# mult_arbiter

Figure 1. M2 wires (mult_arbiter).
Scale: 3 px per µm. Cells faint in the background.
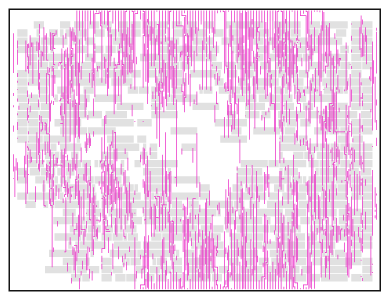
Figure 2. Signal wires by layer (mult_arbiter).
Scale: 3 px per µm. Only two layers are drawn.
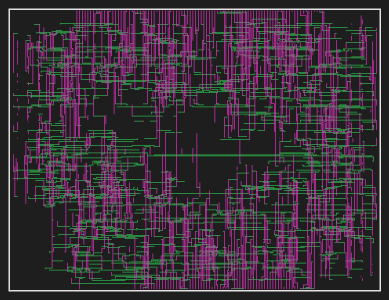
File: config.mk
export PLATFORM = sky130hd
export DESIGN_NAME = mult_arbiter
export DESIGN_NICKNAME = d
export VERILOG_FILES = /design/src/rtl/mult_arb_pkg.sv /design/src/rtl/mult_arbiter_rr_pick.sv /design/src/rtl/mult_arbiter.sv
export SDC_FILE = /design/constraint.sdc
export NUM_CORES = 1
export LEC_CHECK = 0
export CAP_MARGIN = 30
export CORE_ASPECT_RATIO = 0.75
export CORE_MARGIN = 2
export CORE_UTILIZATION = 43
export CTS_BUF_LIST = sky130_fd_sc_hd__clkbuf_4 sky130_fd_sc_hd__clkbuf_8
export DETAILED_ROUTE_END_ITERATION = 8
export PLACE_DENSITY = 0.95
export REMOVE_ABC_BUFFERS = 1
export SYNTH_ARGS = -nofsm -noshare
export SYNTH_HDL_FRONTEND = slang
export SYNTH_SLANG_ARGS = --single-unit
File: constraint.sdc
create_clock -name clk -period 3.7 [get_ports clk]
set_clock_uncertainty 0.15 [all_clocks]
set_input_delay 1.11 -clock clk [delete_from_list [all_inputs] [get_ports clk]]
set_output_delay 1.11 -clock clk [all_outputs]
set_load 0.01 [all_outputs]
File: src/rtl/mult_arb_pkg.sv
// Shared types and helpers for the multiplier arbiter.
// Latency: n/a (declarations only).
// Backpressure: n/a.
//
// Contents: arb_state_t FSM encoding, operand/result widths, parity_ok().
package mult_arb_pkg;

    localparam int OP_W  = 16;
    localparam int RES_W = 32;

    typedef enum logic [1:0] {
        IDLE     = 2'd0,
        ISSUE    = 2'd1,
        WAIT_RES = 2'd2,
        DONE     = 2'd3
    } arb_state_t;

    // An operand is valid when its parity bit equals the XOR of its bits.
    function automatic logic parity_ok(input logic [OP_W-1:0] data, input logic parity);
        return ((^data) == parity);
    endfunction

endpackage

File: src/rtl/mult_arbiter_rr_pick.sv
// Combinational round-robin picker: first set request after i_ptr, wrapping.
// Latency: 0 cycles (pure combinational).
// Backpressure: none; o_vld simply reflects whether any request is set.
//
// Ports: i_req (request vector), i_ptr (last granted index),
//        o_vld (some request present), o_idx (chosen index).
module rr_pick #(
    parameter int N_REQ = 4,
    parameter int IDX_W = 2
) (
    input  logic [N_REQ-1:0] i_req,
    input  logic [IDX_W-1:0] i_ptr,
    output logic             o_vld,
    output logic [IDX_W-1:0] o_idx
);

    // Index reached by stepping k positions past ptr, modulo N_REQ.
    function automatic logic [IDX_W-1:0] step_idx(input logic [IDX_W-1:0] ptr, input int k);
        int j;
        j = int'(ptr) + k;
        if (j >= N_REQ) begin
            j = j - N_REQ;
        end
        return j[IDX_W-1:0];
    endfunction

    // Scan from the farthest position back to ptr+1 so the nearest
    // requester after ptr is the last (and winning) assignment.
    always_comb begin
        o_vld = 1'b0;
        o_idx = '0;
        for (int k = N_REQ; k >= 1; k--) begin
            if (i_req[step_idx(i_ptr, k)]) begin
                o_vld = 1'b1;
                o_idx = step_idx(i_ptr, k);
            end
        end
    end

endmodule

File: src/rtl/mult_arbiter.sv
// Round-robin arbiter sharing one parity-checked 16x16 signed multiplier among N_REQ clients.
// Latency: cli_req->cli_ack 1 cycle; cli_ack->cli_rdy multiplier latency plus FSM overhead.
// Backpressure: clients hold cli_req until cli_ack; watchdog aborts after TIMEOUT cycles.
//
// Ports: clk/rst_n (async active-low); cli_* client side (packed 16-bit operands per client,
// one-hot ack/rdy pulses, result and flags held between rdy pulses); m_* multiplier side
// (req/ack/result_rdy handshake); busy high whenever the FSM is not IDLE.
// Option: define MULT_ARB_PARITY_CHECK_EN to reject bad-parity operands locally without
// issuing them to the multiplier.
module mult_arbiter
    import mult_arb_pkg::*;
#(
    parameter int N_REQ   = 4,
    parameter int TIMEOUT = 64
) (
    input  logic                  clk,
    input  logic                  rst_n,
    input  logic [N_REQ-1:0]      cli_req,
    input  logic [OP_W*N_REQ-1:0] cli_arg_a,
    input  logic [N_REQ-1:0]      cli_arg_a_parity,
    input  logic [OP_W*N_REQ-1:0] cli_arg_b,
    input  logic [N_REQ-1:0]      cli_arg_b_parity,
    output logic [N_REQ-1:0]      cli_ack,
    output logic [N_REQ-1:0]      cli_rdy,
    output logic [RES_W-1:0]      cli_result,
    output logic                  cli_result_parity,
    output logic                  cli_arg_parity_error,
    output logic                  cli_timeout,
    output logic                  m_req,
    output logic [OP_W-1:0]       m_arg_a,
    output logic [OP_W-1:0]       m_arg_b,
    output logic                  m_arg_a_parity,
    output logic                  m_arg_b_parity,
    input  logic                  m_ack,
    input  logic [RES_W-1:0]      m_result,
    input  logic                  m_result_parity,
    input  logic                  m_arg_parity_error,
    input  logic                  m_result_rdy,
    output logic                  busy
);

    localparam int IDX_W = $clog2(N_REQ);
    localparam int WD_W  = $clog2(TIMEOUT + 1);

    arb_state_t       r_state;
    arb_state_t       w_state_nxt;

    logic [IDX_W-1:0] r_ptr;
    logic [IDX_W-1:0] r_idx;
    logic [IDX_W-1:0] w_pick_idx;
    logic             w_pick_vld;
    logic [N_REQ-1:0] w_pick_oh;
    logic [N_REQ-1:0] w_idx_oh;

    logic [OP_W-1:0]  w_sel_a;
    logic [OP_W-1:0]  w_sel_b;
    logic             w_sel_pa;
    logic             w_sel_pb;

    logic [WD_W-1:0]  r_wdog;
    logic             w_wd_expire;

    // One-cycle strobes from the FSM to the datapath.
    logic             w_grant;
    logic             w_done_res;
    logic             w_done_to;
    logic             w_done_perr;

    logic [N_REQ-1:0] r_ack;
    logic [N_REQ-1:0] r_rdy;
    logic [RES_W-1:0] r_result;
    logic             r_res_par;
    logic             r_perr;
    logic             r_to;
    logic             r_m_req;
    logic [OP_W-1:0]  r_m_a;
    logic [OP_W-1:0]  r_m_b;
    logic             r_m_pa;
    logic             r_m_pb;

    rr_pick #(
        .N_REQ (N_REQ),
        .IDX_W (IDX_W)
    ) u_rr_pick (
        .i_req (cli_req),
        .i_ptr (r_ptr),
        .o_vld (w_pick_vld),
        .o_idx (w_pick_idx)
    );

    assign w_sel_a     = cli_arg_a[w_pick_idx*OP_W +: OP_W];
    assign w_sel_b     = cli_arg_b[w_pick_idx*OP_W +: OP_W];
    assign w_sel_pa    = cli_arg_a_parity[w_pick_idx];
    assign w_sel_pb    = cli_arg_b_parity[w_pick_idx];
    assign w_pick_oh   = {{(N_REQ-1){1'b0}}, 1'b1} << w_pick_idx;
    assign w_idx_oh    = {{(N_REQ-1){1'b0}}, 1'b1} << r_idx;
    // The TIMEOUT-th cycle spent in ISSUE/WAIT_RES is the last one allowed.
    assign w_wd_expire = (r_wdog == WD_W'(TIMEOUT - 1));

    always_ff @(posedge clk or negedge rst_n) begin
        if (!rst_n) begin
            r_state <= IDLE;
        end else begin
            r_state <= w_state_nxt;
        end
    end

    always_comb begin
        w_state_nxt = r_state;
        w_grant     = 1'b0;
        w_done_res  = 1'b0;
        w_done_to   = 1'b0;
        w_done_perr = 1'b0;
        case (r_state)
            IDLE: begin
                if (w_pick_vld) begin
                    w_grant = 1'b1;
`ifdef MULT_ARB_PARITY_CHECK_EN
                    if (!parity_ok(w_sel_a, w_sel_pa) || !parity_ok(w_sel_b, w_sel_pb)) begin
                        w_done_perr = 1'b1;
                        w_state_nxt = DONE;
                    end else begin
                        w_state_nxt = ISSUE;
                    end
`else
                    w_state_nxt = ISSUE;
`endif
                end
            end
            ISSUE: begin
                // A same-cycle ack and result completes without visiting WAIT_RES.
                if (m_ack && m_result_rdy) begin
                    w_done_res  = 1'b1;
                    w_state_nxt = DONE;
                end else if (w_wd_expire) begin
                    w_done_to   = 1'b1;
                    w_state_nxt = DONE;
                end else if (m_ack) begin
                    w_state_nxt = WAIT_RES;
                end
            end
            WAIT_RES: begin
                if (m_result_rdy) begin
                    w_done_res  = 1'b1;
                    w_state_nxt = DONE;
                end else if (w_wd_expire) begin
                    w_done_to   = 1'b1;
                    w_state_nxt = DONE;
                end
            end
            DONE: begin
                w_state_nxt = IDLE;
            end
            default: begin
                w_state_nxt = IDLE;
            end
        endcase
    end

    always_ff @(posedge clk or negedge rst_n) begin
        if (!rst_n) begin
            r_ptr    <= IDX_W'(N_REQ - 1);
            r_idx    <= '0;
            r_ack    <= '0;
            r_rdy    <= '0;
            r_result <= '0;
            r_res_par <= 1'b0;
            r_perr   <= 1'b0;
            r_to     <= 1'b0;
            r_m_req  <= 1'b0;
            r_m_a    <= '0;
            r_m_b    <= '0;
            r_m_pa   <= 1'b0;
            r_m_pb   <= 1'b0;
            r_wdog   <= '0;
        end else begin
            r_ack   <= '0;
            r_rdy   <= '0;
            // m_req tracks residence in ISSUE, so it drops the cycle after m_ack.
            r_m_req <= (w_state_nxt == ISSUE);

            if (w_grant) begin
                r_idx  <= w_pick_idx;
                r_ptr  <= w_pick_idx;
                r_ack  <= w_pick_oh;
                r_m_a  <= w_sel_a;
                r_m_b  <= w_sel_b;
                r_m_pa <= w_sel_pa;
                r_m_pb <= w_sel_pb;
                r_wdog <= '0;
            end else if (r_state == ISSUE || r_state == WAIT_RES) begin
                r_wdog <= r_wdog + 1'b1;
            end

            if (w_done_res) begin
                r_result  <= m_result;
                r_res_par <= m_result_parity;
                r_perr    <= m_arg_parity_error;
                r_to      <= 1'b0;
                r_rdy     <= w_idx_oh;
            end

            if (w_done_to) begin
                r_result  <= '0;
                r_res_par <= 1'b0;
                r_perr    <= 1'b0;
                r_to      <= 1'b1;
                r_rdy     <= w_idx_oh;
            end

            // Index is not registered yet in this cycle, so use the live pick.
            if (w_done_perr) begin
                r_result  <= '0;
                r_res_par <= 1'b0;
                r_perr    <= 1'b1;
                r_to      <= 1'b0;
                r_rdy     <= w_pick_oh;
            end
        end
    end

    assign cli_ack              = r_ack;
    assign cli_rdy              = r_rdy;
    assign cli_result           = r_result;
    assign cli_result_parity    = r_res_par;
    assign cli_arg_parity_error = r_perr;
    assign cli_timeout          = r_to;
    assign m_req                = r_m_req;
    assign m_arg_a              = r_m_a;
    assign m_arg_b              = r_m_b;
    assign m_arg_a_parity       = r_m_pa;
    assign m_arg_b_parity       = r_m_pb;
    assign busy                 = (r_state != IDLE);

endmodule
==> results.txt <==
impl run done, here's what came out: outcome finished, final reports clean, final setup margin 0.707 ns, Worst Path Max Fanout 60, number of global-route vias before repair 4334, CP Cell Sequence clkdlybuf4s50_1 -> nand2b_1 -> a21oi_1 -> a211oi_4 -> buf_12 -> mux2i_1 -> o221ai_1, number of enable flip-flop cells 0, initial antenna violation count 0, Top class by area non-clock buffers, clk tree area frac 3.29%, Num Clock Sinks 91, Hold Path Origin m_arg_a[11], hold crit path type reg -> reg, Lkg Pwr 3.25 nW, Net Sw Frac 36.9%, area delta synth->final 63.8%, post-place instance area roughly 7200 µm², asr flop ratio synth 100%, layout net count 846, Non-Clock Inverter Count 5, Iter 0 DRT Violations 203, RR Endpoint cli_result[21], max layer used met4, # resized after CTS 0, r2r setup slk 1.02 ns, most numerous logic cells after layout 255 x clkdlybuf4s50_1, 103 x mux2i_1, 89 x dfrtp_1, 56 x nor2_1, 47 x nand2_1, Fin. Hold Viols 0, number of logic gates 290, Seq. pwr 1.72 mW, fmax 334 MHz, Seq area share 30.4%, Slew headroom 56.4%, Tmin final 2.99 ns, combinational power 2.92 mW, fin. max-slew vios 0, total power between 5 and 6 mW, post-route cell area 7490 µm², cell with the most instances after synthesis mux2i_1, flop count 91, DP HPWL roughly 11 mm, Tap Cells 136, maximum vdd drop 0.000534 V, Top cell excl fill/tap clkdlybuf4s50_1
## Picture notes: Figure 1
longest straight run: 51.8 µm
main direction: vertical
share of all routed wire: 52%
wire length on this layer: 7430 µm
nets with wire on the layer: 758
DR vias: 4251
met2 Use GR: 44.4%
Detailed Route WL: 14.3 mm

## Picture notes: Figure 2
[met2] magenta | wire length: 7430 µm
[met1] green | wire length: 5590 µm
GR Util All Layers: 24.4%
post-DR wirelength/cell: 17.8 µm


# cache_dre_fill

File: config.mk
export PLATFORM = sky130hd
export DESIGN_NAME = cache_dre_fill
export DESIGN_NICKNAME = d
export VERILOG_FILES = /design/src/rtl/cache_dre_fill.sv
export SDC_FILE = /design/constraint.sdc
export NUM_CORES = 1
export LEC_CHECK = 0
export CORE_MARGIN = 3
export CORE_UTILIZATION = 36
export CTS_BUF_LIST = sky130_fd_sc_hd__clkbuf_4 sky130_fd_sc_hd__clkbuf_8 sky130_fd_sc_hd__clkbuf_16
export DETAILED_ROUTE_END_ITERATION = 6
export PLACE_DENSITY = 0.79
export SKIP_LAST_GASP = 1
export SYNTH_ARGS = -nofsm -noshare
export SYNTH_HDL_FRONTEND = slang
export SYNTH_SLANG_ARGS = --single-unit
File: constraint.sdc
create_clock -name clk -period 1.8 [get_ports clk]
set_input_delay 0.36 -clock clk [delete_from_list [all_inputs] [get_ports clk]]
set_output_delay 0.36 -clock clk [all_outputs]
set_load 0.05 [all_outputs]
File: src/rtl/cache_dre_fill.sv
// Line-fill controller: walks a cache line in mask-entry pairs, fetches every word that is not
// fully readable, merges only its non-readable bytes into the data RAM and marks the entry readable.
module cache_dre_fill #(
    parameter int ADDR_WIDTH      = 8,
    parameter int LINE_WORDS_LOG2 = 3,
    parameter int TAG_WIDTH       = 22
) (
    input  logic                            clk,
    input  logic                            rst_n,
    input  logic                            start,
    input  logic [ADDR_WIDTH-LINE_WORDS_LOG2-1:0] startLine,
    input  logic [1:0]                      startChannel,
    input  logic [TAG_WIDTH-1:0]            startTag,
    output logic                            busy,
    output logic                            done,
    output logic                            sel,
    output logic [ADDR_WIDTH-1:0]           ri_readAddress,
    output logic [1:0]                      ri_readChannel,
    input  logic [7:0]                      ri_readData,
    output logic [ADDR_WIDTH-1:0]           ri_writeAddress,
    output logic [1:0]                      ri_writeChannel,
    output logic                            ri_writeEnable,
    output logic [7:0]                      ri_writeData,
    output logic [TAG_WIDTH+ADDR_WIDTH-1:0] mem_address,
    output logic                            mem_read,
    input  logic                            mem_waitRequest,
    input  logic                            mem_readDataValid,
    input  logic [31:0]                     mem_readData,
    output logic [ADDR_WIDTH-1:0]           ram_writeAddress,
    output logic [1:0]                      ram_writeChannel,
    output logic [31:0]                     ram_writeData,
    output logic [3:0]                      ram_writeByteEnable,
    output logic                            ram_writeEnable
);
    localparam int LINE_W = ADDR_WIDTH - LINE_WORDS_LOG2;
    localparam int PAIR_W = (LINE_WORDS_LOG2 > 1) ? (LINE_WORDS_LOG2 - 1) : 1;
    localparam logic [PAIR_W-1:0] LAST_PAIR = PAIR_W'((1 << (LINE_WORDS_LOG2 - 1)) - 1);

    typedef enum logic [2:0] {
        S_IDLE     = 3'd0,
        S_RD_REQ   = 3'd1,
        S_RD_WAIT  = 3'd2,
        S_CHECK    = 3'd3,
        S_MEM_REQ  = 3'd4,
        S_MEM_WAIT = 3'd5,
        S_WR_DRE   = 3'd6,
        S_DONE     = 3'd7
    } state_t;

    state_t                state_r;
    state_t                state_n;
    logic [LINE_W-1:0]     line_r;
    logic [1:0]            chan_r;
    logic [TAG_WIDTH-1:0]  tag_r;
    logic [PAIR_W-1:0]     pair_cnt_r;
    logic                  word_sel_r;
    logic [7:0]            mask_r;
    logic                  busy_r;
    logic                  done_r;
    logic                  sel_r;
    logic                  mem_read_r;
    logic                  ri_we_r;

    logic                  latch_s;
    logic                  load_mask_s;
    logic                  set_ws_s;
    logic                  next_pair_s;
    logic                  ram_we_s;
    logic [3:0]            nib_s;
    logic [ADDR_WIDTH-1:0] pair_addr_s;
    logic [ADDR_WIDTH-1:0] word_addr_s;

    // Mask-store address is held for the whole pair because its read port is registered.
    assign pair_addr_s = {line_r, {LINE_WORDS_LOG2{1'b0}}} | (ADDR_WIDTH'(pair_cnt_r) << 1);
    assign word_addr_s = pair_addr_s | ADDR_WIDTH'(word_sel_r);
    assign nib_s       = word_sel_r ? mask_r[7:4] : mask_r[3:0];

    // Next-state decode and per-cycle datapath strobes.
    always_comb begin
        state_n     = state_r;
        latch_s     = 1'b0;
        load_mask_s = 1'b0;
        set_ws_s    = 1'b0;
        next_pair_s = 1'b0;
        ram_we_s    = 1'b0;
        case (state_r)
            S_IDLE: begin
                if (start) begin
                    latch_s = 1'b1;
                    state_n = S_RD_REQ;
                end else begin
                    state_n = S_IDLE;
                end
            end
            S_RD_REQ: state_n = S_RD_WAIT;
            S_RD_WAIT: begin
                load_mask_s = 1'b1;
                state_n     = S_CHECK;
            end
            S_CHECK: begin
                if (nib_s != 4'hF) begin
                    state_n = S_MEM_REQ;
                end else if (!word_sel_r) begin
                    set_ws_s = 1'b1;
                end else if (mask_r != 8'hFF) begin
                    state_n = S_WR_DRE;
                end else if (pair_cnt_r == LAST_PAIR) begin
                    // Entry already fully readable: skip the mask write.
                    state_n = S_DONE;
                end else begin
                    next_pair_s = 1'b1;
                    state_n     = S_RD_REQ;
                end
            end
            S_MEM_REQ: begin
                if (!mem_waitRequest) begin
                    state_n = S_MEM_WAIT;
                end else begin
                    state_n = S_MEM_REQ;
                end
            end
            S_MEM_WAIT: begin
                if (mem_readDataValid) begin
                    ram_we_s = 1'b1;
                    if (!word_sel_r) begin
                        set_ws_s = 1'b1;
                        state_n  = S_CHECK;
                    end else begin
                        state_n = S_WR_DRE;
                    end
                end else begin
                    state_n = S_MEM_WAIT;
                end
            end
            S_WR_DRE: begin
                if (pair_cnt_r == LAST_PAIR) begin
                    state_n = S_DONE;
                end else begin
                    next_pair_s = 1'b1;
                    state_n     = S_RD_REQ;
                end
            end
            S_DONE:  state_n = S_IDLE;
            default: state_n = S_IDLE;
        endcase
    end

    // State, latched request, pair/word walk and registered control outputs.
    always_ff @(posedge clk or negedge rst_n) begin
        if (!rst_n) begin
            state_r    <= S_IDLE;
            line_r     <= {LINE_W{1'b0}};
            chan_r     <= 2'b00;
            tag_r      <= {TAG_WIDTH{1'b0}};
            pair_cnt_r <= {PAIR_W{1'b0}};
            word_sel_r <= 1'b0;
            mask_r     <= 8'h00;
            busy_r     <= 1'b0;
            done_r     <= 1'b0;
            sel_r      <= 1'b0;
            mem_read_r <= 1'b0;
            ri_we_r    <= 1'b0;
        end else begin
            state_r    <= state_n;
            busy_r     <= (state_n != S_IDLE);
            sel_r      <= (state_n != S_IDLE);
            done_r     <= (state_n == S_DONE);
            mem_read_r <= (state_n == S_MEM_REQ);
            ri_we_r    <= (state_n == S_WR_DRE);
            if (latch_s) begin
                line_r     <= startLine;
                chan_r     <= startChannel;
                tag_r      <= startTag;
                pair_cnt_r <= {PAIR_W{1'b0}};
            end else if (next_pair_s) begin
                pair_cnt_r <= pair_cnt_r + PAIR_W'(1);
            end
            if (load_mask_s) begin
                mask_r     <= ri_readData;
                word_sel_r <= 1'b0;
            end else if (set_ws_s) begin
                word_sel_r <= 1'b1;
            end
        end
    end

    assign busy                = busy_r;
    assign done                = done_r;
    assign sel                 = sel_r;
    assign ri_readAddress      = pair_addr_s;
    assign ri_readChannel      = chan_r;
    assign ri_writeAddress     = pair_addr_s;
    assign ri_writeChannel     = chan_r;
    assign ri_writeEnable      = ri_we_r;
    assign ri_writeData        = ri_we_r ? 8'hFF : 8'h00;
    assign mem_address         = {tag_r, word_addr_s};
    assign mem_read            = mem_read_r;
    // The RAM write lands in the same cycle the memory word is valid.
    assign ram_writeEnable     = ram_we_s;
    assign ram_writeAddress    = word_addr_s;
    assign ram_writeChannel    = chan_r;
    assign ram_writeData       = ram_we_s ? mem_readData : 32'h0000_0000;
    assign ram_writeByteEnable = ram_we_s ? ~nib_s : 4'h0;

endmodule

==> results.txt <==
impl run done, here's what came out: Num CTS Buffers 5, Seq. pwr between 2 and 2.5 mW, combinational power 6.45 mW, Sequential Power Share 22.6%, Mapped Area 2690 µm², register area share after synthesis 43.8%, Comb area share 25.5%, Register Area 1180 µm², cell with the most instances after synthesis dfrtp_1, Clock group 583 µW, hold_ws 0.517 ns, Crit Path Category reg -> out, yosys adder share less than 1%, hold path endpoint tag_r[13], Setup Viol. Count Final 37, failing checks setup timing, critical path required time 1.44 ns, Overflow after GRT 0, pwr/cell area 1830 nW/µm², final setup margin -0.110 ns, outcome finished with violations
Figure 3. I/O pins on the die edge (cache_dre_fill).
Scale: 4 px per µm. Pins as bars across the die edge, other pins in grey.
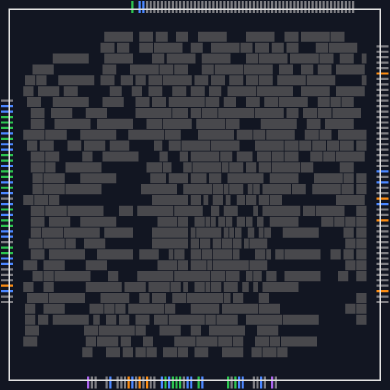
[ri_writeAddress] orange | pins: 8 | direction: output | edge: 4 right, 3 bottom, 1 left
[ri_readChannel] purple | pins: 2 | direction: output | edge: bottom
[startTag] green | pins: 22 | direction: input | edge: 14 left, 7 bottom, 1 top
[mem_address] blue | pins: 30 | direction: output | edge: 15 left, 10 bottom, 3 right, 2 top
all pins by edge: 60 top, 48 right, 38 left, 38 bottom
chip height: 92.4 µm
IO Port Bufs: 181
die width: 92.4 µm

Figure 4. M2 wires (cache_dre_fill).
Scale: 4 px per µm. Cells faint in the background.
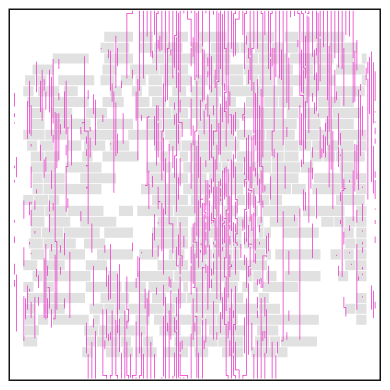
longest straight run: 39.6 µm
main direction: vertical
share of all routed wire: 55%
nets with wire on the layer: 428
wire length on this layer: 4620 µm
DR vias: 2248
met2 Use GR: 34.7%
Detailed Route WL: 8.40 mm

Figure 5. Zoomed window (cache_dre_fill).
Window x 26 to 66, y 26 to 66 µm. Cells in grey, sequential cells in the stronger grey; small squares are vias.
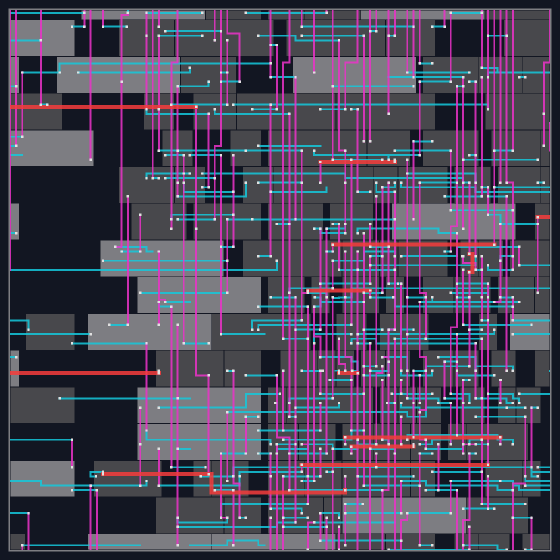
[met2] magenta
[met3] red
[met1] cyan
cells with their middle in the window: 101
netlist names of flops here include: mask_r (5), state_r (3), tag_r (2)
most frequent: dfrtp_1 (12), buf_4 (9)
sequential cells in the window: 12


# armleocpu_mem_1wnr_flat

--- src/rtl/armleocpu_mem_1wnr_pkg.sv ---
// armleocpu_mem_1wnr_pkg
// Shared constants and helpers for the single-write, multi-read memory.
// Optional feature macro: ARMLEOCPU_MEM_1WNR_BYPASS_EN (see armleocpu_mem_1wnr.sv).
package armleocpu_mem_1wnr_pkg;

  // Upper bound on the number of independent read ports.
  localparam int MAX_READ_PORTS = 8;

  // Low bit of lane `lane` inside a packed word split into `granulity`-bit lanes.
  function automatic int lane_lo(input int lane, input int granulity);
    return lane * granulity;
  endfunction

endpackage

--- src/rtl/armleocpu_mem_1wnr_if.sv ---
// armleocpu_mem_1wnr_if
// Bus bundle between a requester (master) and the 1WnR memory (slave).
//   write/waddress/writedata/writeenable : single write port, lane enables
//   read/raddress                       : per-port read strobes, packed addresses
//   readdata/readvalid                  : per-port held data, one-cycle valid pulse
// Optional feature macro: ARMLEOCPU_MEM_1WNR_BYPASS_EN (affects the memory only).
interface armleocpu_mem_1wnr_if #(
  parameter  int ELEMENTS_W = 3,
  parameter  int WIDTH      = 16,
  parameter  int GRANULITY  = 8,
  parameter  int READ_PORTS = 2,
  localparam int ENABLES    = WIDTH / GRANULITY
) ();

  logic                             write;
  logic [ELEMENTS_W-1:0]            waddress;
  logic [WIDTH-1:0]                 writedata;
  logic [ENABLES-1:0]               writeenable;
  logic [READ_PORTS-1:0]            read;
  logic [READ_PORTS*ELEMENTS_W-1:0] raddress;
  logic [READ_PORTS*WIDTH-1:0]      readdata;
  logic [READ_PORTS-1:0]            readvalid;

  modport master (
    output write, waddress, writedata, writeenable, read, raddress,
    input  readdata, readvalid
  );

  modport slave (
    input  write, waddress, writedata, writeenable, read, raddress,
    output readdata, readvalid
  );

endinterface

--- src/rtl/armleocpu_mem_1wnr_rdport.sv ---
// armleocpu_mem_1wnr_rdport
// One read port of the 1WnR memory: array read, optional write bypass merge,
// hold register and readvalid flop.
//   clk, rst            : clock, asynchronous active-high reset
//   mem                 : the shared array (owned by the top)
//   read, raddress      : this port's strobe and address
//   write..writeenable  : write-port view, only used for the bypass merge
//   readdata, readvalid : held word and one-cycle fresh-data pulse
// Optional feature macro: ARMLEOCPU_MEM_1WNR_BYPASS_EN selects write-first
// per lane on a same-address collision; otherwise the port is read-first.
module armleocpu_mem_1wnr_rdport
  import armleocpu_mem_1wnr_pkg::*;
#(
  parameter  int ELEMENTS_W = 3,
  parameter  int WIDTH      = 16,
  parameter  int GRANULITY  = 8,
  localparam int ENABLES    = WIDTH / GRANULITY,
  localparam int DEPTH      = 2 ** ELEMENTS_W
) (
  input  logic                  clk,
  input  logic                  rst,
  input  logic [WIDTH-1:0]      mem [DEPTH],
  input  logic                  read,
  input  logic [ELEMENTS_W-1:0] raddress,
  input  logic                  write,
  input  logic [ELEMENTS_W-1:0] waddress,
  input  logic [WIDTH-1:0]      writedata,
  input  logic [ENABLES-1:0]    writeenable,
  output logic [WIDTH-1:0]      readdata,
  output logic                  readvalid
);

  logic [WIDTH-1:0] word_next;
  logic [WIDTH-1:0] readdata_reg;
  logic             readvalid_reg;

`ifdef ARMLEOCPU_MEM_1WNR_BYPASS_EN
  // Enabled lanes of a colliding write overwrite the stale array word.
  always_comb begin
    word_next = mem[raddress];
    if (write && (waddress == raddress)) begin
      for (int m = 0; m < ENABLES; m++) begin
        if (writeenable[m])
          word_next[lane_lo(m, GRANULITY) +: GRANULITY] =
            writedata[lane_lo(m, GRANULITY) +: GRANULITY];
      end
    end
  end
`else
  assign word_next = mem[raddress];
  // Write-port view is only needed by the bypass merge.
  wire unused_bypass_inputs = ^{write, waddress, writedata, writeenable};
`endif

  always_ff @(posedge clk or posedge rst) begin
    if (rst) begin
      readdata_reg  <= '0;
      readvalid_reg <= 1'b0;
    end else begin
      readvalid_reg <= read;
      if (read)
        readdata_reg <= word_next;
    end
  end

  assign readdata  = readdata_reg;
  assign readvalid = readvalid_reg;

endmodule

--- src/rtl/armleocpu_mem_1wnr.sv ---
// armleocpu_mem_1wnr
// Single-write, multi-read synchronous memory with lane write enables and a
// per-port read hold register. The array itself is never reset.
//   clk : clock, all state updates on the rising edge
//   rst : asynchronous active-high reset (clears read outputs, gates writes)
//   bus : armleocpu_mem_1wnr_if.slave (write port, READ_PORTS read ports)
// Optional feature macro: ARMLEOCPU_MEM_1WNR_BYPASS_EN -- same-cycle
// write-to-read bypass (write-first per enabled lane). Default is read-first.
module armleocpu_mem_1wnr
  import armleocpu_mem_1wnr_pkg::*;
#(
  parameter  int ELEMENTS_W = 3,
  parameter  int WIDTH      = 16,
  parameter  int GRANULITY  = 8,
  parameter  int READ_PORTS = 2,
  localparam int ENABLES    = WIDTH / GRANULITY,
  localparam int DEPTH      = 2 ** ELEMENTS_W
) (
  input logic                clk,
  input logic                rst,
  armleocpu_mem_1wnr_if.slave bus
);

  if (WIDTH % GRANULITY != 0) begin : g_bad_granulity
    $error("armleocpu_mem_1wnr: WIDTH must be a multiple of GRANULITY");
  end
  if (READ_PORTS < 1 || READ_PORTS > MAX_READ_PORTS) begin : g_bad_ports
    $error("armleocpu_mem_1wnr: READ_PORTS out of range");
  end

  logic [WIDTH-1:0] mem [DEPTH];
  logic             write_gate;

  // A write presented while rst is high is dropped.
  assign write_gate = bus.write && !rst;

  always_ff @(posedge clk) begin
    if (write_gate) begin
      for (int m = 0; m < ENABLES; m++) begin
        if (bus.writeenable[m])
          mem[bus.waddress][lane_lo(m, GRANULITY) +: GRANULITY] <=
            bus.writedata[lane_lo(m, GRANULITY) +: GRANULITY];
      end
    end
  end

  for (genvar gi = 0; gi < READ_PORTS; gi++) begin : g_rdport
    armleocpu_mem_1wnr_rdport #(
      .ELEMENTS_W (ELEMENTS_W),
      .WIDTH      (WIDTH),
      .GRANULITY  (GRANULITY)
    ) u_rdport (
      .clk         (clk),
      .rst         (rst),
      .mem         (mem),
      .read        (bus.read[gi]),
      .raddress    (bus.raddress[gi*ELEMENTS_W +: ELEMENTS_W]),
      .write       (bus.write),
      .waddress    (bus.waddress),
      .writedata   (bus.writedata),
      .writeenable (bus.writeenable),
      .readdata    (bus.readdata[gi*WIDTH +: WIDTH]),
      .readvalid   (bus.readvalid[gi])
    );
  end

endmodule
--- src/flat_wrapper.sv ---
// flat-port wrapper written by rule: the top's interface ports become plain ports
module armleocpu_mem_1wnr_flat import armleocpu_mem_1wnr_pkg::*;
#(
  parameter  int ELEMENTS_W = 3,
  parameter  int WIDTH      = 16,
  parameter  int GRANULITY  = 8,
  parameter  int READ_PORTS = 2,
  localparam int ENABLES    = WIDTH / GRANULITY,
  localparam int DEPTH      = 2 ** ELEMENTS_W
)
  (clk, rst, bus_write, bus_waddress, bus_writedata, bus_writeenable, bus_read, bus_raddress, bus_readdata, bus_readvalid);
  armleocpu_mem_1wnr_if #(.ELEMENTS_W(ELEMENTS_W), .WIDTH(WIDTH), .GRANULITY(GRANULITY), .READ_PORTS(READ_PORTS)) bus_i ();
  input logic clk;
  input logic rst;
  input wire logic [$bits(bus_i.write)-1:0] bus_write;
  input wire logic [$bits(bus_i.waddress)-1:0] bus_waddress;
  input wire logic [$bits(bus_i.writedata)-1:0] bus_writedata;
  input wire logic [$bits(bus_i.writeenable)-1:0] bus_writeenable;
  input wire logic [$bits(bus_i.read)-1:0] bus_read;
  input wire logic [$bits(bus_i.raddress)-1:0] bus_raddress;
  output wire logic [$bits(bus_i.readdata)-1:0] bus_readdata;
  output wire logic [$bits(bus_i.readvalid)-1:0] bus_readvalid;
  assign bus_i.write = bus_write;
  assign bus_i.waddress = bus_waddress;
  assign bus_i.writedata = bus_writedata;
  assign bus_i.writeenable = bus_writeenable;
  assign bus_i.read = bus_read;
  assign bus_i.raddress = bus_raddress;
  assign bus_readdata = bus_i.readdata;
  assign bus_readvalid = bus_i.readvalid;
  armleocpu_mem_1wnr #(.ELEMENTS_W(ELEMENTS_W), .WIDTH(WIDTH), .GRANULITY(GRANULITY), .READ_PORTS(READ_PORTS)) u_core (.clk(clk), .rst(rst), .bus(bus_i));
endmodule
--- config.mk ---
export PLATFORM = sky130hd
export DESIGN_NAME = armleocpu_mem_1wnr_flat
export DESIGN_NICKNAME = d
export VERILOG_FILES = /design/src/rtl/armleocpu_mem_1wnr_pkg.sv /design/src/rtl/armleocpu_mem_1wnr_if.sv /design/src/rtl/armleocpu_mem_1wnr_rdport.sv /design/src/rtl/armleocpu_mem_1wnr.sv /design/src/flat_wrapper.sv
export SDC_FILE = /design/constraint.sdc
export NUM_CORES = 1
export LEC_CHECK = 0
export ABC_CLOCK_PERIOD_IN_PS = 1000
export CORE_MARGIN = 2
export CORE_UTILIZATION = 53
export CTS_BUF_LIST = sky130_fd_sc_hd__clkbuf_8 sky130_fd_sc_hd__clkbuf_16
export DETAILED_ROUTE_END_ITERATION = 10
export PLACE_DENSITY_LB_ADDON = 0.05
export SLEW_MARGIN = 0
export SYNTH_ARGS = -nofsm -noshare
export SYNTH_HDL_FRONTEND = slang
export SYNTH_SLANG_ARGS = --single-unit
--- constraint.sdc ---
create_clock -name clk -period 1 [get_ports clk]
set_input_delay 0.1 -clock clk [delete_from_list [all_inputs] [get_ports clk]]
set_output_delay 0.1 -clock clk [all_outputs]
set_load 0.02 [all_outputs]
==> results.txt <==
impl run done, here's what came out: outcome finished with violations, failing checks setup timing, met1 global-route usage slightly below 40%, Synth mux share 12.0%, R2R depth 3, asr flop ratio synth 21.0%, met2 wire len 9.75 mm, Synth Area per Inst roughly 13 µm², WP buf/inv 0, Crit. Startpoint u_core.mem[60], Clock group 6.14 mW, slowest stage delay, CP 0.42 ns, RSZ-0062 raised after global routing true, Starting Density 54.6%, final setup margin -0.139 ns, GR peak layer met2, Fillers 991, Sequential Power Share 47.8%, Overflow after GRT 0, worst slew pin tran 0.533 ns, Top cell excl fill/tap edfxtp_1, Multi-input gate area 3360 µm², Core Area 14600 µm², layout net count 768, top power group registers, Unique cell types 25, Routed Antenna Nets 0, DRC Markers 0, simple-gate share of the synthesized area 14.8%, area delta synth->final 31.1%, TritonCTS clock tree built, max_cap viols 0, Setup Viol. Count Final about 66, hold crit path type in -> async, cell with the most instances after synthesis edfxtp_1, synth warn 0, most numerous logic cells after layout 128 x edfxtp_1, 93 x mux2i_1, 75 x buf_4, 64 x and2_1, 54 x nor2b_1, max layer used met4, met2 Use GR 42.0%, initial antenna violation count 0, Final period util 114%, layout cells sized above 1 30.0%, Net Sw Frac 24.8%, Seq area share 44.8%
Figure 6. Signal wires by layer (armleocpu_mem_1wnr_flat).
Scale: 3 px per µm. Only two layers are drawn.
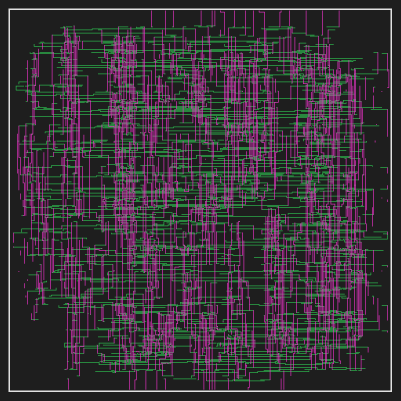
[met1] green | wire length: 9470 µm
[met2] magenta | wire length: 9750 µm
Detailed Route WL: 21.1 mm
GR Util All Layers: 27.3%
DR vias: 5678
post-DR wirelength/cell: 22.6 µm

Figure 7. Zoomed window (armleocpu_mem_1wnr_flat).
Window x 43 to 83, y 43 to 83 µm. Cells in grey, sequential cells in the stronger grey; small squares are vias.
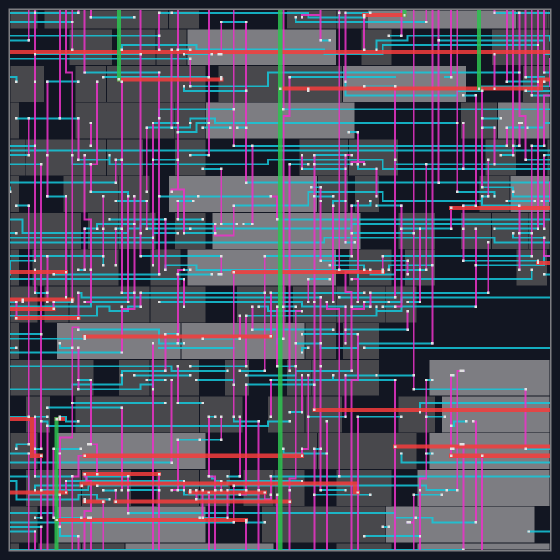
[met1] cyan
[met3] red
[met4] green
[met2] magenta
netlist names of flops here include: u_core.mem (13), u_core.g_rdport.u_rdport.readdata (3)
sequential cells in the window: 16
cells with their middle in the window: 92
most frequent: and2_1 (13), buf_4 (13), edfxtp_1 (13)

Figure 8. I/O pins on the die edge (armleocpu_mem_1wnr_flat).
Scale: 4 px per µm. Pins as bars across the die edge, other pins in grey.
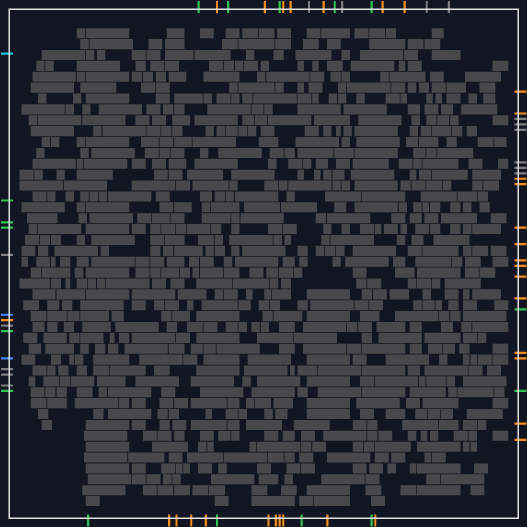
[bus_writedata] green | pins: 16 | direction: input | edge: 5 left, 5 top, 4 bottom, 2 right
[bus_readdata] orange | pins: 32 | direction: output | edge: 14 right, 10 bottom, 7 top, 1 left
[bus_writeenable] blue | pins: 2 | direction: input | edge: left
[clk] cyan | pins: 1 | direction: input | edge: left
all pins by edge: 22 right, 16 top, 14 bottom, 14 left
chip height: 127 µm
IO Port Bufs: 65
die width: 127 µm


# reg_file_mp_flat

$ cat config.mk
export PLATFORM = sky130hd
export DESIGN_NAME = reg_file_mp_flat
export DESIGN_NICKNAME = d
export VERILOG_FILES = /design/src/rtl/reg_file_pkg.sv /design/src/rtl/reg_file_mp_if.sv /design/src/rtl/reg_file_scoreboard.sv /design/src/rtl/reg_file_mp.sv /design/src/flat_wrapper.sv
export SDC_FILE = /design/constraint.sdc
export NUM_CORES = 2
export LEC_CHECK = 0
export CORE_ASPECT_RATIO = 1.25
export CORE_MARGIN = 4
export CORE_UTILIZATION = 30
export DETAILED_ROUTE_END_ITERATION = 6
export GPL_ROUTABILITY_DRIVEN = 0
export GPL_TIMING_DRIVEN = 0
export PLACE_DENSITY_LB_ADDON = 0.15
export SYNTH_ARGS = -nofsm -noshare
export SYNTH_HDL_FRONTEND = slang
export SYNTH_HIERARCHICAL = 1
export SYNTH_SLANG_ARGS = --single-unit
$ cat constraint.sdc
create_clock -name clk -period 2.6 [get_ports clk]
set_input_delay 0.78 -clock clk [delete_from_list [all_inputs] [get_ports clk]]
set_output_delay 0.78 -clock clk [all_outputs]
set_load 0.02 [all_outputs]
$ cat src/rtl/reg_file_pkg.sv
// Shared definitions for the multi-port register file: default geometry,
// address/data types and the hardwired-zero register address.
package reg_file_pkg;

  localparam int unsigned DEF_ADW = 5;
  localparam int unsigned DEF_DPW = 32;
  localparam int unsigned DEF_NRP = 2;
  localparam int unsigned DEF_NWP = 1;

  typedef logic [DEF_ADW-1:0] reg_addr_t;
  typedef logic [DEF_DPW-1:0] reg_data_t;

  localparam reg_addr_t ZERO_ADDR = '0;

endpackage

$ cat src/rtl/reg_file_mp_if.sv
// Read, write and reservation bus of the multi-port register file.
// master = decode/issue + writeback side, slave = the register file.
interface reg_file_mp_if #(
  parameter int unsigned ADW = 5,
  parameter int unsigned DPW = 32,
  parameter int unsigned NRP = 2,
  parameter int unsigned NWP = 1
);
  logic [NRP-1:0]           rd_en;
  logic [NRP-1:0][ADW-1:0]  rd_addr;
  logic [NRP-1:0][DPW-1:0]  rd_data;
  logic [NRP-1:0]           rd_busy;
  logic [NWP-1:0]           we;
  logic [NWP-1:0][ADW-1:0]  wa;
  logic [NWP-1:0][DPW-1:0]  wd;
  logic                     rsv_en;
  logic [ADW-1:0]           rsv_addr;

  modport master (
    output rd_en, rd_addr, we, wa, wd, rsv_en, rsv_addr,
    input  rd_data, rd_busy
  );

  modport slave (
    input  rd_en, rd_addr, we, wa, wd, rsv_en, rsv_addr,
    output rd_data, rd_busy
  );
endinterface

$ cat src/rtl/reg_file_scoreboard.sv
// Busy scoreboard: one pending-writeback bit per register, write-clear /
// reserve-set priority and per-read-port busy lookup (REG_FILE_BYPASS_EN).
module reg_file_scoreboard
  import reg_file_pkg::*;
#(
  parameter int unsigned ADW      = DEF_ADW,
  parameter int unsigned NRP      = DEF_NRP,
  parameter int unsigned NWP      = DEF_NWP,
  parameter int unsigned ZERO_REG = 1
) (
  input  logic                    clk,
  input  logic                    arst_n,
  input  logic [NWP-1:0]          clr_en,
  input  logic [NWP-1:0][ADW-1:0] clr_addr,
  input  logic                    set_en,
  input  logic [ADW-1:0]          set_addr,
  input  logic [NRP-1:0][ADW-1:0] look_addr,
  output logic [NRP-1:0]          look_busy
);

  localparam int unsigned DEPTH = 1 << ADW;
  localparam logic [ADW-1:0] ZA = ADW'(ZERO_ADDR);

  logic [DEPTH-1:0] busy;
  logic [DEPTH-1:0] busy_nxt;

  // Reservation is applied after the clears so it wins on the same address.
  always_comb begin
    busy_nxt = busy;
    for (int unsigned k = 0; k < NWP; k++) begin
      if (clr_en[k]) busy_nxt[clr_addr[k]] = 1'b0;
    end
    if (set_en) busy_nxt[set_addr] = 1'b1;
  end

  always_ff @(posedge clk or negedge arst_n) begin
    if (!arst_n) busy <= '0;
    else         busy <= busy_nxt;
  end

  always_comb begin
    look_busy = '0;
    for (int unsigned i = 0; i < NRP; i++) begin
`ifdef REG_FILE_BYPASS_EN
      look_busy[i] = busy_nxt[look_addr[i]];
`else
      look_busy[i] = busy[look_addr[i]];
`endif
      if ((ZERO_REG != 0) && (look_addr[i] == ZA)) look_busy[i] = 1'b0;
    end
  end

endmodule

$ cat src/rtl/reg_file_mp.sv
// Multi-port integer register file with busy scoreboard and optional
// hardwired zero. Define REG_FILE_BYPASS_EN for same-cycle write-to-read forwarding.
module reg_file_mp
  import reg_file_pkg::*;
#(
  parameter int unsigned ADW      = DEF_ADW,
  parameter int unsigned DPW      = DEF_DPW,
  parameter int unsigned NRP      = DEF_NRP,
  parameter int unsigned NWP      = DEF_NWP,
  parameter int unsigned ZERO_REG = 1
) (
  input  logic         clk,
  input  logic         arst_n,
  reg_file_mp_if.slave bus
);

  localparam int unsigned DEPTH = 1 << ADW;
  localparam logic [ADW-1:0] ZA = ADW'(ZERO_ADDR);

  if (NRP < 1 || NRP > 4) begin : g_bad_nrp
    $fatal(1, "reg_file_mp: NRP must be 1..4");
  end
  if (NWP < 1 || NWP > 2) begin : g_bad_nwp
    $fatal(1, "reg_file_mp: NWP must be 1..2");
  end
  if (ZERO_REG > 1) begin : g_bad_zero
    $fatal(1, "reg_file_mp: ZERO_REG must be 0 or 1");
  end
  if (ADW < 1 || DPW < 1) begin : g_bad_width
    $fatal(1, "reg_file_mp: ADW and DPW must be nonzero");
  end

  logic [DPW-1:0]          regs [DEPTH];
  logic [NWP-1:0]          we_eff;
  logic                    rsv_eff;
  logic [NRP-1:0][DPW-1:0] rd_nxt;
  logic [NRP-1:0]          busy_look;

  always_comb begin
    we_eff = '0;
    for (int unsigned k = 0; k < NWP; k++) begin
      we_eff[k] = bus.we[k] && !((ZERO_REG != 0) && (bus.wa[k] == ZA));
    end
    rsv_eff = bus.rsv_en && !((ZERO_REG != 0) && (bus.rsv_addr == ZA));
  end

  // Ascending port order: the highest-index write to an address lands last.
  always_ff @(posedge clk or negedge arst_n) begin
    if (!arst_n) begin
      for (int unsigned a = 0; a < DEPTH; a++) regs[a] <= '0;
    end else begin
      for (int unsigned k = 0; k < NWP; k++) begin
        if (we_eff[k]) regs[bus.wa[k]] <= bus.wd[k];
      end
    end
  end

  always_comb begin
    rd_nxt = '0;
    for (int unsigned i = 0; i < NRP; i++) begin
      rd_nxt[i] = regs[bus.rd_addr[i]];
`ifdef REG_FILE_BYPASS_EN
      for (int unsigned k = 0; k < NWP; k++) begin
        if (we_eff[k] && (bus.wa[k] == bus.rd_addr[i])) rd_nxt[i] = bus.wd[k];
      end
`endif
      if ((ZERO_REG != 0) && (bus.rd_addr[i] == ZA)) rd_nxt[i] = '0;
    end
  end

  reg_file_scoreboard #(
    .ADW      (ADW),
    .NRP      (NRP),
    .NWP      (NWP),
    .ZERO_REG (ZERO_REG)
  ) u_scoreboard (
    .clk       (clk),
    .arst_n    (arst_n),
    .clr_en    (we_eff),
    .clr_addr  (bus.wa),
    .set_en    (rsv_eff),
    .set_addr  (bus.rsv_addr),
    .look_addr (bus.rd_addr),
    .look_busy (busy_look)
  );

  always_ff @(posedge clk or negedge arst_n) begin
    if (!arst_n) begin
      bus.rd_data <= '0;
      bus.rd_busy <= '0;
    end else begin
      for (int unsigned i = 0; i < NRP; i++) begin
        if (bus.rd_en[i]) begin
          bus.rd_data[i] <= rd_nxt[i];
          bus.rd_busy[i] <= busy_look[i];
        end
      end
    end
  end

endmodule

$ cat src/flat_wrapper.sv
// flat-port wrapper written by rule: the top's interface ports become plain ports
module reg_file_mp_flat import reg_file_pkg::*;
#(
  parameter int unsigned ADW      = DEF_ADW,
  parameter int unsigned DPW      = DEF_DPW,
  parameter int unsigned NRP      = DEF_NRP,
  parameter int unsigned NWP      = DEF_NWP,
  parameter int unsigned ZERO_REG = 1
)
  (clk, arst_n, bus_rd_en, bus_rd_addr, bus_we, bus_wa, bus_wd, bus_rsv_en, bus_rsv_addr, bus_rd_data, bus_rd_busy);
  reg_file_mp_if #(.ADW(ADW), .DPW(DPW), .NRP(NRP), .NWP(NWP)) bus_i ();
  input  logic clk;
  input  logic arst_n;
  input wire logic [$bits(bus_i.rd_en)-1:0] bus_rd_en;
  input wire logic [$bits(bus_i.rd_addr)-1:0] bus_rd_addr;
  input wire logic [$bits(bus_i.we)-1:0] bus_we;
  input wire logic [$bits(bus_i.wa)-1:0] bus_wa;
  input wire logic [$bits(bus_i.wd)-1:0] bus_wd;
  input wire logic [$bits(bus_i.rsv_en)-1:0] bus_rsv_en;
  input wire logic [$bits(bus_i.rsv_addr)-1:0] bus_rsv_addr;
  output wire logic [$bits(bus_i.rd_data)-1:0] bus_rd_data;
  output wire logic [$bits(bus_i.rd_busy)-1:0] bus_rd_busy;
  assign bus_i.rd_en = bus_rd_en;
  assign bus_i.rd_addr = bus_rd_addr;
  assign bus_i.we = bus_we;
  assign bus_i.wa = bus_wa;
  assign bus_i.wd = bus_wd;
  assign bus_i.rsv_en = bus_rsv_en;
  assign bus_i.rsv_addr = bus_rsv_addr;
  assign bus_rd_data = bus_i.rd_data;
  assign bus_rd_busy = bus_i.rd_busy;
  reg_file_mp #(.ADW(ADW), .DPW(DPW), .NRP(NRP), .NWP(NWP), .ZERO_REG(ZERO_REG)) u_core (.clk(clk), .arst_n(arst_n), .bus(bus_i));
endmodule
Figure 9. Signal wires by layer (reg_file_mp_flat).
Scale: 1 px per µm. Only two layers are drawn.
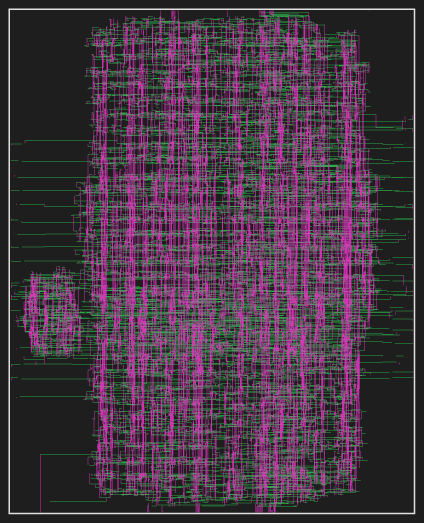
[met1] green | wire length: 92.8 mm
[met2] magenta | wire length: 98.5 mm
post-DR wirelength/cell: 29.0 µm
GR Util All Layers: 20.4%

Figure 10. Zoomed window (reg_file_mp_flat).
Window x 182 to 222, y 231 to 271 µm. Cells in grey, sequential cells in the stronger grey; small squares are vias.
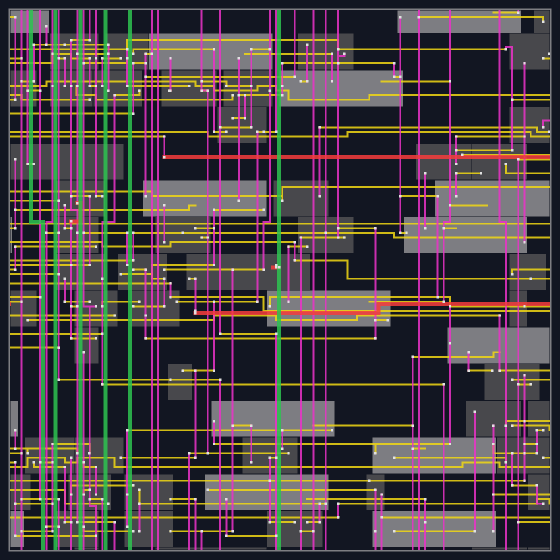
[met2] magenta
[met3] red
[met4] green
[met1] yellow
most frequent: mux2i_1 (12), dfrtp_1 (12), mux2_2 (11)
sequential cells in the window: 12
cells with their middle in the window: 49
netlist names of flops here include: u_core/regs (12)

==> results.txt <==
impl run done, here's what came out: slowest stage delay, CP 0.61 ns, CLK BUF ~190, hold crit path type in -> async, flop count 1122, Mapped Area 58700 µm², combinational power share 19.7%, Non-clock buffer share 5.85%, Synth mux share 39.7%, GR Util met3 3.13%, failing checks setup timing, area delta synth->final 16.8%, Cells after Synth 4218, clk slew on worst S/H paths 0.06 ns, cell taking the most area after synthesis dfrtp_1, DRC Markers 0, Mapped Nets 4276, Max H-tree Level 4, Tap Cells 2562, top power group registers, Clock group roughly 19 mW, Top cell excl fill/tap dfrtp_1, Most common reg cell dfrtp_1, clk tree area frac 6.26%, outcome finished with violations, Overflow after GRT 0, GR peak layer met2, asr flop ratio synth 100%, final setup margin -0.0160 ns, Setup WS pre-CTS -2.42 ns, Setup Viol. Count Final 28, Latency at later pin approximately 0.79 ns, top-area cell type share of the netlist area 47.8%, layout cells sized above 1 42.4%, Starting Density 30.2%, maximum vdd drop 0.000610 V, worst slew pin tran 1.22 ns, Register Area ~28000 µm², post-place instance area 63400 µm², met1 global-route usage 27.8%, yosys adder share 0%, # Cells Yosys 4218
Figure 11. M2 wires (reg_file_mp_flat).
Scale: 1 px per µm. Cells faint in the background.
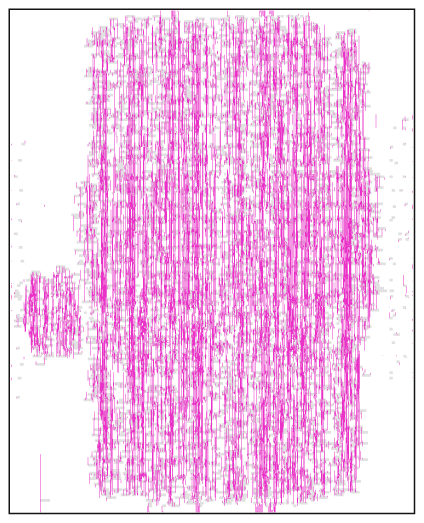
wire length on this layer: 98.5 mm
share of all routed wire: 47%
main direction: vertical
Detailed Route WL: 208 mm
met2 Use GR: 33.2%
DR vias: 38160


# frame_rate_ctrl

Figure 12. Zoomed window (frame_rate_ctrl).
Window x 20 to 60, y 20 to 60 µm. Cells in grey, sequential cells in the stronger grey; small squares are vias.
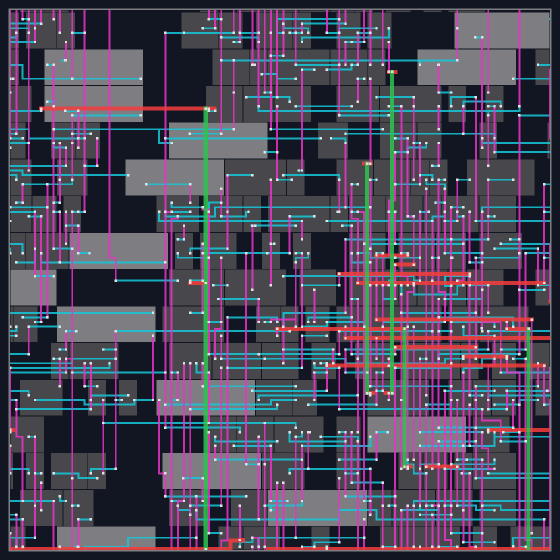
Figure 13. I/O pins on the die edge (frame_rate_ctrl).
Scale: 6 px per µm. Pins as bars across the die edge, other pins in grey.
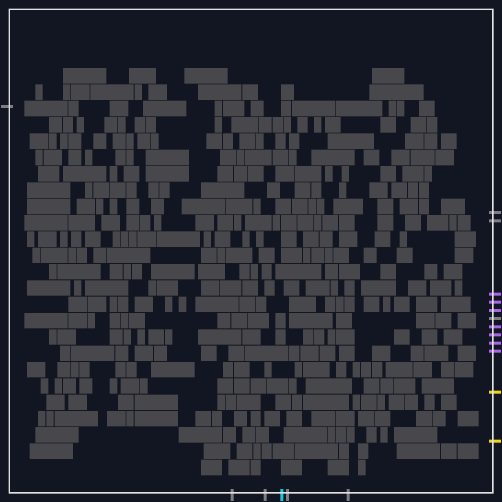
Figure 14. M2 wires (frame_rate_ctrl).
Scale: 4 px per µm. Cells faint in the background.
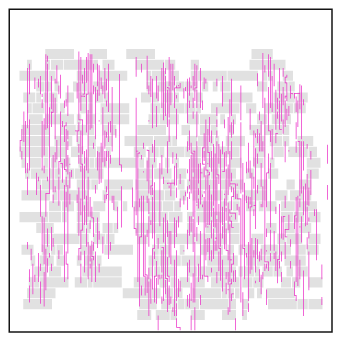
==> src/rtl/frame_rate_pkg.sv <==
// frame_rate_pkg
//   Shared definitions for the frame-rate monitor / HDMI reconfiguration slice:
//   2-bit mode codes, controller FSM state encoding and the nominal refresh
//   rates used by the classifier.
package frame_rate_pkg;

    typedef enum logic [1:0] {
        MODE_NONE  = 2'd0,
        MODE_HZ50  = 2'd1,
        MODE_HZ60  = 2'd2,
        MODE_OTHER = 2'd3
    } mode_t;

    typedef enum logic [1:0] {
        ST_IDLE   = 2'd0,
        ST_QUAL   = 2'd1,
        ST_LOCKED = 2'd2,
        ST_REQ    = 2'd3
    } state_t;

    localparam int NOM_HZ50 = 50;
    localparam int NOM_HZ60 = 60;

endpackage

==> src/rtl/frame_rate_classify.sv <==
// frame_rate_classify
//   Pure combinational classifier of a measured refresh rate into a mode code.
//   Ports:
//     i_freq  [6:0]  measured refresh rate in Hz (0 = unknown)
//     o_class [1:0]  NONE for 0, HZ50 / HZ60 within +/-TOL_HZ, OTHER otherwise
//   Parameter:
//     TOL_HZ         band half-width around each nominal rate
module frame_rate_classify
    import frame_rate_pkg::*;
#(
    parameter int TOL_HZ = 3
) (
    input  logic [6:0] i_freq,
    output mode_t      o_class
);

    int freq;

    // The 50 Hz band is tested first so an overlap (large TOL_HZ) resolves to HZ50.
    always_comb begin
        freq    = {25'd0, i_freq};
        o_class = MODE_OTHER;
        if (i_freq == '0) begin
            o_class = MODE_NONE;
        end else if (freq >= NOM_HZ50 - TOL_HZ && freq <= NOM_HZ50 + TOL_HZ) begin
            o_class = MODE_HZ50;
        end else if (freq >= NOM_HZ60 - TOL_HZ && freq <= NOM_HZ60 + TOL_HZ) begin
            o_class = MODE_HZ60;
        end
    end

endmodule

==> src/rtl/frame_rate_ctrl.sv <==
// frame_rate_ctrl
//   Qualifies the measured vertical refresh rate over several frames and
//   sequences HDMI transmitter reconfiguration through a req/ack handshake.
//   Hysteresis on lock loss and a no-signal watchdog keep glitches from
//   triggering reprogramming.
//   Ports:
//     clk, reset_n           clock, synchronous active-low reset
//     i_frame                one-cycle frame-end strobe
//     i_freq, i_freq_valid   measured refresh rate (Hz) and its qualifier
//     o_mode                 currently applied mode
//     o_locked               mode qualified and applied
//     o_cfg_req, o_cfg_mode  reconfiguration request and requested mode
//     i_cfg_ack              sequencer accepted the request
//   Optional (macro FRAME_RATE_CTRL_IRQ_EN):
//     o_irq                  sticky flag, set on any o_mode change
//     i_irq_clr              clears o_irq (a simultaneous set wins)
module frame_rate_ctrl
    import frame_rate_pkg::*;
#(
    parameter int unsigned STABLE_FRAMES  = 8,
    parameter int unsigned LOSS_FRAMES    = 4,
    parameter int          TOL_HZ         = 3,
    parameter int unsigned TIMEOUT_CYCLES = 8388608
) (
    input  logic       clk,
    input  logic       reset_n,
    input  logic       i_frame,
    input  logic [6:0] i_freq,
    input  logic       i_freq_valid,
    output logic [1:0] o_mode,
    output logic       o_locked,
    output logic       o_cfg_req,
    output logic [1:0] o_cfg_mode,
    input  logic       i_cfg_ack
`ifdef FRAME_RATE_CTRL_IRQ_EN
    ,
    output logic       o_irq,
    input  logic       i_irq_clr
`endif
);

    localparam int unsigned CNT_W  = $clog2(STABLE_FRAMES + 1);
    localparam int unsigned MISS_W = $clog2(LOSS_FRAMES + 1);
    localparam int unsigned WD_W   = $clog2(TIMEOUT_CYCLES + 1);

    localparam logic [CNT_W-1:0]  CNT_MAX  = CNT_W'(STABLE_FRAMES);
    localparam logic [MISS_W-1:0] MISS_MAX = MISS_W'(LOSS_FRAMES);
    localparam logic [WD_W-1:0]   WD_MAX   = WD_W'(TIMEOUT_CYCLES);
    localparam logic [WD_W-1:0]   WD_LAST  = WD_W'(TIMEOUT_CYCLES - 1);

    state_t            state_q,    state_d;
    mode_t             cand_q,     cand_d;
    mode_t             mode_q,     mode_d;
    mode_t             cfg_mode_q, cfg_mode_d;
    logic [CNT_W-1:0]  cnt_q,      cnt_d;
    logic [MISS_W-1:0] miss_q,     miss_d;
    logic [WD_W-1:0]   wdog_q,     wdog_d;
    logic              locked_q,   locked_d;
    logic              req_q,      req_d;

    mode_t             cls;
    logic              frame_ok;
    logic              wd_expire;
    logic              try_qual;
    logic [CNT_W-1:0]  qual_cnt;
    logic [CNT_W-1:0]  cnt_inc;
    logic [MISS_W-1:0] miss_inc;

    frame_rate_classify #(
        .TOL_HZ (TOL_HZ)
    ) u_classify (
        .i_freq  (i_freq),
        .o_class (cls)
    );

    assign frame_ok  = i_frame & i_freq_valid;
    // An accepted frame in the same cycle clears the watchdog, so it wins.
    assign wd_expire = !frame_ok && (wdog_q >= WD_LAST);
    assign cnt_inc   = (cnt_q  == CNT_MAX)  ? cnt_q  : cnt_q  + CNT_W'(1);
    assign miss_inc  = (miss_q == MISS_MAX) ? miss_q : miss_q + MISS_W'(1);

    // State / data registers
    always_ff @(posedge clk) begin
        if (!reset_n) begin
            state_q    <= ST_IDLE;
            cand_q     <= MODE_NONE;
            mode_q     <= MODE_NONE;
            cfg_mode_q <= MODE_NONE;
            cnt_q      <= '0;
            miss_q     <= '0;
            wdog_q     <= '0;
            locked_q   <= 1'b0;
            req_q      <= 1'b0;
        end else begin
            state_q    <= state_d;
            cand_q     <= cand_d;
            mode_q     <= mode_d;
            cfg_mode_q <= cfg_mode_d;
            cnt_q      <= cnt_d;
            miss_q     <= miss_d;
            wdog_q     <= wdog_d;
            locked_q   <= locked_d;
            req_q      <= req_d;
        end
    end

    // Next-state logic
    always_comb begin
        state_d    = state_q;
        cand_d     = cand_q;
        mode_d     = mode_q;
        cfg_mode_d = cfg_mode_q;
        cnt_d      = cnt_q;
        miss_d     = miss_q;
        locked_d   = locked_q;
        req_d      = req_q;
        try_qual   = 1'b0;
        qual_cnt   = '0;

        if (state_q == ST_REQ || frame_ok) begin
            wdog_d = '0;
        end else if (wdog_q != WD_MAX) begin
            wdog_d = wdog_q + WD_W'(1);
        end else begin
            wdog_d = wdog_q;
        end

        case (state_q)
            ST_IDLE: begin
                if (frame_ok && cls != MODE_NONE) begin
                    cand_d   = cls;
                    qual_cnt = CNT_W'(1);
                    try_qual = 1'b1;
                end
            end
            ST_QUAL: begin
                if (frame_ok) begin
                    if (cls == MODE_NONE) begin
                        state_d = ST_IDLE;
                        cnt_d   = '0;
                    end else if (cls != cand_q) begin
                        cand_d   = cls;
                        qual_cnt = CNT_W'(1);
                        try_qual = 1'b1;
                    end else begin
                        qual_cnt = cnt_inc;
                        try_qual = 1'b1;
                    end
                end
            end
            ST_LOCKED: begin
                if (frame_ok) begin
                    if (cls == mode_q) begin
                        miss_d = '0;
                    end else if (miss_inc == MISS_MAX) begin
                        locked_d = 1'b0;
                        miss_d   = '0;
                        if (cls == MODE_NONE) begin
                            state_d = ST_IDLE;
                        end else begin
                            state_d = ST_QUAL;
                            cand_d  = cls;
                            cnt_d   = CNT_W'(1);
                        end
                    end else begin
                        miss_d = miss_inc;
                    end
                end
            end
            ST_REQ: begin
                if (i_cfg_ack) begin
                    req_d    = 1'b0;
                    mode_d   = cfg_mode_q;
                    locked_d = 1'b1;
                    miss_d   = '0;
                    state_d  = ST_LOCKED;
                end
            end
            default: state_d = ST_IDLE;
        endcase

        // Shared by IDLE and QUAL: a candidate that reaches STABLE_FRAMES either
        // re-locks to the already applied mode or requests reprogramming.
        if (try_qual) begin
            state_d = ST_QUAL;
            cnt_d   = qual_cnt;
            if (qual_cnt == CNT_MAX) begin
                miss_d = '0;
                if (cand_d == mode_q) begin
                    state_d  = ST_LOCKED;
                    locked_d = 1'b1;
                end else begin
                    state_d    = ST_REQ;
                    req_d      = 1'b1;
                    cfg_mode_d = cand_d;
                end
            end
        end

        if (wd_expire && state_q != ST_REQ) begin
            state_d  = ST_IDLE;
            mode_d   = MODE_NONE;
            locked_d = 1'b0;
            cnt_d    = '0;
            miss_d   = '0;
        end
    end

    // Outputs
    always_comb begin
        o_mode     = mode_q;
        o_locked   = locked_q;
        o_cfg_req  = req_q;
        o_cfg_mode = cfg_mode_q;
    end

`ifdef FRAME_RATE_CTRL_IRQ_EN
    logic irq_q;

    always_ff @(posedge clk) begin
        if (!reset_n) begin
            irq_q <= 1'b0;
        end else if (mode_d != mode_q) begin
            irq_q <= 1'b1;
        end else if (i_irq_clr) begin
            irq_q <= 1'b0;
        end
    end

    always_comb begin
        o_irq = irq_q;
    end
`endif

endmodule

==> config.mk <==
export PLATFORM = sky130hd
export DESIGN_NAME = frame_rate_ctrl
export DESIGN_NICKNAME = d
export VERILOG_FILES = /design/src/rtl/frame_rate_pkg.sv /design/src/rtl/frame_rate_classify.sv /design/src/rtl/frame_rate_ctrl.sv
export SDC_FILE = /design/constraint.sdc
export NUM_CORES = 1
export LEC_CHECK = 0
export CORE_MARGIN = 2
export CORE_UTILIZATION = 45
export CTS_BUF_LIST = sky130_fd_sc_hd__clkbuf_4
export DETAILED_ROUTE_END_ITERATION = 6
export PLACE_DENSITY = 0.72
export SLEW_MARGIN = 20
export SYNTH_ARGS = -nofsm -noshare
export SYNTH_HDL_FRONTEND = slang
export SYNTH_SLANG_ARGS = --single-unit
==> constraint.sdc <==
create_clock -name clk -period 2.4 [get_ports clk]
set_input_delay 0.36 -clock clk [delete_from_list [all_inputs] [get_ports clk]]
set_output_delay 0.36 -clock clk [all_outputs]
set_load 0.02 [all_outputs]
==> results.txt <==
impl run done, here's what came out: Post CTS Setup Buffer Count 1, max layer used met4, Synth mux share 1.57%, first-pass GRT wire length 11.0 mm, largest net degree at the start of global routing 25, DRC Markers 0, Setup WS pre-CTS -0.576 ns, Placed Cells 456, Iter 0 DRT Violations approximately 140, Latency at later pin between 0.3 and 0.4 ns, hold path endpoint o_cfg_req, number of logic gates 264, Clock group 355 µW, Seq. pwr 737 µW, Multi-input gate area 1780 µm², NetSw around 630 µW, Seq area share 24.8%, Register Area ~800 µm², GR peak layer met2, Cells after Synth about 330, Fillers 515, worst setup path end o_cfg_mode[0], R2R depth 10, Site Rows 27, Registers, synthesis 41, combinational power share 38.6%, post-route cell area 3320 µm², yosys stat area 2620 µm², most numerous logic cells after layout 45 x nor2_1, 44 x buf_4, 39 x dfxtp_1, 27 x nand2_1, 21 x a21oi_1, Slew headroom a little over two thirds, final setup margin -0.0530 ns, outcome finished with violations, failing checks setup timing, Setup Viol. Count Final 2, total power 1.78 mW, Top class by area combinational gates, hold crit path type reg -> reg, CLK BUF 6
Notes on Figure 12 above:
[met1] cyan
[met3] red
[met2] magenta
[met4] green
netlist names of flops here include: wdog_q (5), miss_q (2), state_q (2)
cells with their middle in the window: 143
sequential cells in the window: 13
most frequent: buf_4 (18), nor2_1 (17), dfxtp_1 (12)

Notes on Figure 13 above:
[o_mode] yellow | pins: 2 | direction: output | edge: right
[i_freq] purple | pins: 7 | direction: input | edge: right
[i_cfg_ack] cyan | pins: 1 | direction: input | edge: bottom
all pins by edge: 12 right, 5 bottom, 1 left
IO Port Bufs: 17
die width: 80.3 µm
chip height: 80.3 µm

Notes on Figure 14 above:
nets with wire on the layer: 350
share of all routed wire: 49%
longest straight run: 41.0 µm
wire length on this layer: 3220 µm
main direction: vertical
DR vias: 2594
Detailed Route WL: 6.51 mm
met2 Use GR: 38.4%


# deskew_ctrl_flat

Figure 15. Zoomed window (deskew_ctrl_flat).
Window x 69 to 109, y 69 to 109 µm. Cells in grey, sequential cells in the stronger grey; small squares are vias.
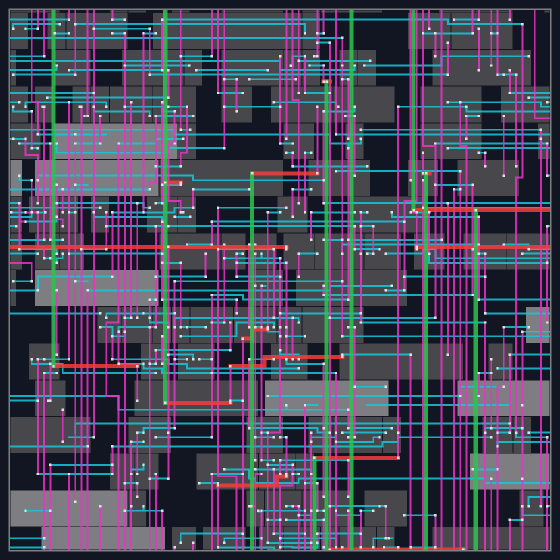
Figure 16. Cell placement (deskew_ctrl_flat).
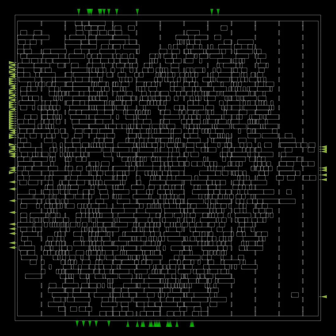
**src/rtl/deskew_pkg.sv**
```systemverilog
// Shared types and constants for the deskew sequencer and its register block.
package deskew_pkg;

    localparam int unsigned ADDR_W  = 17;
    localparam int unsigned DIM_W   = 9;
    localparam int unsigned PIX_W   = 8;
    localparam int unsigned MAX_DIM = 256;

    localparam int unsigned PROD_W = 2 * DIM_W;
    localparam int unsigned SPAN_W = ((ADDR_W > PROD_W) ? ADDR_W : PROD_W) + 1;

    localparam int unsigned FLAG_DONE        = 0;
    localparam int unsigned FLAG_ERR_SIZE    = 1;
    localparam int unsigned FLAG_MEM_ACC_ERR = 2;
    localparam int unsigned FLAG_NUM         = 3;

    typedef enum logic [2:0] {
        IDLE,
        CHECK,
        RD_REQ,
        RD_WAIT,
        WR_REQ,
        FINISH,
        ERR_SIZE,
        MEM_ERR
    } deskew_st_e;

    // True when base + w*w - 1 still lies inside the address space (no wrap).
    function automatic logic span_fits(input logic [ADDR_W-1:0] base,
                                       input logic [DIM_W-1:0]  w);
        logic [PROD_W-1:0] prod;
        logic [SPAN_W-1:0] last;
        prod = PROD_W'(w) * PROD_W'(w);
        last = SPAN_W'(base) + SPAN_W'(prod) - SPAN_W'(1);
        return (last < (SPAN_W'(1) << ADDR_W));
    endfunction

endpackage

```
**src/rtl/deskew_if.sv**
```systemverilog
// Single shared memory port used by the deskew sequencer.
interface deskew_if;
    import deskew_pkg::*;

    logic              mem_req;
    logic              mem_we;
    logic [ADDR_W-1:0] mem_addr;
    logic [PIX_W-1:0]  mem_wdata;
    logic              mem_gnt;
    logic              mem_err;
    logic              mem_rvalid;
    logic [PIX_W-1:0]  mem_rdata;

    modport master (
        output mem_req, mem_we, mem_addr, mem_wdata,
        input  mem_gnt, mem_err, mem_rvalid, mem_rdata
    );

    modport slave (
        input  mem_req, mem_we, mem_addr, mem_wdata,
        output mem_gnt, mem_err, mem_rvalid, mem_rdata
    );

endinterface

```
**src/rtl/deskew_addr_gen.sv**
```systemverilog
// Pixel walker: row/column counters and incremental source/destination addresses.
// Outputs reflect the counter values that will hold after this clock edge.
module deskew_addr_gen
    import deskew_pkg::*;
(
    input  logic              clk,
    input  logic              rst_n,
    input  logic              i_load,
    input  logic              i_adv,
    input  logic [DIM_W-1:0]  i_w,
    input  logic [ADDR_W-1:0] i_base_in,
    input  logic [ADDR_W-1:0] i_base_out,
    output logic [ADDR_W-1:0] o_src_c,
    output logic [ADDR_W-1:0] o_dst_c,
    output logic              o_last_c
);

    logic [DIM_W-1:0]  r_row_idx, r_col, r_dcol;
    logic [ADDR_W-1:0] r_row_base;
    logic [DIM_W-1:0]  w_row_idx_nxt, w_col_nxt, w_dcol_nxt;
    logic [ADDR_W-1:0] w_row_base_nxt;
    logic [DIM_W-1:0]  w_w_m1;
    logic [DIM_W-1:0]  w_row_idx_p1;

    assign w_w_m1       = i_w - DIM_W'(1);
    assign w_row_idx_p1 = r_row_idx + DIM_W'(1);

    // Row base steps by W per row; destination column wraps and reloads to (r+1) mod W.
    always_comb begin
        w_row_idx_nxt  = r_row_idx;
        w_col_nxt      = r_col;
        w_dcol_nxt     = r_dcol;
        w_row_base_nxt = r_row_base;
        if (i_load) begin
            w_row_idx_nxt  = '0;
            w_col_nxt      = '0;
            w_dcol_nxt     = '0;
            w_row_base_nxt = '0;
        end else if (i_adv) begin
            if (r_col == w_w_m1) begin
                w_col_nxt      = '0;
                w_row_idx_nxt  = w_row_idx_p1;
                w_row_base_nxt = r_row_base + ADDR_W'(i_w);
                w_dcol_nxt     = (w_row_idx_p1 == i_w) ? '0 : w_row_idx_p1;
            end else begin
                w_col_nxt  = r_col + DIM_W'(1);
                w_dcol_nxt = (r_dcol == w_w_m1) ? '0 : r_dcol + DIM_W'(1);
            end
        end
    end

    always_ff @(posedge clk or negedge rst_n) begin
        if (!rst_n) begin
            r_row_idx  <= '0;
            r_col      <= '0;
            r_dcol     <= '0;
            r_row_base <= '0;
        end else begin
            r_row_idx  <= w_row_idx_nxt;
            r_col      <= w_col_nxt;
            r_dcol     <= w_dcol_nxt;
            r_row_base <= w_row_base_nxt;
        end
    end

    assign o_src_c  = i_base_in  + w_row_base_nxt + ADDR_W'(w_col_nxt);
    assign o_dst_c  = i_base_out + w_row_base_nxt + ADDR_W'(w_dcol_nxt);
    assign o_last_c = (r_row_idx == w_w_m1) && (r_col == w_w_m1);

endmodule

```
**src/rtl/deskew_ctrl.sv**
```systemverilog
// Deskew sequencer: validates the image size, then reads and writes each pixel
// through one shared memory port and reports sticky status flags.
module deskew_ctrl
    import deskew_pkg::*;
(
    input  logic              clk,
    input  logic              rst_n,
    input  logic              start_deskew,
    input  logic              soft_rst,
    input  logic [DIM_W-1:0]  img_w_l,
    input  logic [ADDR_W-1:0] start_addr_in,
    input  logic [ADDR_W-1:0] start_addr_out,
    input  logic              mem_acc_err_ack,
    input  logic              err_size_ack,
    input  logic              done_ack,
    output logic              mem_acc_err,
    output logic              err_size,
    output logic              done,
    output logic              idle,
    deskew_if.master          mem
);

    deskew_st_e          r_state, w_state_nxt;
    logic [DIM_W-1:0]    r_w;
    logic [ADDR_W-1:0]   r_base_in, r_base_out;
    logic [FLAG_NUM-1:0] r_flags, w_flags_nxt, w_ack;
    logic                r_idle;
    logic                r_mem_req, w_mem_req_nxt;
    logic                r_mem_we, w_mem_we_nxt;
    logic [ADDR_W-1:0]   r_mem_addr, w_mem_addr_nxt;
    logic [PIX_W-1:0]    r_mem_wdata, w_mem_wdata_nxt;
    logic                w_cap, w_load, w_adv, w_size_ok;
    logic [ADDR_W-1:0]   w_src, w_dst;
    logic                w_last;

    deskew_addr_gen u_addr_gen (
        .clk        (clk),
        .rst_n      (rst_n),
        .i_load     (w_load),
        .i_adv      (w_adv),
        .i_w        (r_w),
        .i_base_in  (r_base_in),
        .i_base_out (r_base_out),
        .o_src_c    (w_src),
        .o_dst_c    (w_dst),
        .o_last_c   (w_last)
    );

    assign w_size_ok = (r_w != '0) && (r_w <= DIM_W'(MAX_DIM))
                    && span_fits(r_base_in, r_w) && span_fits(r_base_out, r_w);

    always_comb begin
        w_ack                   = '0;
        w_ack[FLAG_DONE]        = done_ack;
        w_ack[FLAG_ERR_SIZE]    = err_size_ack;
        w_ack[FLAG_MEM_ACC_ERR] = mem_acc_err_ack;
    end

    // Next state and next registered outputs; flag sets override same-cycle acks.
    always_comb begin
        w_state_nxt     = r_state;
        w_flags_nxt     = r_flags & ~w_ack;
        w_mem_req_nxt   = 1'b0;
        w_mem_we_nxt    = r_mem_we;
        w_mem_addr_nxt  = r_mem_addr;
        w_mem_wdata_nxt = r_mem_wdata;
        w_cap           = 1'b0;
        w_load          = 1'b0;
        w_adv           = 1'b0;
        case (r_state)
            IDLE: begin
                if (start_deskew) begin
                    w_state_nxt = CHECK;
                    w_cap       = 1'b1;
                end
            end
            CHECK: begin
                if (w_size_ok) begin
                    w_state_nxt    = RD_REQ;
                    w_load         = 1'b1;
                    w_mem_req_nxt  = 1'b1;
                    w_mem_we_nxt   = 1'b0;
                    w_mem_addr_nxt = w_src;
                end else begin
                    w_state_nxt = ERR_SIZE;
                end
            end
            RD_REQ: begin
                if (mem.mem_gnt) begin
                    w_state_nxt = mem.mem_err ? MEM_ERR : RD_WAIT;
                end else begin
                    w_mem_req_nxt = 1'b1;
                end
            end
            RD_WAIT: begin
                if (mem.mem_rvalid) begin
                    w_state_nxt     = WR_REQ;
                    w_mem_wdata_nxt = mem.mem_rdata;
                    w_mem_req_nxt   = 1'b1;
                    w_mem_we_nxt    = 1'b1;
                    w_mem_addr_nxt  = w_dst;
                end
            end
            WR_REQ: begin
                if (mem.mem_gnt) begin
                    if (mem.mem_err) begin
                        w_state_nxt = MEM_ERR;
                    end else if (w_last) begin
                        w_state_nxt = FINISH;
                    end else begin
                        w_state_nxt    = RD_REQ;
                        w_adv          = 1'b1;
                        w_mem_req_nxt  = 1'b1;
                        w_mem_we_nxt   = 1'b0;
                        w_mem_addr_nxt = w_src;
                    end
                end else begin
                    w_mem_req_nxt = 1'b1;
                end
            end
            FINISH: begin
                w_flags_nxt[FLAG_DONE] = 1'b1;
                w_state_nxt            = IDLE;
            end
            ERR_SIZE: begin
                w_flags_nxt[FLAG_ERR_SIZE] = 1'b1;
                w_state_nxt                = IDLE;
            end
            MEM_ERR: begin
                w_flags_nxt[FLAG_MEM_ACC_ERR] = 1'b1;
                w_state_nxt                   = IDLE;
            end
            default: w_state_nxt = IDLE;
        endcase
        if (soft_rst) begin
            w_state_nxt   = IDLE;
            w_flags_nxt   = '0;
            w_mem_req_nxt = 1'b0;
            w_cap         = 1'b0;
            w_load        = 1'b0;
            w_adv         = 1'b0;
        end
    end

    always_ff @(posedge clk or negedge rst_n) begin
        if (!rst_n) begin
            r_state     <= IDLE;
            r_flags     <= '0;
            r_idle      <= 1'b1;
            r_mem_req   <= 1'b0;
            r_mem_we    <= 1'b0;
            r_mem_addr  <= '0;
            r_mem_wdata <= '0;
        end else begin
            r_state     <= w_state_nxt;
            r_flags     <= w_flags_nxt;
            r_idle      <= (w_state_nxt == IDLE);
            r_mem_req   <= w_mem_req_nxt;
            r_mem_we    <= w_mem_we_nxt;
            r_mem_addr  <= w_mem_addr_nxt;
            r_mem_wdata <= w_mem_wdata_nxt;
        end
    end

    // Run configuration is frozen at the accepted start.
    always_ff @(posedge clk or negedge rst_n) begin
        if (!rst_n) begin
            r_w        <= '0;
            r_base_in  <= '0;
            r_base_out <= '0;
        end else if (w_cap) begin
            r_w        <= img_w_l;
            r_base_in  <= start_addr_in;
            r_base_out <= start_addr_out;
        end
    end

    assign done          = r_flags[FLAG_DONE];
    assign err_size      = r_flags[FLAG_ERR_SIZE];
    assign mem_acc_err   = r_flags[FLAG_MEM_ACC_ERR];
    assign idle          = r_idle;
    assign mem.mem_req   = r_mem_req;
    assign mem.mem_we    = r_mem_we;
    assign mem.mem_addr  = r_mem_addr;
    assign mem.mem_wdata = r_mem_wdata;

endmodule

```
**src/flat_wrapper.sv**
```systemverilog
// flat-port wrapper written by rule: the top's interface ports become plain ports
module deskew_ctrl_flat import deskew_pkg::*;
  (clk, rst_n, start_deskew, soft_rst, img_w_l, start_addr_in, start_addr_out, mem_acc_err_ack, err_size_ack, done_ack, mem_acc_err, err_size, done, idle, mem_mem_req, mem_mem_we, mem_mem_addr, mem_mem_wdata, mem_mem_gnt, mem_mem_err, mem_mem_rvalid, mem_mem_rdata);
  deskew_if mem_i ();
  input  logic clk;
  input  logic rst_n;
  input  logic start_deskew;
  input  logic soft_rst;
  input  logic [DIM_W-1:0] img_w_l;
  input  logic [ADDR_W-1:0] start_addr_in;
  input  logic [ADDR_W-1:0] start_addr_out;
  input  logic mem_acc_err_ack;
  input  logic err_size_ack;
  input  logic done_ack;
  output logic mem_acc_err;
  output logic err_size;
  output logic done;
  output logic idle;
  output wire logic [$bits(mem_i.mem_req)-1:0] mem_mem_req;
  output wire logic [$bits(mem_i.mem_we)-1:0] mem_mem_we;
  output wire logic [$bits(mem_i.mem_addr)-1:0] mem_mem_addr;
  output wire logic [$bits(mem_i.mem_wdata)-1:0] mem_mem_wdata;
  input wire logic [$bits(mem_i.mem_gnt)-1:0] mem_mem_gnt;
  input wire logic [$bits(mem_i.mem_err)-1:0] mem_mem_err;
  input wire logic [$bits(mem_i.mem_rvalid)-1:0] mem_mem_rvalid;
  input wire logic [$bits(mem_i.mem_rdata)-1:0] mem_mem_rdata;
  assign mem_mem_req = mem_i.mem_req;
  assign mem_mem_we = mem_i.mem_we;
  assign mem_mem_addr = mem_i.mem_addr;
  assign mem_mem_wdata = mem_i.mem_wdata;
  assign mem_i.mem_gnt = mem_mem_gnt;
  assign mem_i.mem_err = mem_mem_err;
  assign mem_i.mem_rvalid = mem_mem_rvalid;
  assign mem_i.mem_rdata = mem_mem_rdata;
  deskew_ctrl u_core (.clk(clk), .rst_n(rst_n), .start_deskew(start_deskew), .soft_rst(soft_rst), .img_w_l(img_w_l), .start_addr_in(start_addr_in), .start_addr_out(start_addr_out), .mem_acc_err_ack(mem_acc_err_ack), .err_size_ack(err_size_ack), .done_ack(done_ack), .mem_acc_err(mem_acc_err), .err_size(err_size), .done(done), .idle(idle), .mem(mem_i));
endmodule
```
**config.mk**
```make
export PLATFORM = sky130hd
export DESIGN_NAME = deskew_ctrl_flat
export DESIGN_NICKNAME = d
export VERILOG_FILES = /design/src/rtl/deskew_pkg.sv /design/src/rtl/deskew_if.sv /design/src/rtl/deskew_addr_gen.sv /design/src/rtl/deskew_ctrl.sv /design/src/flat_wrapper.sv
export SDC_FILE = /design/constraint.sdc
export NUM_CORES = 1
export LEC_CHECK = 0
export CORE_UTILIZATION = 40
export CTS_CLUSTER_DIAMETER = 30
export DETAILED_ROUTE_END_ITERATION = 16
export SYNTH_ARGS = -nofsm -noshare
export SYNTH_HDL_FRONTEND = slang
export SYNTH_SLANG_ARGS = --single-unit
```
**constraint.sdc**
```tcl
create_clock -name clk -period 27.7 [get_ports clk]
set_input_delay 6.925 -clock clk [delete_from_list [all_inputs] [get_ports clk]]
set_output_delay 6.925 -clock clk [all_outputs]
set_load 0.005 [all_outputs]
```
==> results.txt <==
impl run done, here's what came out: hold path endpoint u_core.mem.mem_wdata[7], Site Rows about 63, DR vias/cell 5.40, Tmin final 12.40 ns, yosys stat area around 12000 µm², FF-to-FF Start u_core.r_w[6], critical path required time 28.04 ns, # Cells Yosys between 1000 and 1500, CTS root buf clkbuf_16, DR vias between 10000 and 15000, Non-clock buffer share 7.13%, top-area cell type share of the netlist area 24.4%, number of logic gates approximately 1000, setup TNS 0 ns, Top cells by area dfrtp_1 24%, ha_1 15%, fa_1 8.8%, inv_1 5.9%, mux2_2 5.4%, Worst path slowest cell nor3_1, Top class by area combinational gates, layout net count 1720, Crit path depth 18, outcome finished, final reports clean, CP Capture Type flip-flop, Final period util 44.8%, worst slew pin tran 0.868 ns, Detailed Route WL 33.4 mm, Registers, synthesis 121, R2R depth 43, Slew headroom a little over two fifths
About Figure 15:
[met1] cyan
[met3] red
[met2] magenta
[met4] green
most frequent: inv_1 (13), ha_1 (13), nor2_1 (10)
netlist names of flops here include: u_core.u_addr_gen.r_row_base (5), u_core.u_addr_gen.r_dcol (2)
sequential cells in the window: 8
cells with their middle in the window: 109

About Figure 16:
flop count: 121
Seq area share: 21.2%
Core Area: 30000 µm²
Layout Utilization: 47.6%


# can_xmit_sched_flat

===== src/rtl/can_pkg.sv =====
// Shared types for the CAN transmit scheduler: frame types, FSM states,
// the stored mailbox record and the bus-priority key builder.
package can_pkg;

  typedef enum logic [1:0] {
    DATA     = 2'd0,
    REMOTE   = 2'd1,
    ERROR    = 2'd2,
    OVERLOAD = 2'd3
  } frame_type_e;

  typedef enum logic [2:0] {
    ST_IDLE,
    ST_SELECT,
    ST_START,
    ST_WAIT_BUSY,
    ST_WAIT_DONE,
    ST_COMPLETE
  } sched_state_e;

  typedef struct packed {
    logic        format;
    logic        rtr;
    logic [3:0]  dlc;
    logic [28:0] id;
    logic [63:0] data;
  } mailbox_t;

  localparam int PRIO_KEY_W = 31;

  // Arbitration-field order: base, SRR/RTR, IDE, extension. The trailing
  // extended-frame RTR bit does not fit in 31 bits; such ties fall to index.
  function automatic logic [PRIO_KEY_W-1:0] prio_key(input mailbox_t m);
    if (m.format)
      return {m.id[28:18], 1'b1, 1'b1, m.id[17:0]};
    else
      return {m.id[28:18], m.rtr, 1'b0, 18'h0};
  endfunction

  function automatic logic [3:0] clamp_dlc(input logic [3:0] dlc);
    return (dlc > 4'd8) ? 4'd8 : dlc;
  endfunction

endpackage


===== src/rtl/can_xmit_sched_if.sv =====
// Scheduler <-> CAN bit transmitter link: start pulse, frame fields and
// the transmitter/bus-monitor status returned to the scheduler.
interface can_xmit_sched_if;
  logic        startXmit;
  logic        format;
  logic [1:0]  frameType;
  logic [3:0]  datalen;
  logic [28:0] id;
  logic [63:0] xmitdata;
  logic        busy;
  logic        xmit_err;

  modport master (
    output startXmit, format, frameType, datalen, id, xmitdata,
    input  busy, xmit_err
  );

  modport slave (
    input  startXmit, format, frameType, datalen, id, xmitdata,
    output busy, xmit_err
  );
endinterface


===== src/rtl/can_prio_select.sv =====
// Combinational arbiter: among requesting mailboxes, the lowest priority key
// wins; equal keys resolve to the lowest index.
module can_prio_select import can_pkg::*; #(
  parameter  int NUM_MB = 4,
  localparam int IW     = $clog2(NUM_MB)
) (
  input  logic [PRIO_KEY_W-1:0] key [NUM_MB],
  input  logic [NUM_MB-1:0]     req,
  output logic                  valid,
  output logic [IW-1:0]         idx
);
  logic [PRIO_KEY_W-1:0] best;

  always_comb begin
    valid = 1'b0;
    idx   = '0;
    best  = '1;
    for (int i = 0; i < NUM_MB; i++) begin
      if (req[i] && (!valid || key[i] < best)) begin
        valid = 1'b1;
        idx   = IW'(i);
        best  = key[i];
      end
    end
  end
endmodule


===== src/rtl/can_xmit_sched.sv =====
// CAN transmit scheduler: mailboxes plus error/overload requests share one
// transmitter. Optional retransmission on bus failure: CAN_SCHED_RETRY_EN.
module can_xmit_sched import can_pkg::*; #(
  parameter  int NUM_MB       = 4,
  parameter  int BUSY_TIMEOUT = 8,
  parameter  int MAX_RETRY    = 8,
  localparam int IW           = $clog2(NUM_MB)
) (
  input  logic              clk,
  input  logic              rst,
  input  logic              wr_en,
  input  logic [IW-1:0]     wr_idx,
  input  logic              wr_format,
  input  logic              wr_rtr,
  input  logic [3:0]        wr_datalen,
  input  logic [28:0]       wr_id,
  input  logic [63:0]       wr_data,
  input  logic              abort_en,
  input  logic [IW-1:0]     abort_idx,
  input  logic              err_req,
  input  logic              err_type,
  can_xmit_sched_if.master  tx,
  output logic [NUM_MB-1:0] pending,
  output logic [NUM_MB-1:0] done,
  output logic [NUM_MB-1:0] fail,
  output logic              wr_rej,
  output logic              abort_rej,
  output logic              err_done,
  output logic              timeout,
  output logic              sched_busy,
  output logic [IW-1:0]     cur_idx
);
  localparam int TW = $clog2(BUSY_TIMEOUT + 1);

  sched_state_e          state_reg, state_next;
  mailbox_t              mb_reg [NUM_MB];
  logic [PRIO_KEY_W-1:0] key [NUM_MB];
  logic [NUM_MB-1:0]     pending_reg, pending_next;
  logic                  err_flag_reg, err_type_reg, cur_err_reg;
  logic [IW-1:0]         cur_idx_reg;
  logic [TW-1:0]         cnt_reg;
  logic                  wr_rej_reg, abort_rej_reg;
  logic                  format_reg;
  frame_type_e           frame_type_reg;
  logic [3:0]            datalen_reg;
  logic [28:0]           id_reg;
  logic [63:0]           data_reg;
  logic                  sel_valid;
  logic [IW-1:0]         sel_idx;
  logic                  inflight_mb;
  logic [IW-1:0]         inflight_idx;
  logic                  wr_ok, abort_hit, abort_busy;
  logic                  frame_failed, retry_exhausted, mb_clear, bus_expired;
  logic [NUM_MB-1:0]     cur_onehot;

  generate
    for (genvar gi = 0; gi < NUM_MB; gi++) begin : g_key
      assign key[gi] = prio_key(mb_reg[gi]);
    end
  endgenerate

  can_prio_select #(.NUM_MB(NUM_MB)) u_sel (
    .key   (key),
    .req   (pending_reg),
    .valid (sel_valid),
    .idx   (sel_idx)
  );

  // During SELECT the winner is already committed, so it counts as in flight.
  always_comb begin
    inflight_mb  = 1'b0;
    inflight_idx = cur_idx_reg;
    if (state_reg == ST_SELECT) begin
      inflight_mb  = !err_flag_reg && sel_valid;
      inflight_idx = sel_idx;
    end else if (state_reg != ST_IDLE) begin
      inflight_mb  = !cur_err_reg;
    end
  end

  assign wr_ok       = wr_en && !pending_reg[wr_idx];
  assign abort_hit   = abort_en && pending_reg[abort_idx];
  assign abort_busy  = abort_hit && inflight_mb && (inflight_idx == abort_idx);
  assign cur_onehot  = NUM_MB'(1) << cur_idx_reg;
  assign bus_expired = (cnt_reg == TW'(BUSY_TIMEOUT - 1)) && !tx.busy;

`ifdef CAN_SCHED_RETRY_EN
  logic       fail_seen_reg;
  logic [3:0] retry_reg [NUM_MB];

  assign frame_failed    = fail_seen_reg;
  assign retry_exhausted = (retry_reg[cur_idx_reg] >= 4'(MAX_RETRY));
  assign fail = (state_reg == ST_COMPLETE && !cur_err_reg && frame_failed && retry_exhausted)
                ? cur_onehot : '0;

  always_ff @(posedge clk) begin
    if (rst) begin
      fail_seen_reg <= 1'b0;
      for (int i = 0; i < NUM_MB; i++) retry_reg[i] <= '0;
    end else begin
      if (state_reg == ST_START)
        fail_seen_reg <= 1'b0;
      else if (state_reg == ST_WAIT_DONE && tx.xmit_err)
        fail_seen_reg <= 1'b1;
      if (wr_ok)
        retry_reg[wr_idx] <= '0;
      if (state_reg == ST_COMPLETE && !cur_err_reg && frame_failed && !retry_exhausted)
        retry_reg[cur_idx_reg] <= retry_reg[cur_idx_reg] + 4'd1;
    end
  end
`else
  logic unused_xmit_err;
  assign unused_xmit_err = tx.xmit_err;
  assign frame_failed    = 1'b0;
  assign retry_exhausted = 1'b0;
  assign fail            = '0;
`endif

  assign mb_clear = !cur_err_reg && (!frame_failed || retry_exhausted);

  // Abort is applied before the write, and the write sees the old flag.
  always_comb begin
    pending_next = pending_reg;
    if (abort_hit && !abort_busy)
      pending_next[abort_idx] = 1'b0;
    if (state_reg == ST_COMPLETE && mb_clear)
      pending_next[cur_idx_reg] = 1'b0;
    if (wr_ok)
      pending_next[wr_idx] = 1'b1;
  end

  always_comb begin
    state_next = state_reg;
    case (state_reg)
      ST_IDLE:      if (err_flag_reg || |pending_reg) state_next = ST_SELECT;
      ST_SELECT:    state_next = (err_flag_reg || sel_valid) ? ST_START : ST_IDLE;
      ST_START:     state_next = ST_WAIT_BUSY;
      ST_WAIT_BUSY: begin
        if (tx.busy)         state_next = ST_WAIT_DONE;
        else if (bus_expired) state_next = ST_IDLE;
      end
      ST_WAIT_DONE: if (!tx.busy) state_next = ST_COMPLETE;
      ST_COMPLETE:  state_next = ST_IDLE;
      default:      state_next = ST_IDLE;
    endcase
  end

  always_ff @(posedge clk) begin
    if (rst) begin
      state_reg      <= ST_IDLE;
      pending_reg    <= '0;
      err_flag_reg   <= 1'b0;
      err_type_reg   <= 1'b0;
      cur_err_reg    <= 1'b0;
      cur_idx_reg    <= '0;
      cnt_reg        <= '0;
      wr_rej_reg     <= 1'b0;
      abort_rej_reg  <= 1'b0;
      format_reg     <= 1'b0;
      frame_type_reg <= DATA;
      datalen_reg    <= '0;
      id_reg         <= '0;
      data_reg       <= '0;
      for (int i = 0; i < NUM_MB; i++) mb_reg[i] <= '0;
    end else begin
      state_reg     <= state_next;
      pending_reg   <= pending_next;
      wr_rej_reg    <= wr_en && pending_reg[wr_idx];
      abort_rej_reg <= abort_busy;
      if (wr_ok)
        mb_reg[wr_idx] <= '{format: wr_format, rtr: wr_rtr, dlc: clamp_dlc(wr_datalen),
                            id: wr_id, data: wr_data};
      if (state_reg == ST_COMPLETE && cur_err_reg)
        err_flag_reg <= 1'b0;
      else if (err_req && !err_flag_reg) begin
        err_flag_reg <= 1'b1;
        err_type_reg <= err_type;
      end
      if (state_reg == ST_SELECT) begin
        cur_err_reg <= err_flag_reg;
        cur_idx_reg <= sel_idx;
        if (err_flag_reg) begin
          format_reg     <= 1'b0;
          frame_type_reg <= err_type_reg ? OVERLOAD : ERROR;
          datalen_reg    <= '0;
          id_reg         <= '0;
          data_reg       <= '0;
        end else if (sel_valid) begin
          format_reg     <= mb_reg[sel_idx].format;
          frame_type_reg <= mb_reg[sel_idx].rtr ? REMOTE : DATA;
          datalen_reg    <= mb_reg[sel_idx].dlc;
          id_reg         <= mb_reg[sel_idx].id;
          data_reg       <= mb_reg[sel_idx].data;
        end
      end
      if (state_reg == ST_START)
        cnt_reg <= '0;
      else if (state_reg == ST_WAIT_BUSY)
        cnt_reg <= cnt_reg + TW'(1);
    end
  end

  assign tx.startXmit = (state_reg == ST_START);
  assign tx.format    = format_reg;
  assign tx.frameType = frame_type_reg;
  assign tx.datalen   = datalen_reg;
  assign tx.id        = id_reg;
  assign tx.xmitdata  = data_reg;

  assign pending    = pending_reg;
  assign wr_rej     = wr_rej_reg;
  assign abort_rej  = abort_rej_reg;
  assign timeout    = (state_reg == ST_WAIT_BUSY) && bus_expired;
  assign sched_busy = (state_reg != ST_IDLE);
  assign cur_idx    = cur_idx_reg;
  assign done       = (state_reg == ST_COMPLETE && !cur_err_reg && !frame_failed)
                      ? cur_onehot : '0;
  assign err_done   = (state_reg == ST_COMPLETE) && cur_err_reg && !frame_failed;
endmodule

===== src/flat_wrapper.sv =====
// flat-port wrapper written by rule: the top's interface ports become plain ports
module can_xmit_sched_flat import can_pkg::*;
#(
  parameter  int NUM_MB       = 4,
  parameter  int BUSY_TIMEOUT = 8,
  parameter  int MAX_RETRY    = 8,
  localparam int IW           = $clog2(NUM_MB)
)
  (clk, rst, wr_en, wr_idx, wr_format, wr_rtr, wr_datalen, wr_id, wr_data, abort_en, abort_idx, err_req, err_type, pending, done, fail, wr_rej, abort_rej, err_done, timeout, sched_busy, cur_idx, tx_startXmit, tx_format, tx_frameType, tx_datalen, tx_id, tx_xmitdata, tx_busy, tx_xmit_err);
  can_xmit_sched_if tx_i ();
  input  logic clk;
  input  logic rst;
  input  logic wr_en;
  input  logic [IW-1:0] wr_idx;
  input  logic wr_format;
  input  logic wr_rtr;
  input  logic [3:0] wr_datalen;
  input  logic [28:0] wr_id;
  input  logic [63:0] wr_data;
  input  logic abort_en;
  input  logic [IW-1:0] abort_idx;
  input  logic err_req;
  input  logic err_type;
  output logic [NUM_MB-1:0] pending;
  output logic [NUM_MB-1:0] done;
  output logic [NUM_MB-1:0] fail;
  output logic wr_rej;
  output logic abort_rej;
  output logic err_done;
  output logic timeout;
  output logic sched_busy;
  output logic [IW-1:0] cur_idx;
  output wire logic [$bits(tx_i.startXmit)-1:0] tx_startXmit;
  output wire logic [$bits(tx_i.format)-1:0] tx_format;
  output wire logic [$bits(tx_i.frameType)-1:0] tx_frameType;
  output wire logic [$bits(tx_i.datalen)-1:0] tx_datalen;
  output wire logic [$bits(tx_i.id)-1:0] tx_id;
  output wire logic [$bits(tx_i.xmitdata)-1:0] tx_xmitdata;
  input wire logic [$bits(tx_i.busy)-1:0] tx_busy;
  input wire logic [$bits(tx_i.xmit_err)-1:0] tx_xmit_err;
  assign tx_startXmit = tx_i.startXmit;
  assign tx_format = tx_i.format;
  assign tx_frameType = tx_i.frameType;
  assign tx_datalen = tx_i.datalen;
  assign tx_id = tx_i.id;
  assign tx_xmitdata = tx_i.xmitdata;
  assign tx_i.busy = tx_busy;
  assign tx_i.xmit_err = tx_xmit_err;
  can_xmit_sched #(.NUM_MB(NUM_MB), .BUSY_TIMEOUT(BUSY_TIMEOUT), .MAX_RETRY(MAX_RETRY)) u_core (.clk(clk), .rst(rst), .wr_en(wr_en), .wr_idx(wr_idx), .wr_format(wr_format), .wr_rtr(wr_rtr), .wr_datalen(wr_datalen), .wr_id(wr_id), .wr_data(wr_data), .abort_en(abort_en), .abort_idx(abort_idx), .err_req(err_req), .err_type(err_type), .tx(tx_i), .pending(pending), .done(done), .fail(fail), .wr_rej(wr_rej), .abort_rej(abort_rej), .err_done(err_done), .timeout(timeout), .sched_busy(sched_busy), .cur_idx(cur_idx));
endmodule

===== config.mk =====
export PLATFORM = sky130hd
export DESIGN_NAME = can_xmit_sched_flat
export DESIGN_NICKNAME = d
export VERILOG_FILES = /design/src/rtl/can_pkg.sv /design/src/rtl/can_xmit_sched_if.sv /design/src/rtl/can_prio_select.sv /design/src/rtl/can_xmit_sched.sv /design/src/flat_wrapper.sv
export SDC_FILE = /design/constraint.sdc
export NUM_CORES = 1
export LEC_CHECK = 0
export CORE_MARGIN = 4
export CORE_UTILIZATION = 35
export DETAILED_ROUTE_END_ITERATION = 10
export PLACE_DENSITY = 0.63
export SETUP_SLACK_MARGIN = 0.3
export SYNTH_ARGS = -nofsm -noshare
export SYNTH_HDL_FRONTEND = slang
export SYNTH_SLANG_ARGS = --single-unit
export TNS_END_PERCENT = 1

===== constraint.sdc =====
create_clock -name clk -period 20.7 [get_ports clk]
set_input_delay 3.105 -clock clk [delete_from_list [all_inputs] [get_ports clk]]
set_output_delay 3.105 -clock clk [all_outputs]
set_load 0.02 [all_outputs]

Figure 17. I/O pins on the die edge (can_xmit_sched_flat).
Scale: 1.5 px per µm. Pins as bars across the die edge, other pins in grey.
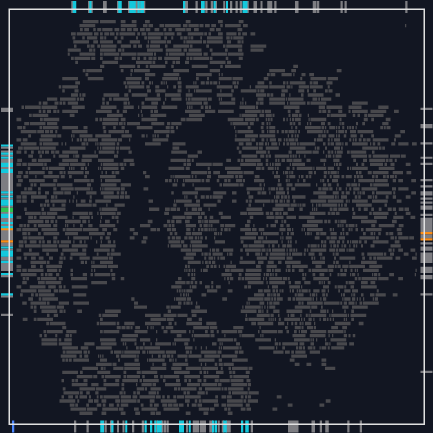
[pending] orange | pins: 4 | direction: output | edge: 2 right, 2 left
[tx_xmitdata] cyan | pins: 64 | direction: output | edge: 23 left, 21 bottom, 20 top
[tx_xmit_err] blue | pins: 1 | direction: input | edge: bottom
[abort_idx] green | pins: 2 | direction: input | edge: left
die width: 276 µm
chip height: 276 µm
IO Port Bufs: 225

==> results.txt <==
impl run done, here's what came out: DRC Markers 0, combinational power 385 µW, TritonCTS clock tree built, WP buf/inv 5, Layout Utilization 42.7%, flop count 514, total power 2.66 mW, r2r setup slk slightly above 7 ns, Register Area 14300 µm², Cells after Synth between 2000 and 2500, outcome finished, final reports clean, Slew headroom 22.8%, post-route cell area 30100 µm², fmax 74.3 MHz, GR Util met3 4.92%, setup TNS 0 ns, Overflow after GRT 0, Routed Antenna Nets 0, GR peak layer met2, Die ar. 76000 µm², yosys stat area approximately 25000 µm², first-pass GRT wire length roughly 120 mm, Final period util between 60 and 70%, layout net count 2569, area delta synth->final 20.1%, Top cells by area edfxtp_1 47%, dfxtp_1 9.4%, and2_1 6.1%, ha_1 4.5%, a21oi_1 3.9%, met2 Use GR between 30 and 40%, simple-gate share of the synthesized area 16.8%, GR Util All Layers 21.1%, DR vias 19167, maximum vdd drop 0.0000638 V, max reg flops 396, Non-Clock Inverter Count 47, Clock group around 1.1 mW, Latency at later pin 0.64 ns, Post-CTS Hold Fix Bufs 0

# mux2_rr_arbiter

### config.mk
export PLATFORM = sky130hd
export DESIGN_NAME = mux2_rr_arbiter
export DESIGN_NICKNAME = d
export VERILOG_FILES = /design/src/rtl/mux2_arb_defs_pkg.sv /design/src/rtl/mux2_arb_hold_cnt.sv /design/src/rtl/mux2_rr_arbiter.sv
export SDC_FILE = /design/constraint.sdc
export NUM_CORES = 1
export LEC_CHECK = 0
export ABC_AREA = 1
export CORE_AREA = 2 2 39 41
export CTS_BUF_LIST = sky130_fd_sc_hd__clkbuf_4
export CTS_CLUSTER_SIZE = 25
export DETAILED_ROUTE_END_ITERATION = 7
export DIE_AREA = 0 0 41 43
export PLACE_DENSITY = 0.5
export SYNTH_ARGS = -nofsm -noshare
export SYNTH_HDL_FRONTEND = slang
export SYNTH_SLANG_ARGS = --single-unit
### constraint.sdc
create_clock -name CLK -period 1 [get_ports CLK]
set_input_delay 0.2 -clock CLK [delete_from_list [all_inputs] [get_ports CLK]]
set_output_delay 0.2 -clock CLK [all_outputs]
set_load 0.01 [all_outputs]
### src/rtl/mux2_arb_defs_pkg.sv
// mux2_arb_defs: shared definitions for the 2:1 mux round-robin arbiter.
//   state_t      : FSM encoding (IDLE / OWN_A / OWN_B)
//   SEL_A, SEL_B : mux select values routing requester A or B
//   MAX_HOLD_DEF : default hold limit used when MUX2_RR_ARB_TIMEOUT_EN is defined
//   HOLD_W_DEF   : default hold counter width
package mux2_arb_defs;

  typedef enum logic [1:0] {
    ST_IDLE  = 2'b00,
    ST_OWN_A = 2'b01,
    ST_OWN_B = 2'b10
  } state_t;

  localparam logic SEL_A = 1'b0;
  localparam logic SEL_B = 1'b1;

  localparam int MAX_HOLD_DEF = 8;
  localparam int HOLD_W_DEF   = 8;

endpackage

### src/rtl/mux2_arb_hold_cnt.sv
// mux2_arb_hold_cnt: saturating grant-hold counter with terminal count.
// Only compiled when MUX2_RR_ARB_TIMEOUT_EN is defined (it is only used by
// the arbiter's forced-handover logic).
// Ports:
//   clk, rst : clock, synchronous active-high reset
//   clr      : clear to 0 (wins over en)
//   en       : count one cycle of ownership, saturating at MAX_HOLD
//   tc       : high while count == MAX_HOLD-1, i.e. the owner's last
//              allowed cycle when someone else is waiting
`ifdef MUX2_RR_ARB_TIMEOUT_EN
module mux2_arb_hold_cnt
  import mux2_arb_defs::*;
#(
  parameter int MAX_HOLD = MAX_HOLD_DEF,
  parameter int HOLD_W   = HOLD_W_DEF
) (
  input  logic clk,
  input  logic rst,
  input  logic clr,
  input  logic en,
  output logic tc
);

  localparam logic [HOLD_W-1:0] MAX_V = HOLD_W'(MAX_HOLD);
  localparam logic [HOLD_W-1:0] TC_V  = HOLD_W'(MAX_HOLD - 1);

  logic [HOLD_W-1:0] cnt;

  always_ff @(posedge clk) begin
    if (rst)                     cnt <= '0;
    else if (clr)                cnt <= '0;
    else if (en && cnt != MAX_V) cnt <= cnt + 1'b1;
  end

  assign tc = (cnt == TC_V);

endmodule
`endif

### src/rtl/mux2_rr_arbiter.sv
// mux2_rr_arbiter: round-robin owner of a shared 2:1 mux.
// SEL feeds the mux select directly; an owner keeps the mux while it keeps
// requesting, ties go to whoever did not own it last.
// Optional macro MUX2_RR_ARB_TIMEOUT_EN: an owner that has held the mux for
// MAX_HOLD cycles is forced to hand over when the other side is waiting,
// and PREEMPT pulses for the first cycle of the new grant. Without it,
// PREEMPT is tied low and no hold counter exists.
// Ports:
//   CLK, RST     : clock, synchronous active-high reset
//   REQ_A, REQ_B : level requests
//   GNT_A, GNT_B : registered grants (never both high)
//   SEL          : registered mux select, 0 = A, 1 = B; held while idle
//   BUSY         : GNT_A | GNT_B
//   PREEMPT      : one-cycle pulse on a forced handover
module mux2_rr_arbiter
  import mux2_arb_defs::*;
#(
  parameter int MAX_HOLD = MAX_HOLD_DEF,
  parameter int HOLD_W   = HOLD_W_DEF
) (
  input  logic CLK,
  input  logic RST,
  input  logic REQ_A,
  input  logic REQ_B,
  output logic GNT_A,
  output logic GNT_B,
  output logic SEL,
  output logic BUSY,
  output logic PREEMPT
);

  // Parameter sanity check at elaboration.
  if (MAX_HOLD < 1 || MAX_HOLD > 255 || (2 ** HOLD_W) <= MAX_HOLD) begin : g_bad_param
    $error("mux2_rr_arbiter: illegal MAX_HOLD/HOLD_W");
  end

  state_t state, nxt;
  logic   last;      // 1: B owned the mux last, so A wins the next tie
  logic   hold_tc;   // current owner is on its last allowed cycle
  logic   entry;     // nxt is a different state than the current one

  assign entry = (nxt != state);

`ifdef MUX2_RR_ARB_TIMEOUT_EN
  logic preempt_nxt;

  mux2_arb_hold_cnt #(
    .MAX_HOLD (MAX_HOLD),
    .HOLD_W   (HOLD_W)
  ) u_hold_cnt (
    .clk (CLK),
    .rst (RST),
    .clr (entry),
    .en  (state != ST_IDLE),
    .tc  (hold_tc)
  );

  // A handover is forced only if the outgoing owner still wanted the mux.
  assign preempt_nxt = (state == ST_OWN_A && nxt == ST_OWN_B && REQ_A) ||
                       (state == ST_OWN_B && nxt == ST_OWN_A && REQ_B);
`else
  assign hold_tc = 1'b0;
  assign PREEMPT = 1'b0;
`endif

  always_comb begin
    nxt = state;
    case (state)
      ST_IDLE: begin
        if (REQ_A && REQ_B) nxt = last ? ST_OWN_A : ST_OWN_B;
        else if (REQ_A)     nxt = ST_OWN_A;
        else if (REQ_B)     nxt = ST_OWN_B;
      end
      ST_OWN_A: begin
        if (REQ_A) nxt = (hold_tc && REQ_B) ? ST_OWN_B : ST_OWN_A;
        else       nxt = REQ_B ? ST_OWN_B : ST_IDLE;
      end
      ST_OWN_B: begin
        if (REQ_B) nxt = (hold_tc && REQ_A) ? ST_OWN_A : ST_OWN_B;
        else       nxt = REQ_A ? ST_OWN_A : ST_IDLE;
      end
      default: nxt = ST_IDLE;
    endcase
  end

  // All outputs are registered from the next state so they line up with
  // the state register and cannot glitch the mux select.
  always_ff @(posedge CLK) begin
    if (RST) begin
      state <= ST_IDLE;
      last  <= 1'b1;
      GNT_A <= 1'b0;
      GNT_B <= 1'b0;
      SEL   <= SEL_A;
`ifdef MUX2_RR_ARB_TIMEOUT_EN
      PREEMPT <= 1'b0;
`endif
    end else begin
      state <= nxt;
      GNT_A <= (nxt == ST_OWN_A);
      GNT_B <= (nxt == ST_OWN_B);
      // In IDLE, SEL keeps the previous owner's route.
      if (nxt == ST_OWN_A)      SEL <= SEL_A;
      else if (nxt == ST_OWN_B) SEL <= SEL_B;
      if (entry && nxt == ST_OWN_A) last <= 1'b0;
      if (entry && nxt == ST_OWN_B) last <= 1'b1;
`ifdef MUX2_RR_ARB_TIMEOUT_EN
      PREEMPT <= preempt_nxt;
`endif
    end
  end

  assign BUSY = GNT_A | GNT_B;

endmodule

Figure 18. PDN straps and rails (mux2_rr_arbiter).
Scale: 12 px per µm. Pins as bars on the die edge. Tap cells in grey.
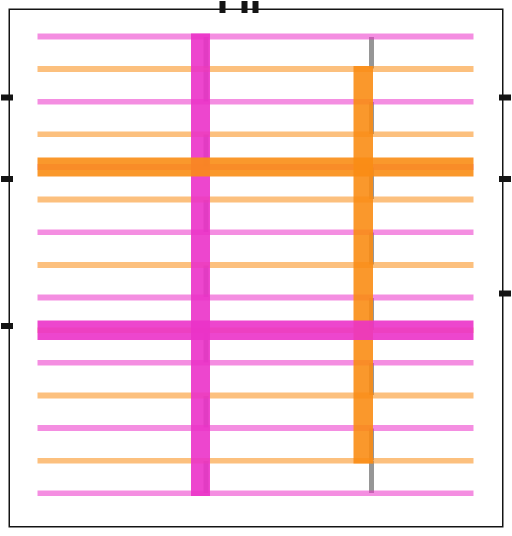
[VSS] magenta
[VDD] orange
met1 rails: 15
met5 straps: 2
met4 straps: 2
signal pins: 9
chip height: 43 µm
maximum vdd drop: 0.000660 V

Figure 19. Wires at chosen ports, followed through buffers (mux2_rr_arbiter).
Scale: 6 px per µm.
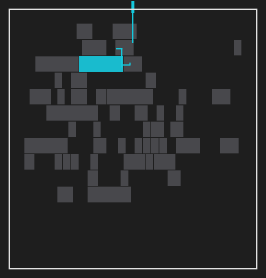
[GNT_B] cyan | bits: 1 | direction: output | end cells: 1 | buffers: 1 | wire: 11.2 µm
IO Pins: 9
IO Port Bufs: 7

Figure 20. Signal wires by layer (mux2_rr_arbiter).
Scale: 8 px per µm. Only two layers are drawn.
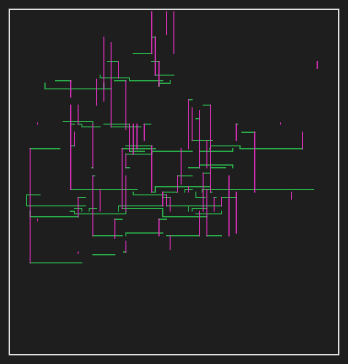
[met2] magenta | wire length: 225 µm
[met1] green | wire length: 231 µm
GR Util All Layers: 7.45%
Detailed Route WL: 510 µm
DR vias: 267
post-DR wirelength/cell: 7.73 µm

==> results.txt <==
impl run done, here's what came out: outcome finished with violations, failing checks setup timing, Overflow after GRT 0, # resized after CTS 15, Non-clock buffer share between 15 and 20%, asr flop ratio synth 0%, Num CTS Buffers 3, Synth Area per Inst ~6.8 µm², slowest stage delay, CP 0.30 ns, hold path endpoint last, met3 WL 35 µm, post-route cell area 405 µm², first-pass GRT wire length 821 µm, Int Power 463 µW, DP HPWL 378 µm, Multi-input gate area 144 µm², final setup margin -0.0985 ns, Top class by area combinational gates, Synth mux share 0%, Setup WS pre-CTS -0.268 ns, GR Util met3 1.57%, Post-Synth XOR/XNOR Area 0%, Setup Viol. Count Final 2, CLK BUF 3, Register Area 125 µm², clk slew on worst S/H paths 0.04 ns, synth warn 0, Hold Path Origin last, Top cells by area dfxtp_1 44%, nand2_1 17%, inv_1 6.9%, nor2_1 6.9%, a21oi_1 5.5%


## Gallery

Cell placement.
(a)
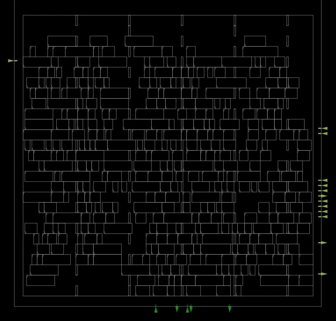
(b)
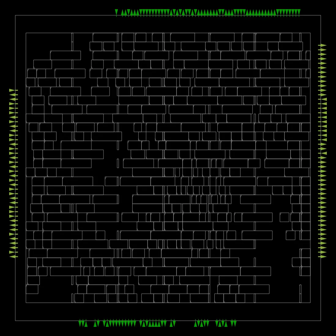
(c)
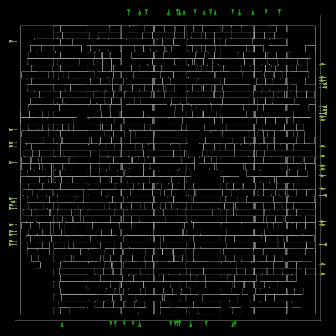
(d)
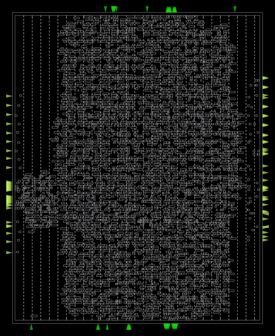
(e)
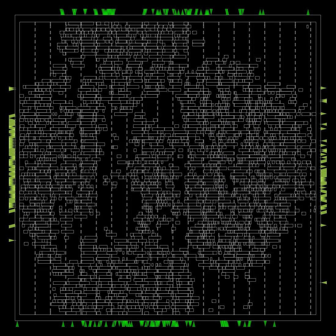
(f)
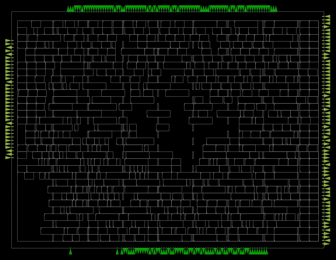
(a) comes from frame_rate_ctrl.
(f) comes from mult_arbiter.
(b) comes from cache_dre_fill.
(d) comes from reg_file_mp_flat.
(e) comes from can_xmit_sched_flat.
(c) comes from armleocpu_mem_1wnr_flat.
Of these, most cells: (d)
Of these, most sequential cells: (d)


==> screenshots <==
Signal wires by layer.
shot_01.png
Scale: 4 px per µm. Only two layers are drawn.
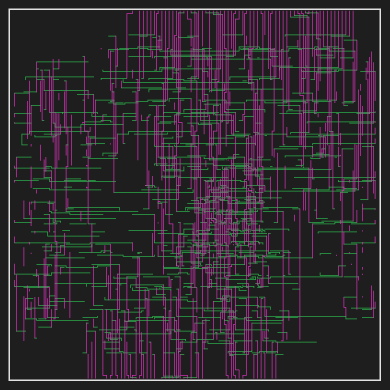
shot_02.png
Scale: 4 px per µm. Only two layers are drawn.
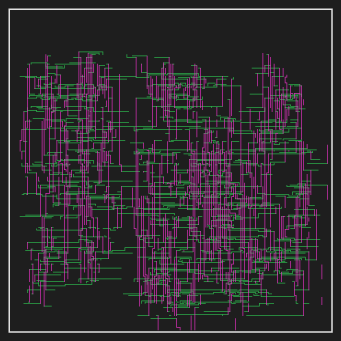
shot_03.png
Scale: 2 px per µm. Only two layers are drawn.
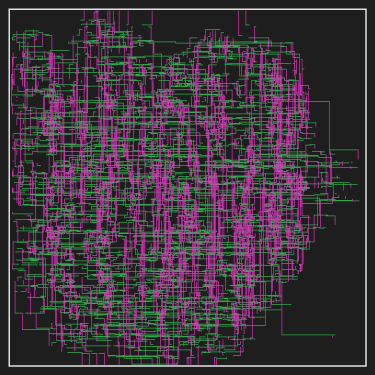
shot_04.png
Scale: 1.5 px per µm. Only two layers are drawn.
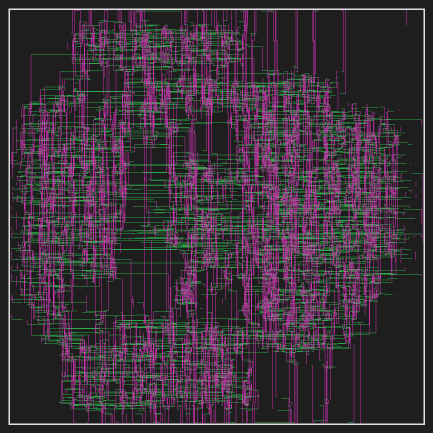
- least wire: shot_02.png
- can_xmit_sched_flat = shot_04.png
- cache_dre_fill = shot_01.png
- deskew_ctrl_flat = shot_03.png
- frame_rate_ctrl = shot_02.png

Key to shot_01.png:
[met2] magenta | wire length: 4620 µm
[met1] green | wire length: 3110 µm

Power is estimated from default activity; no workload was simulated.
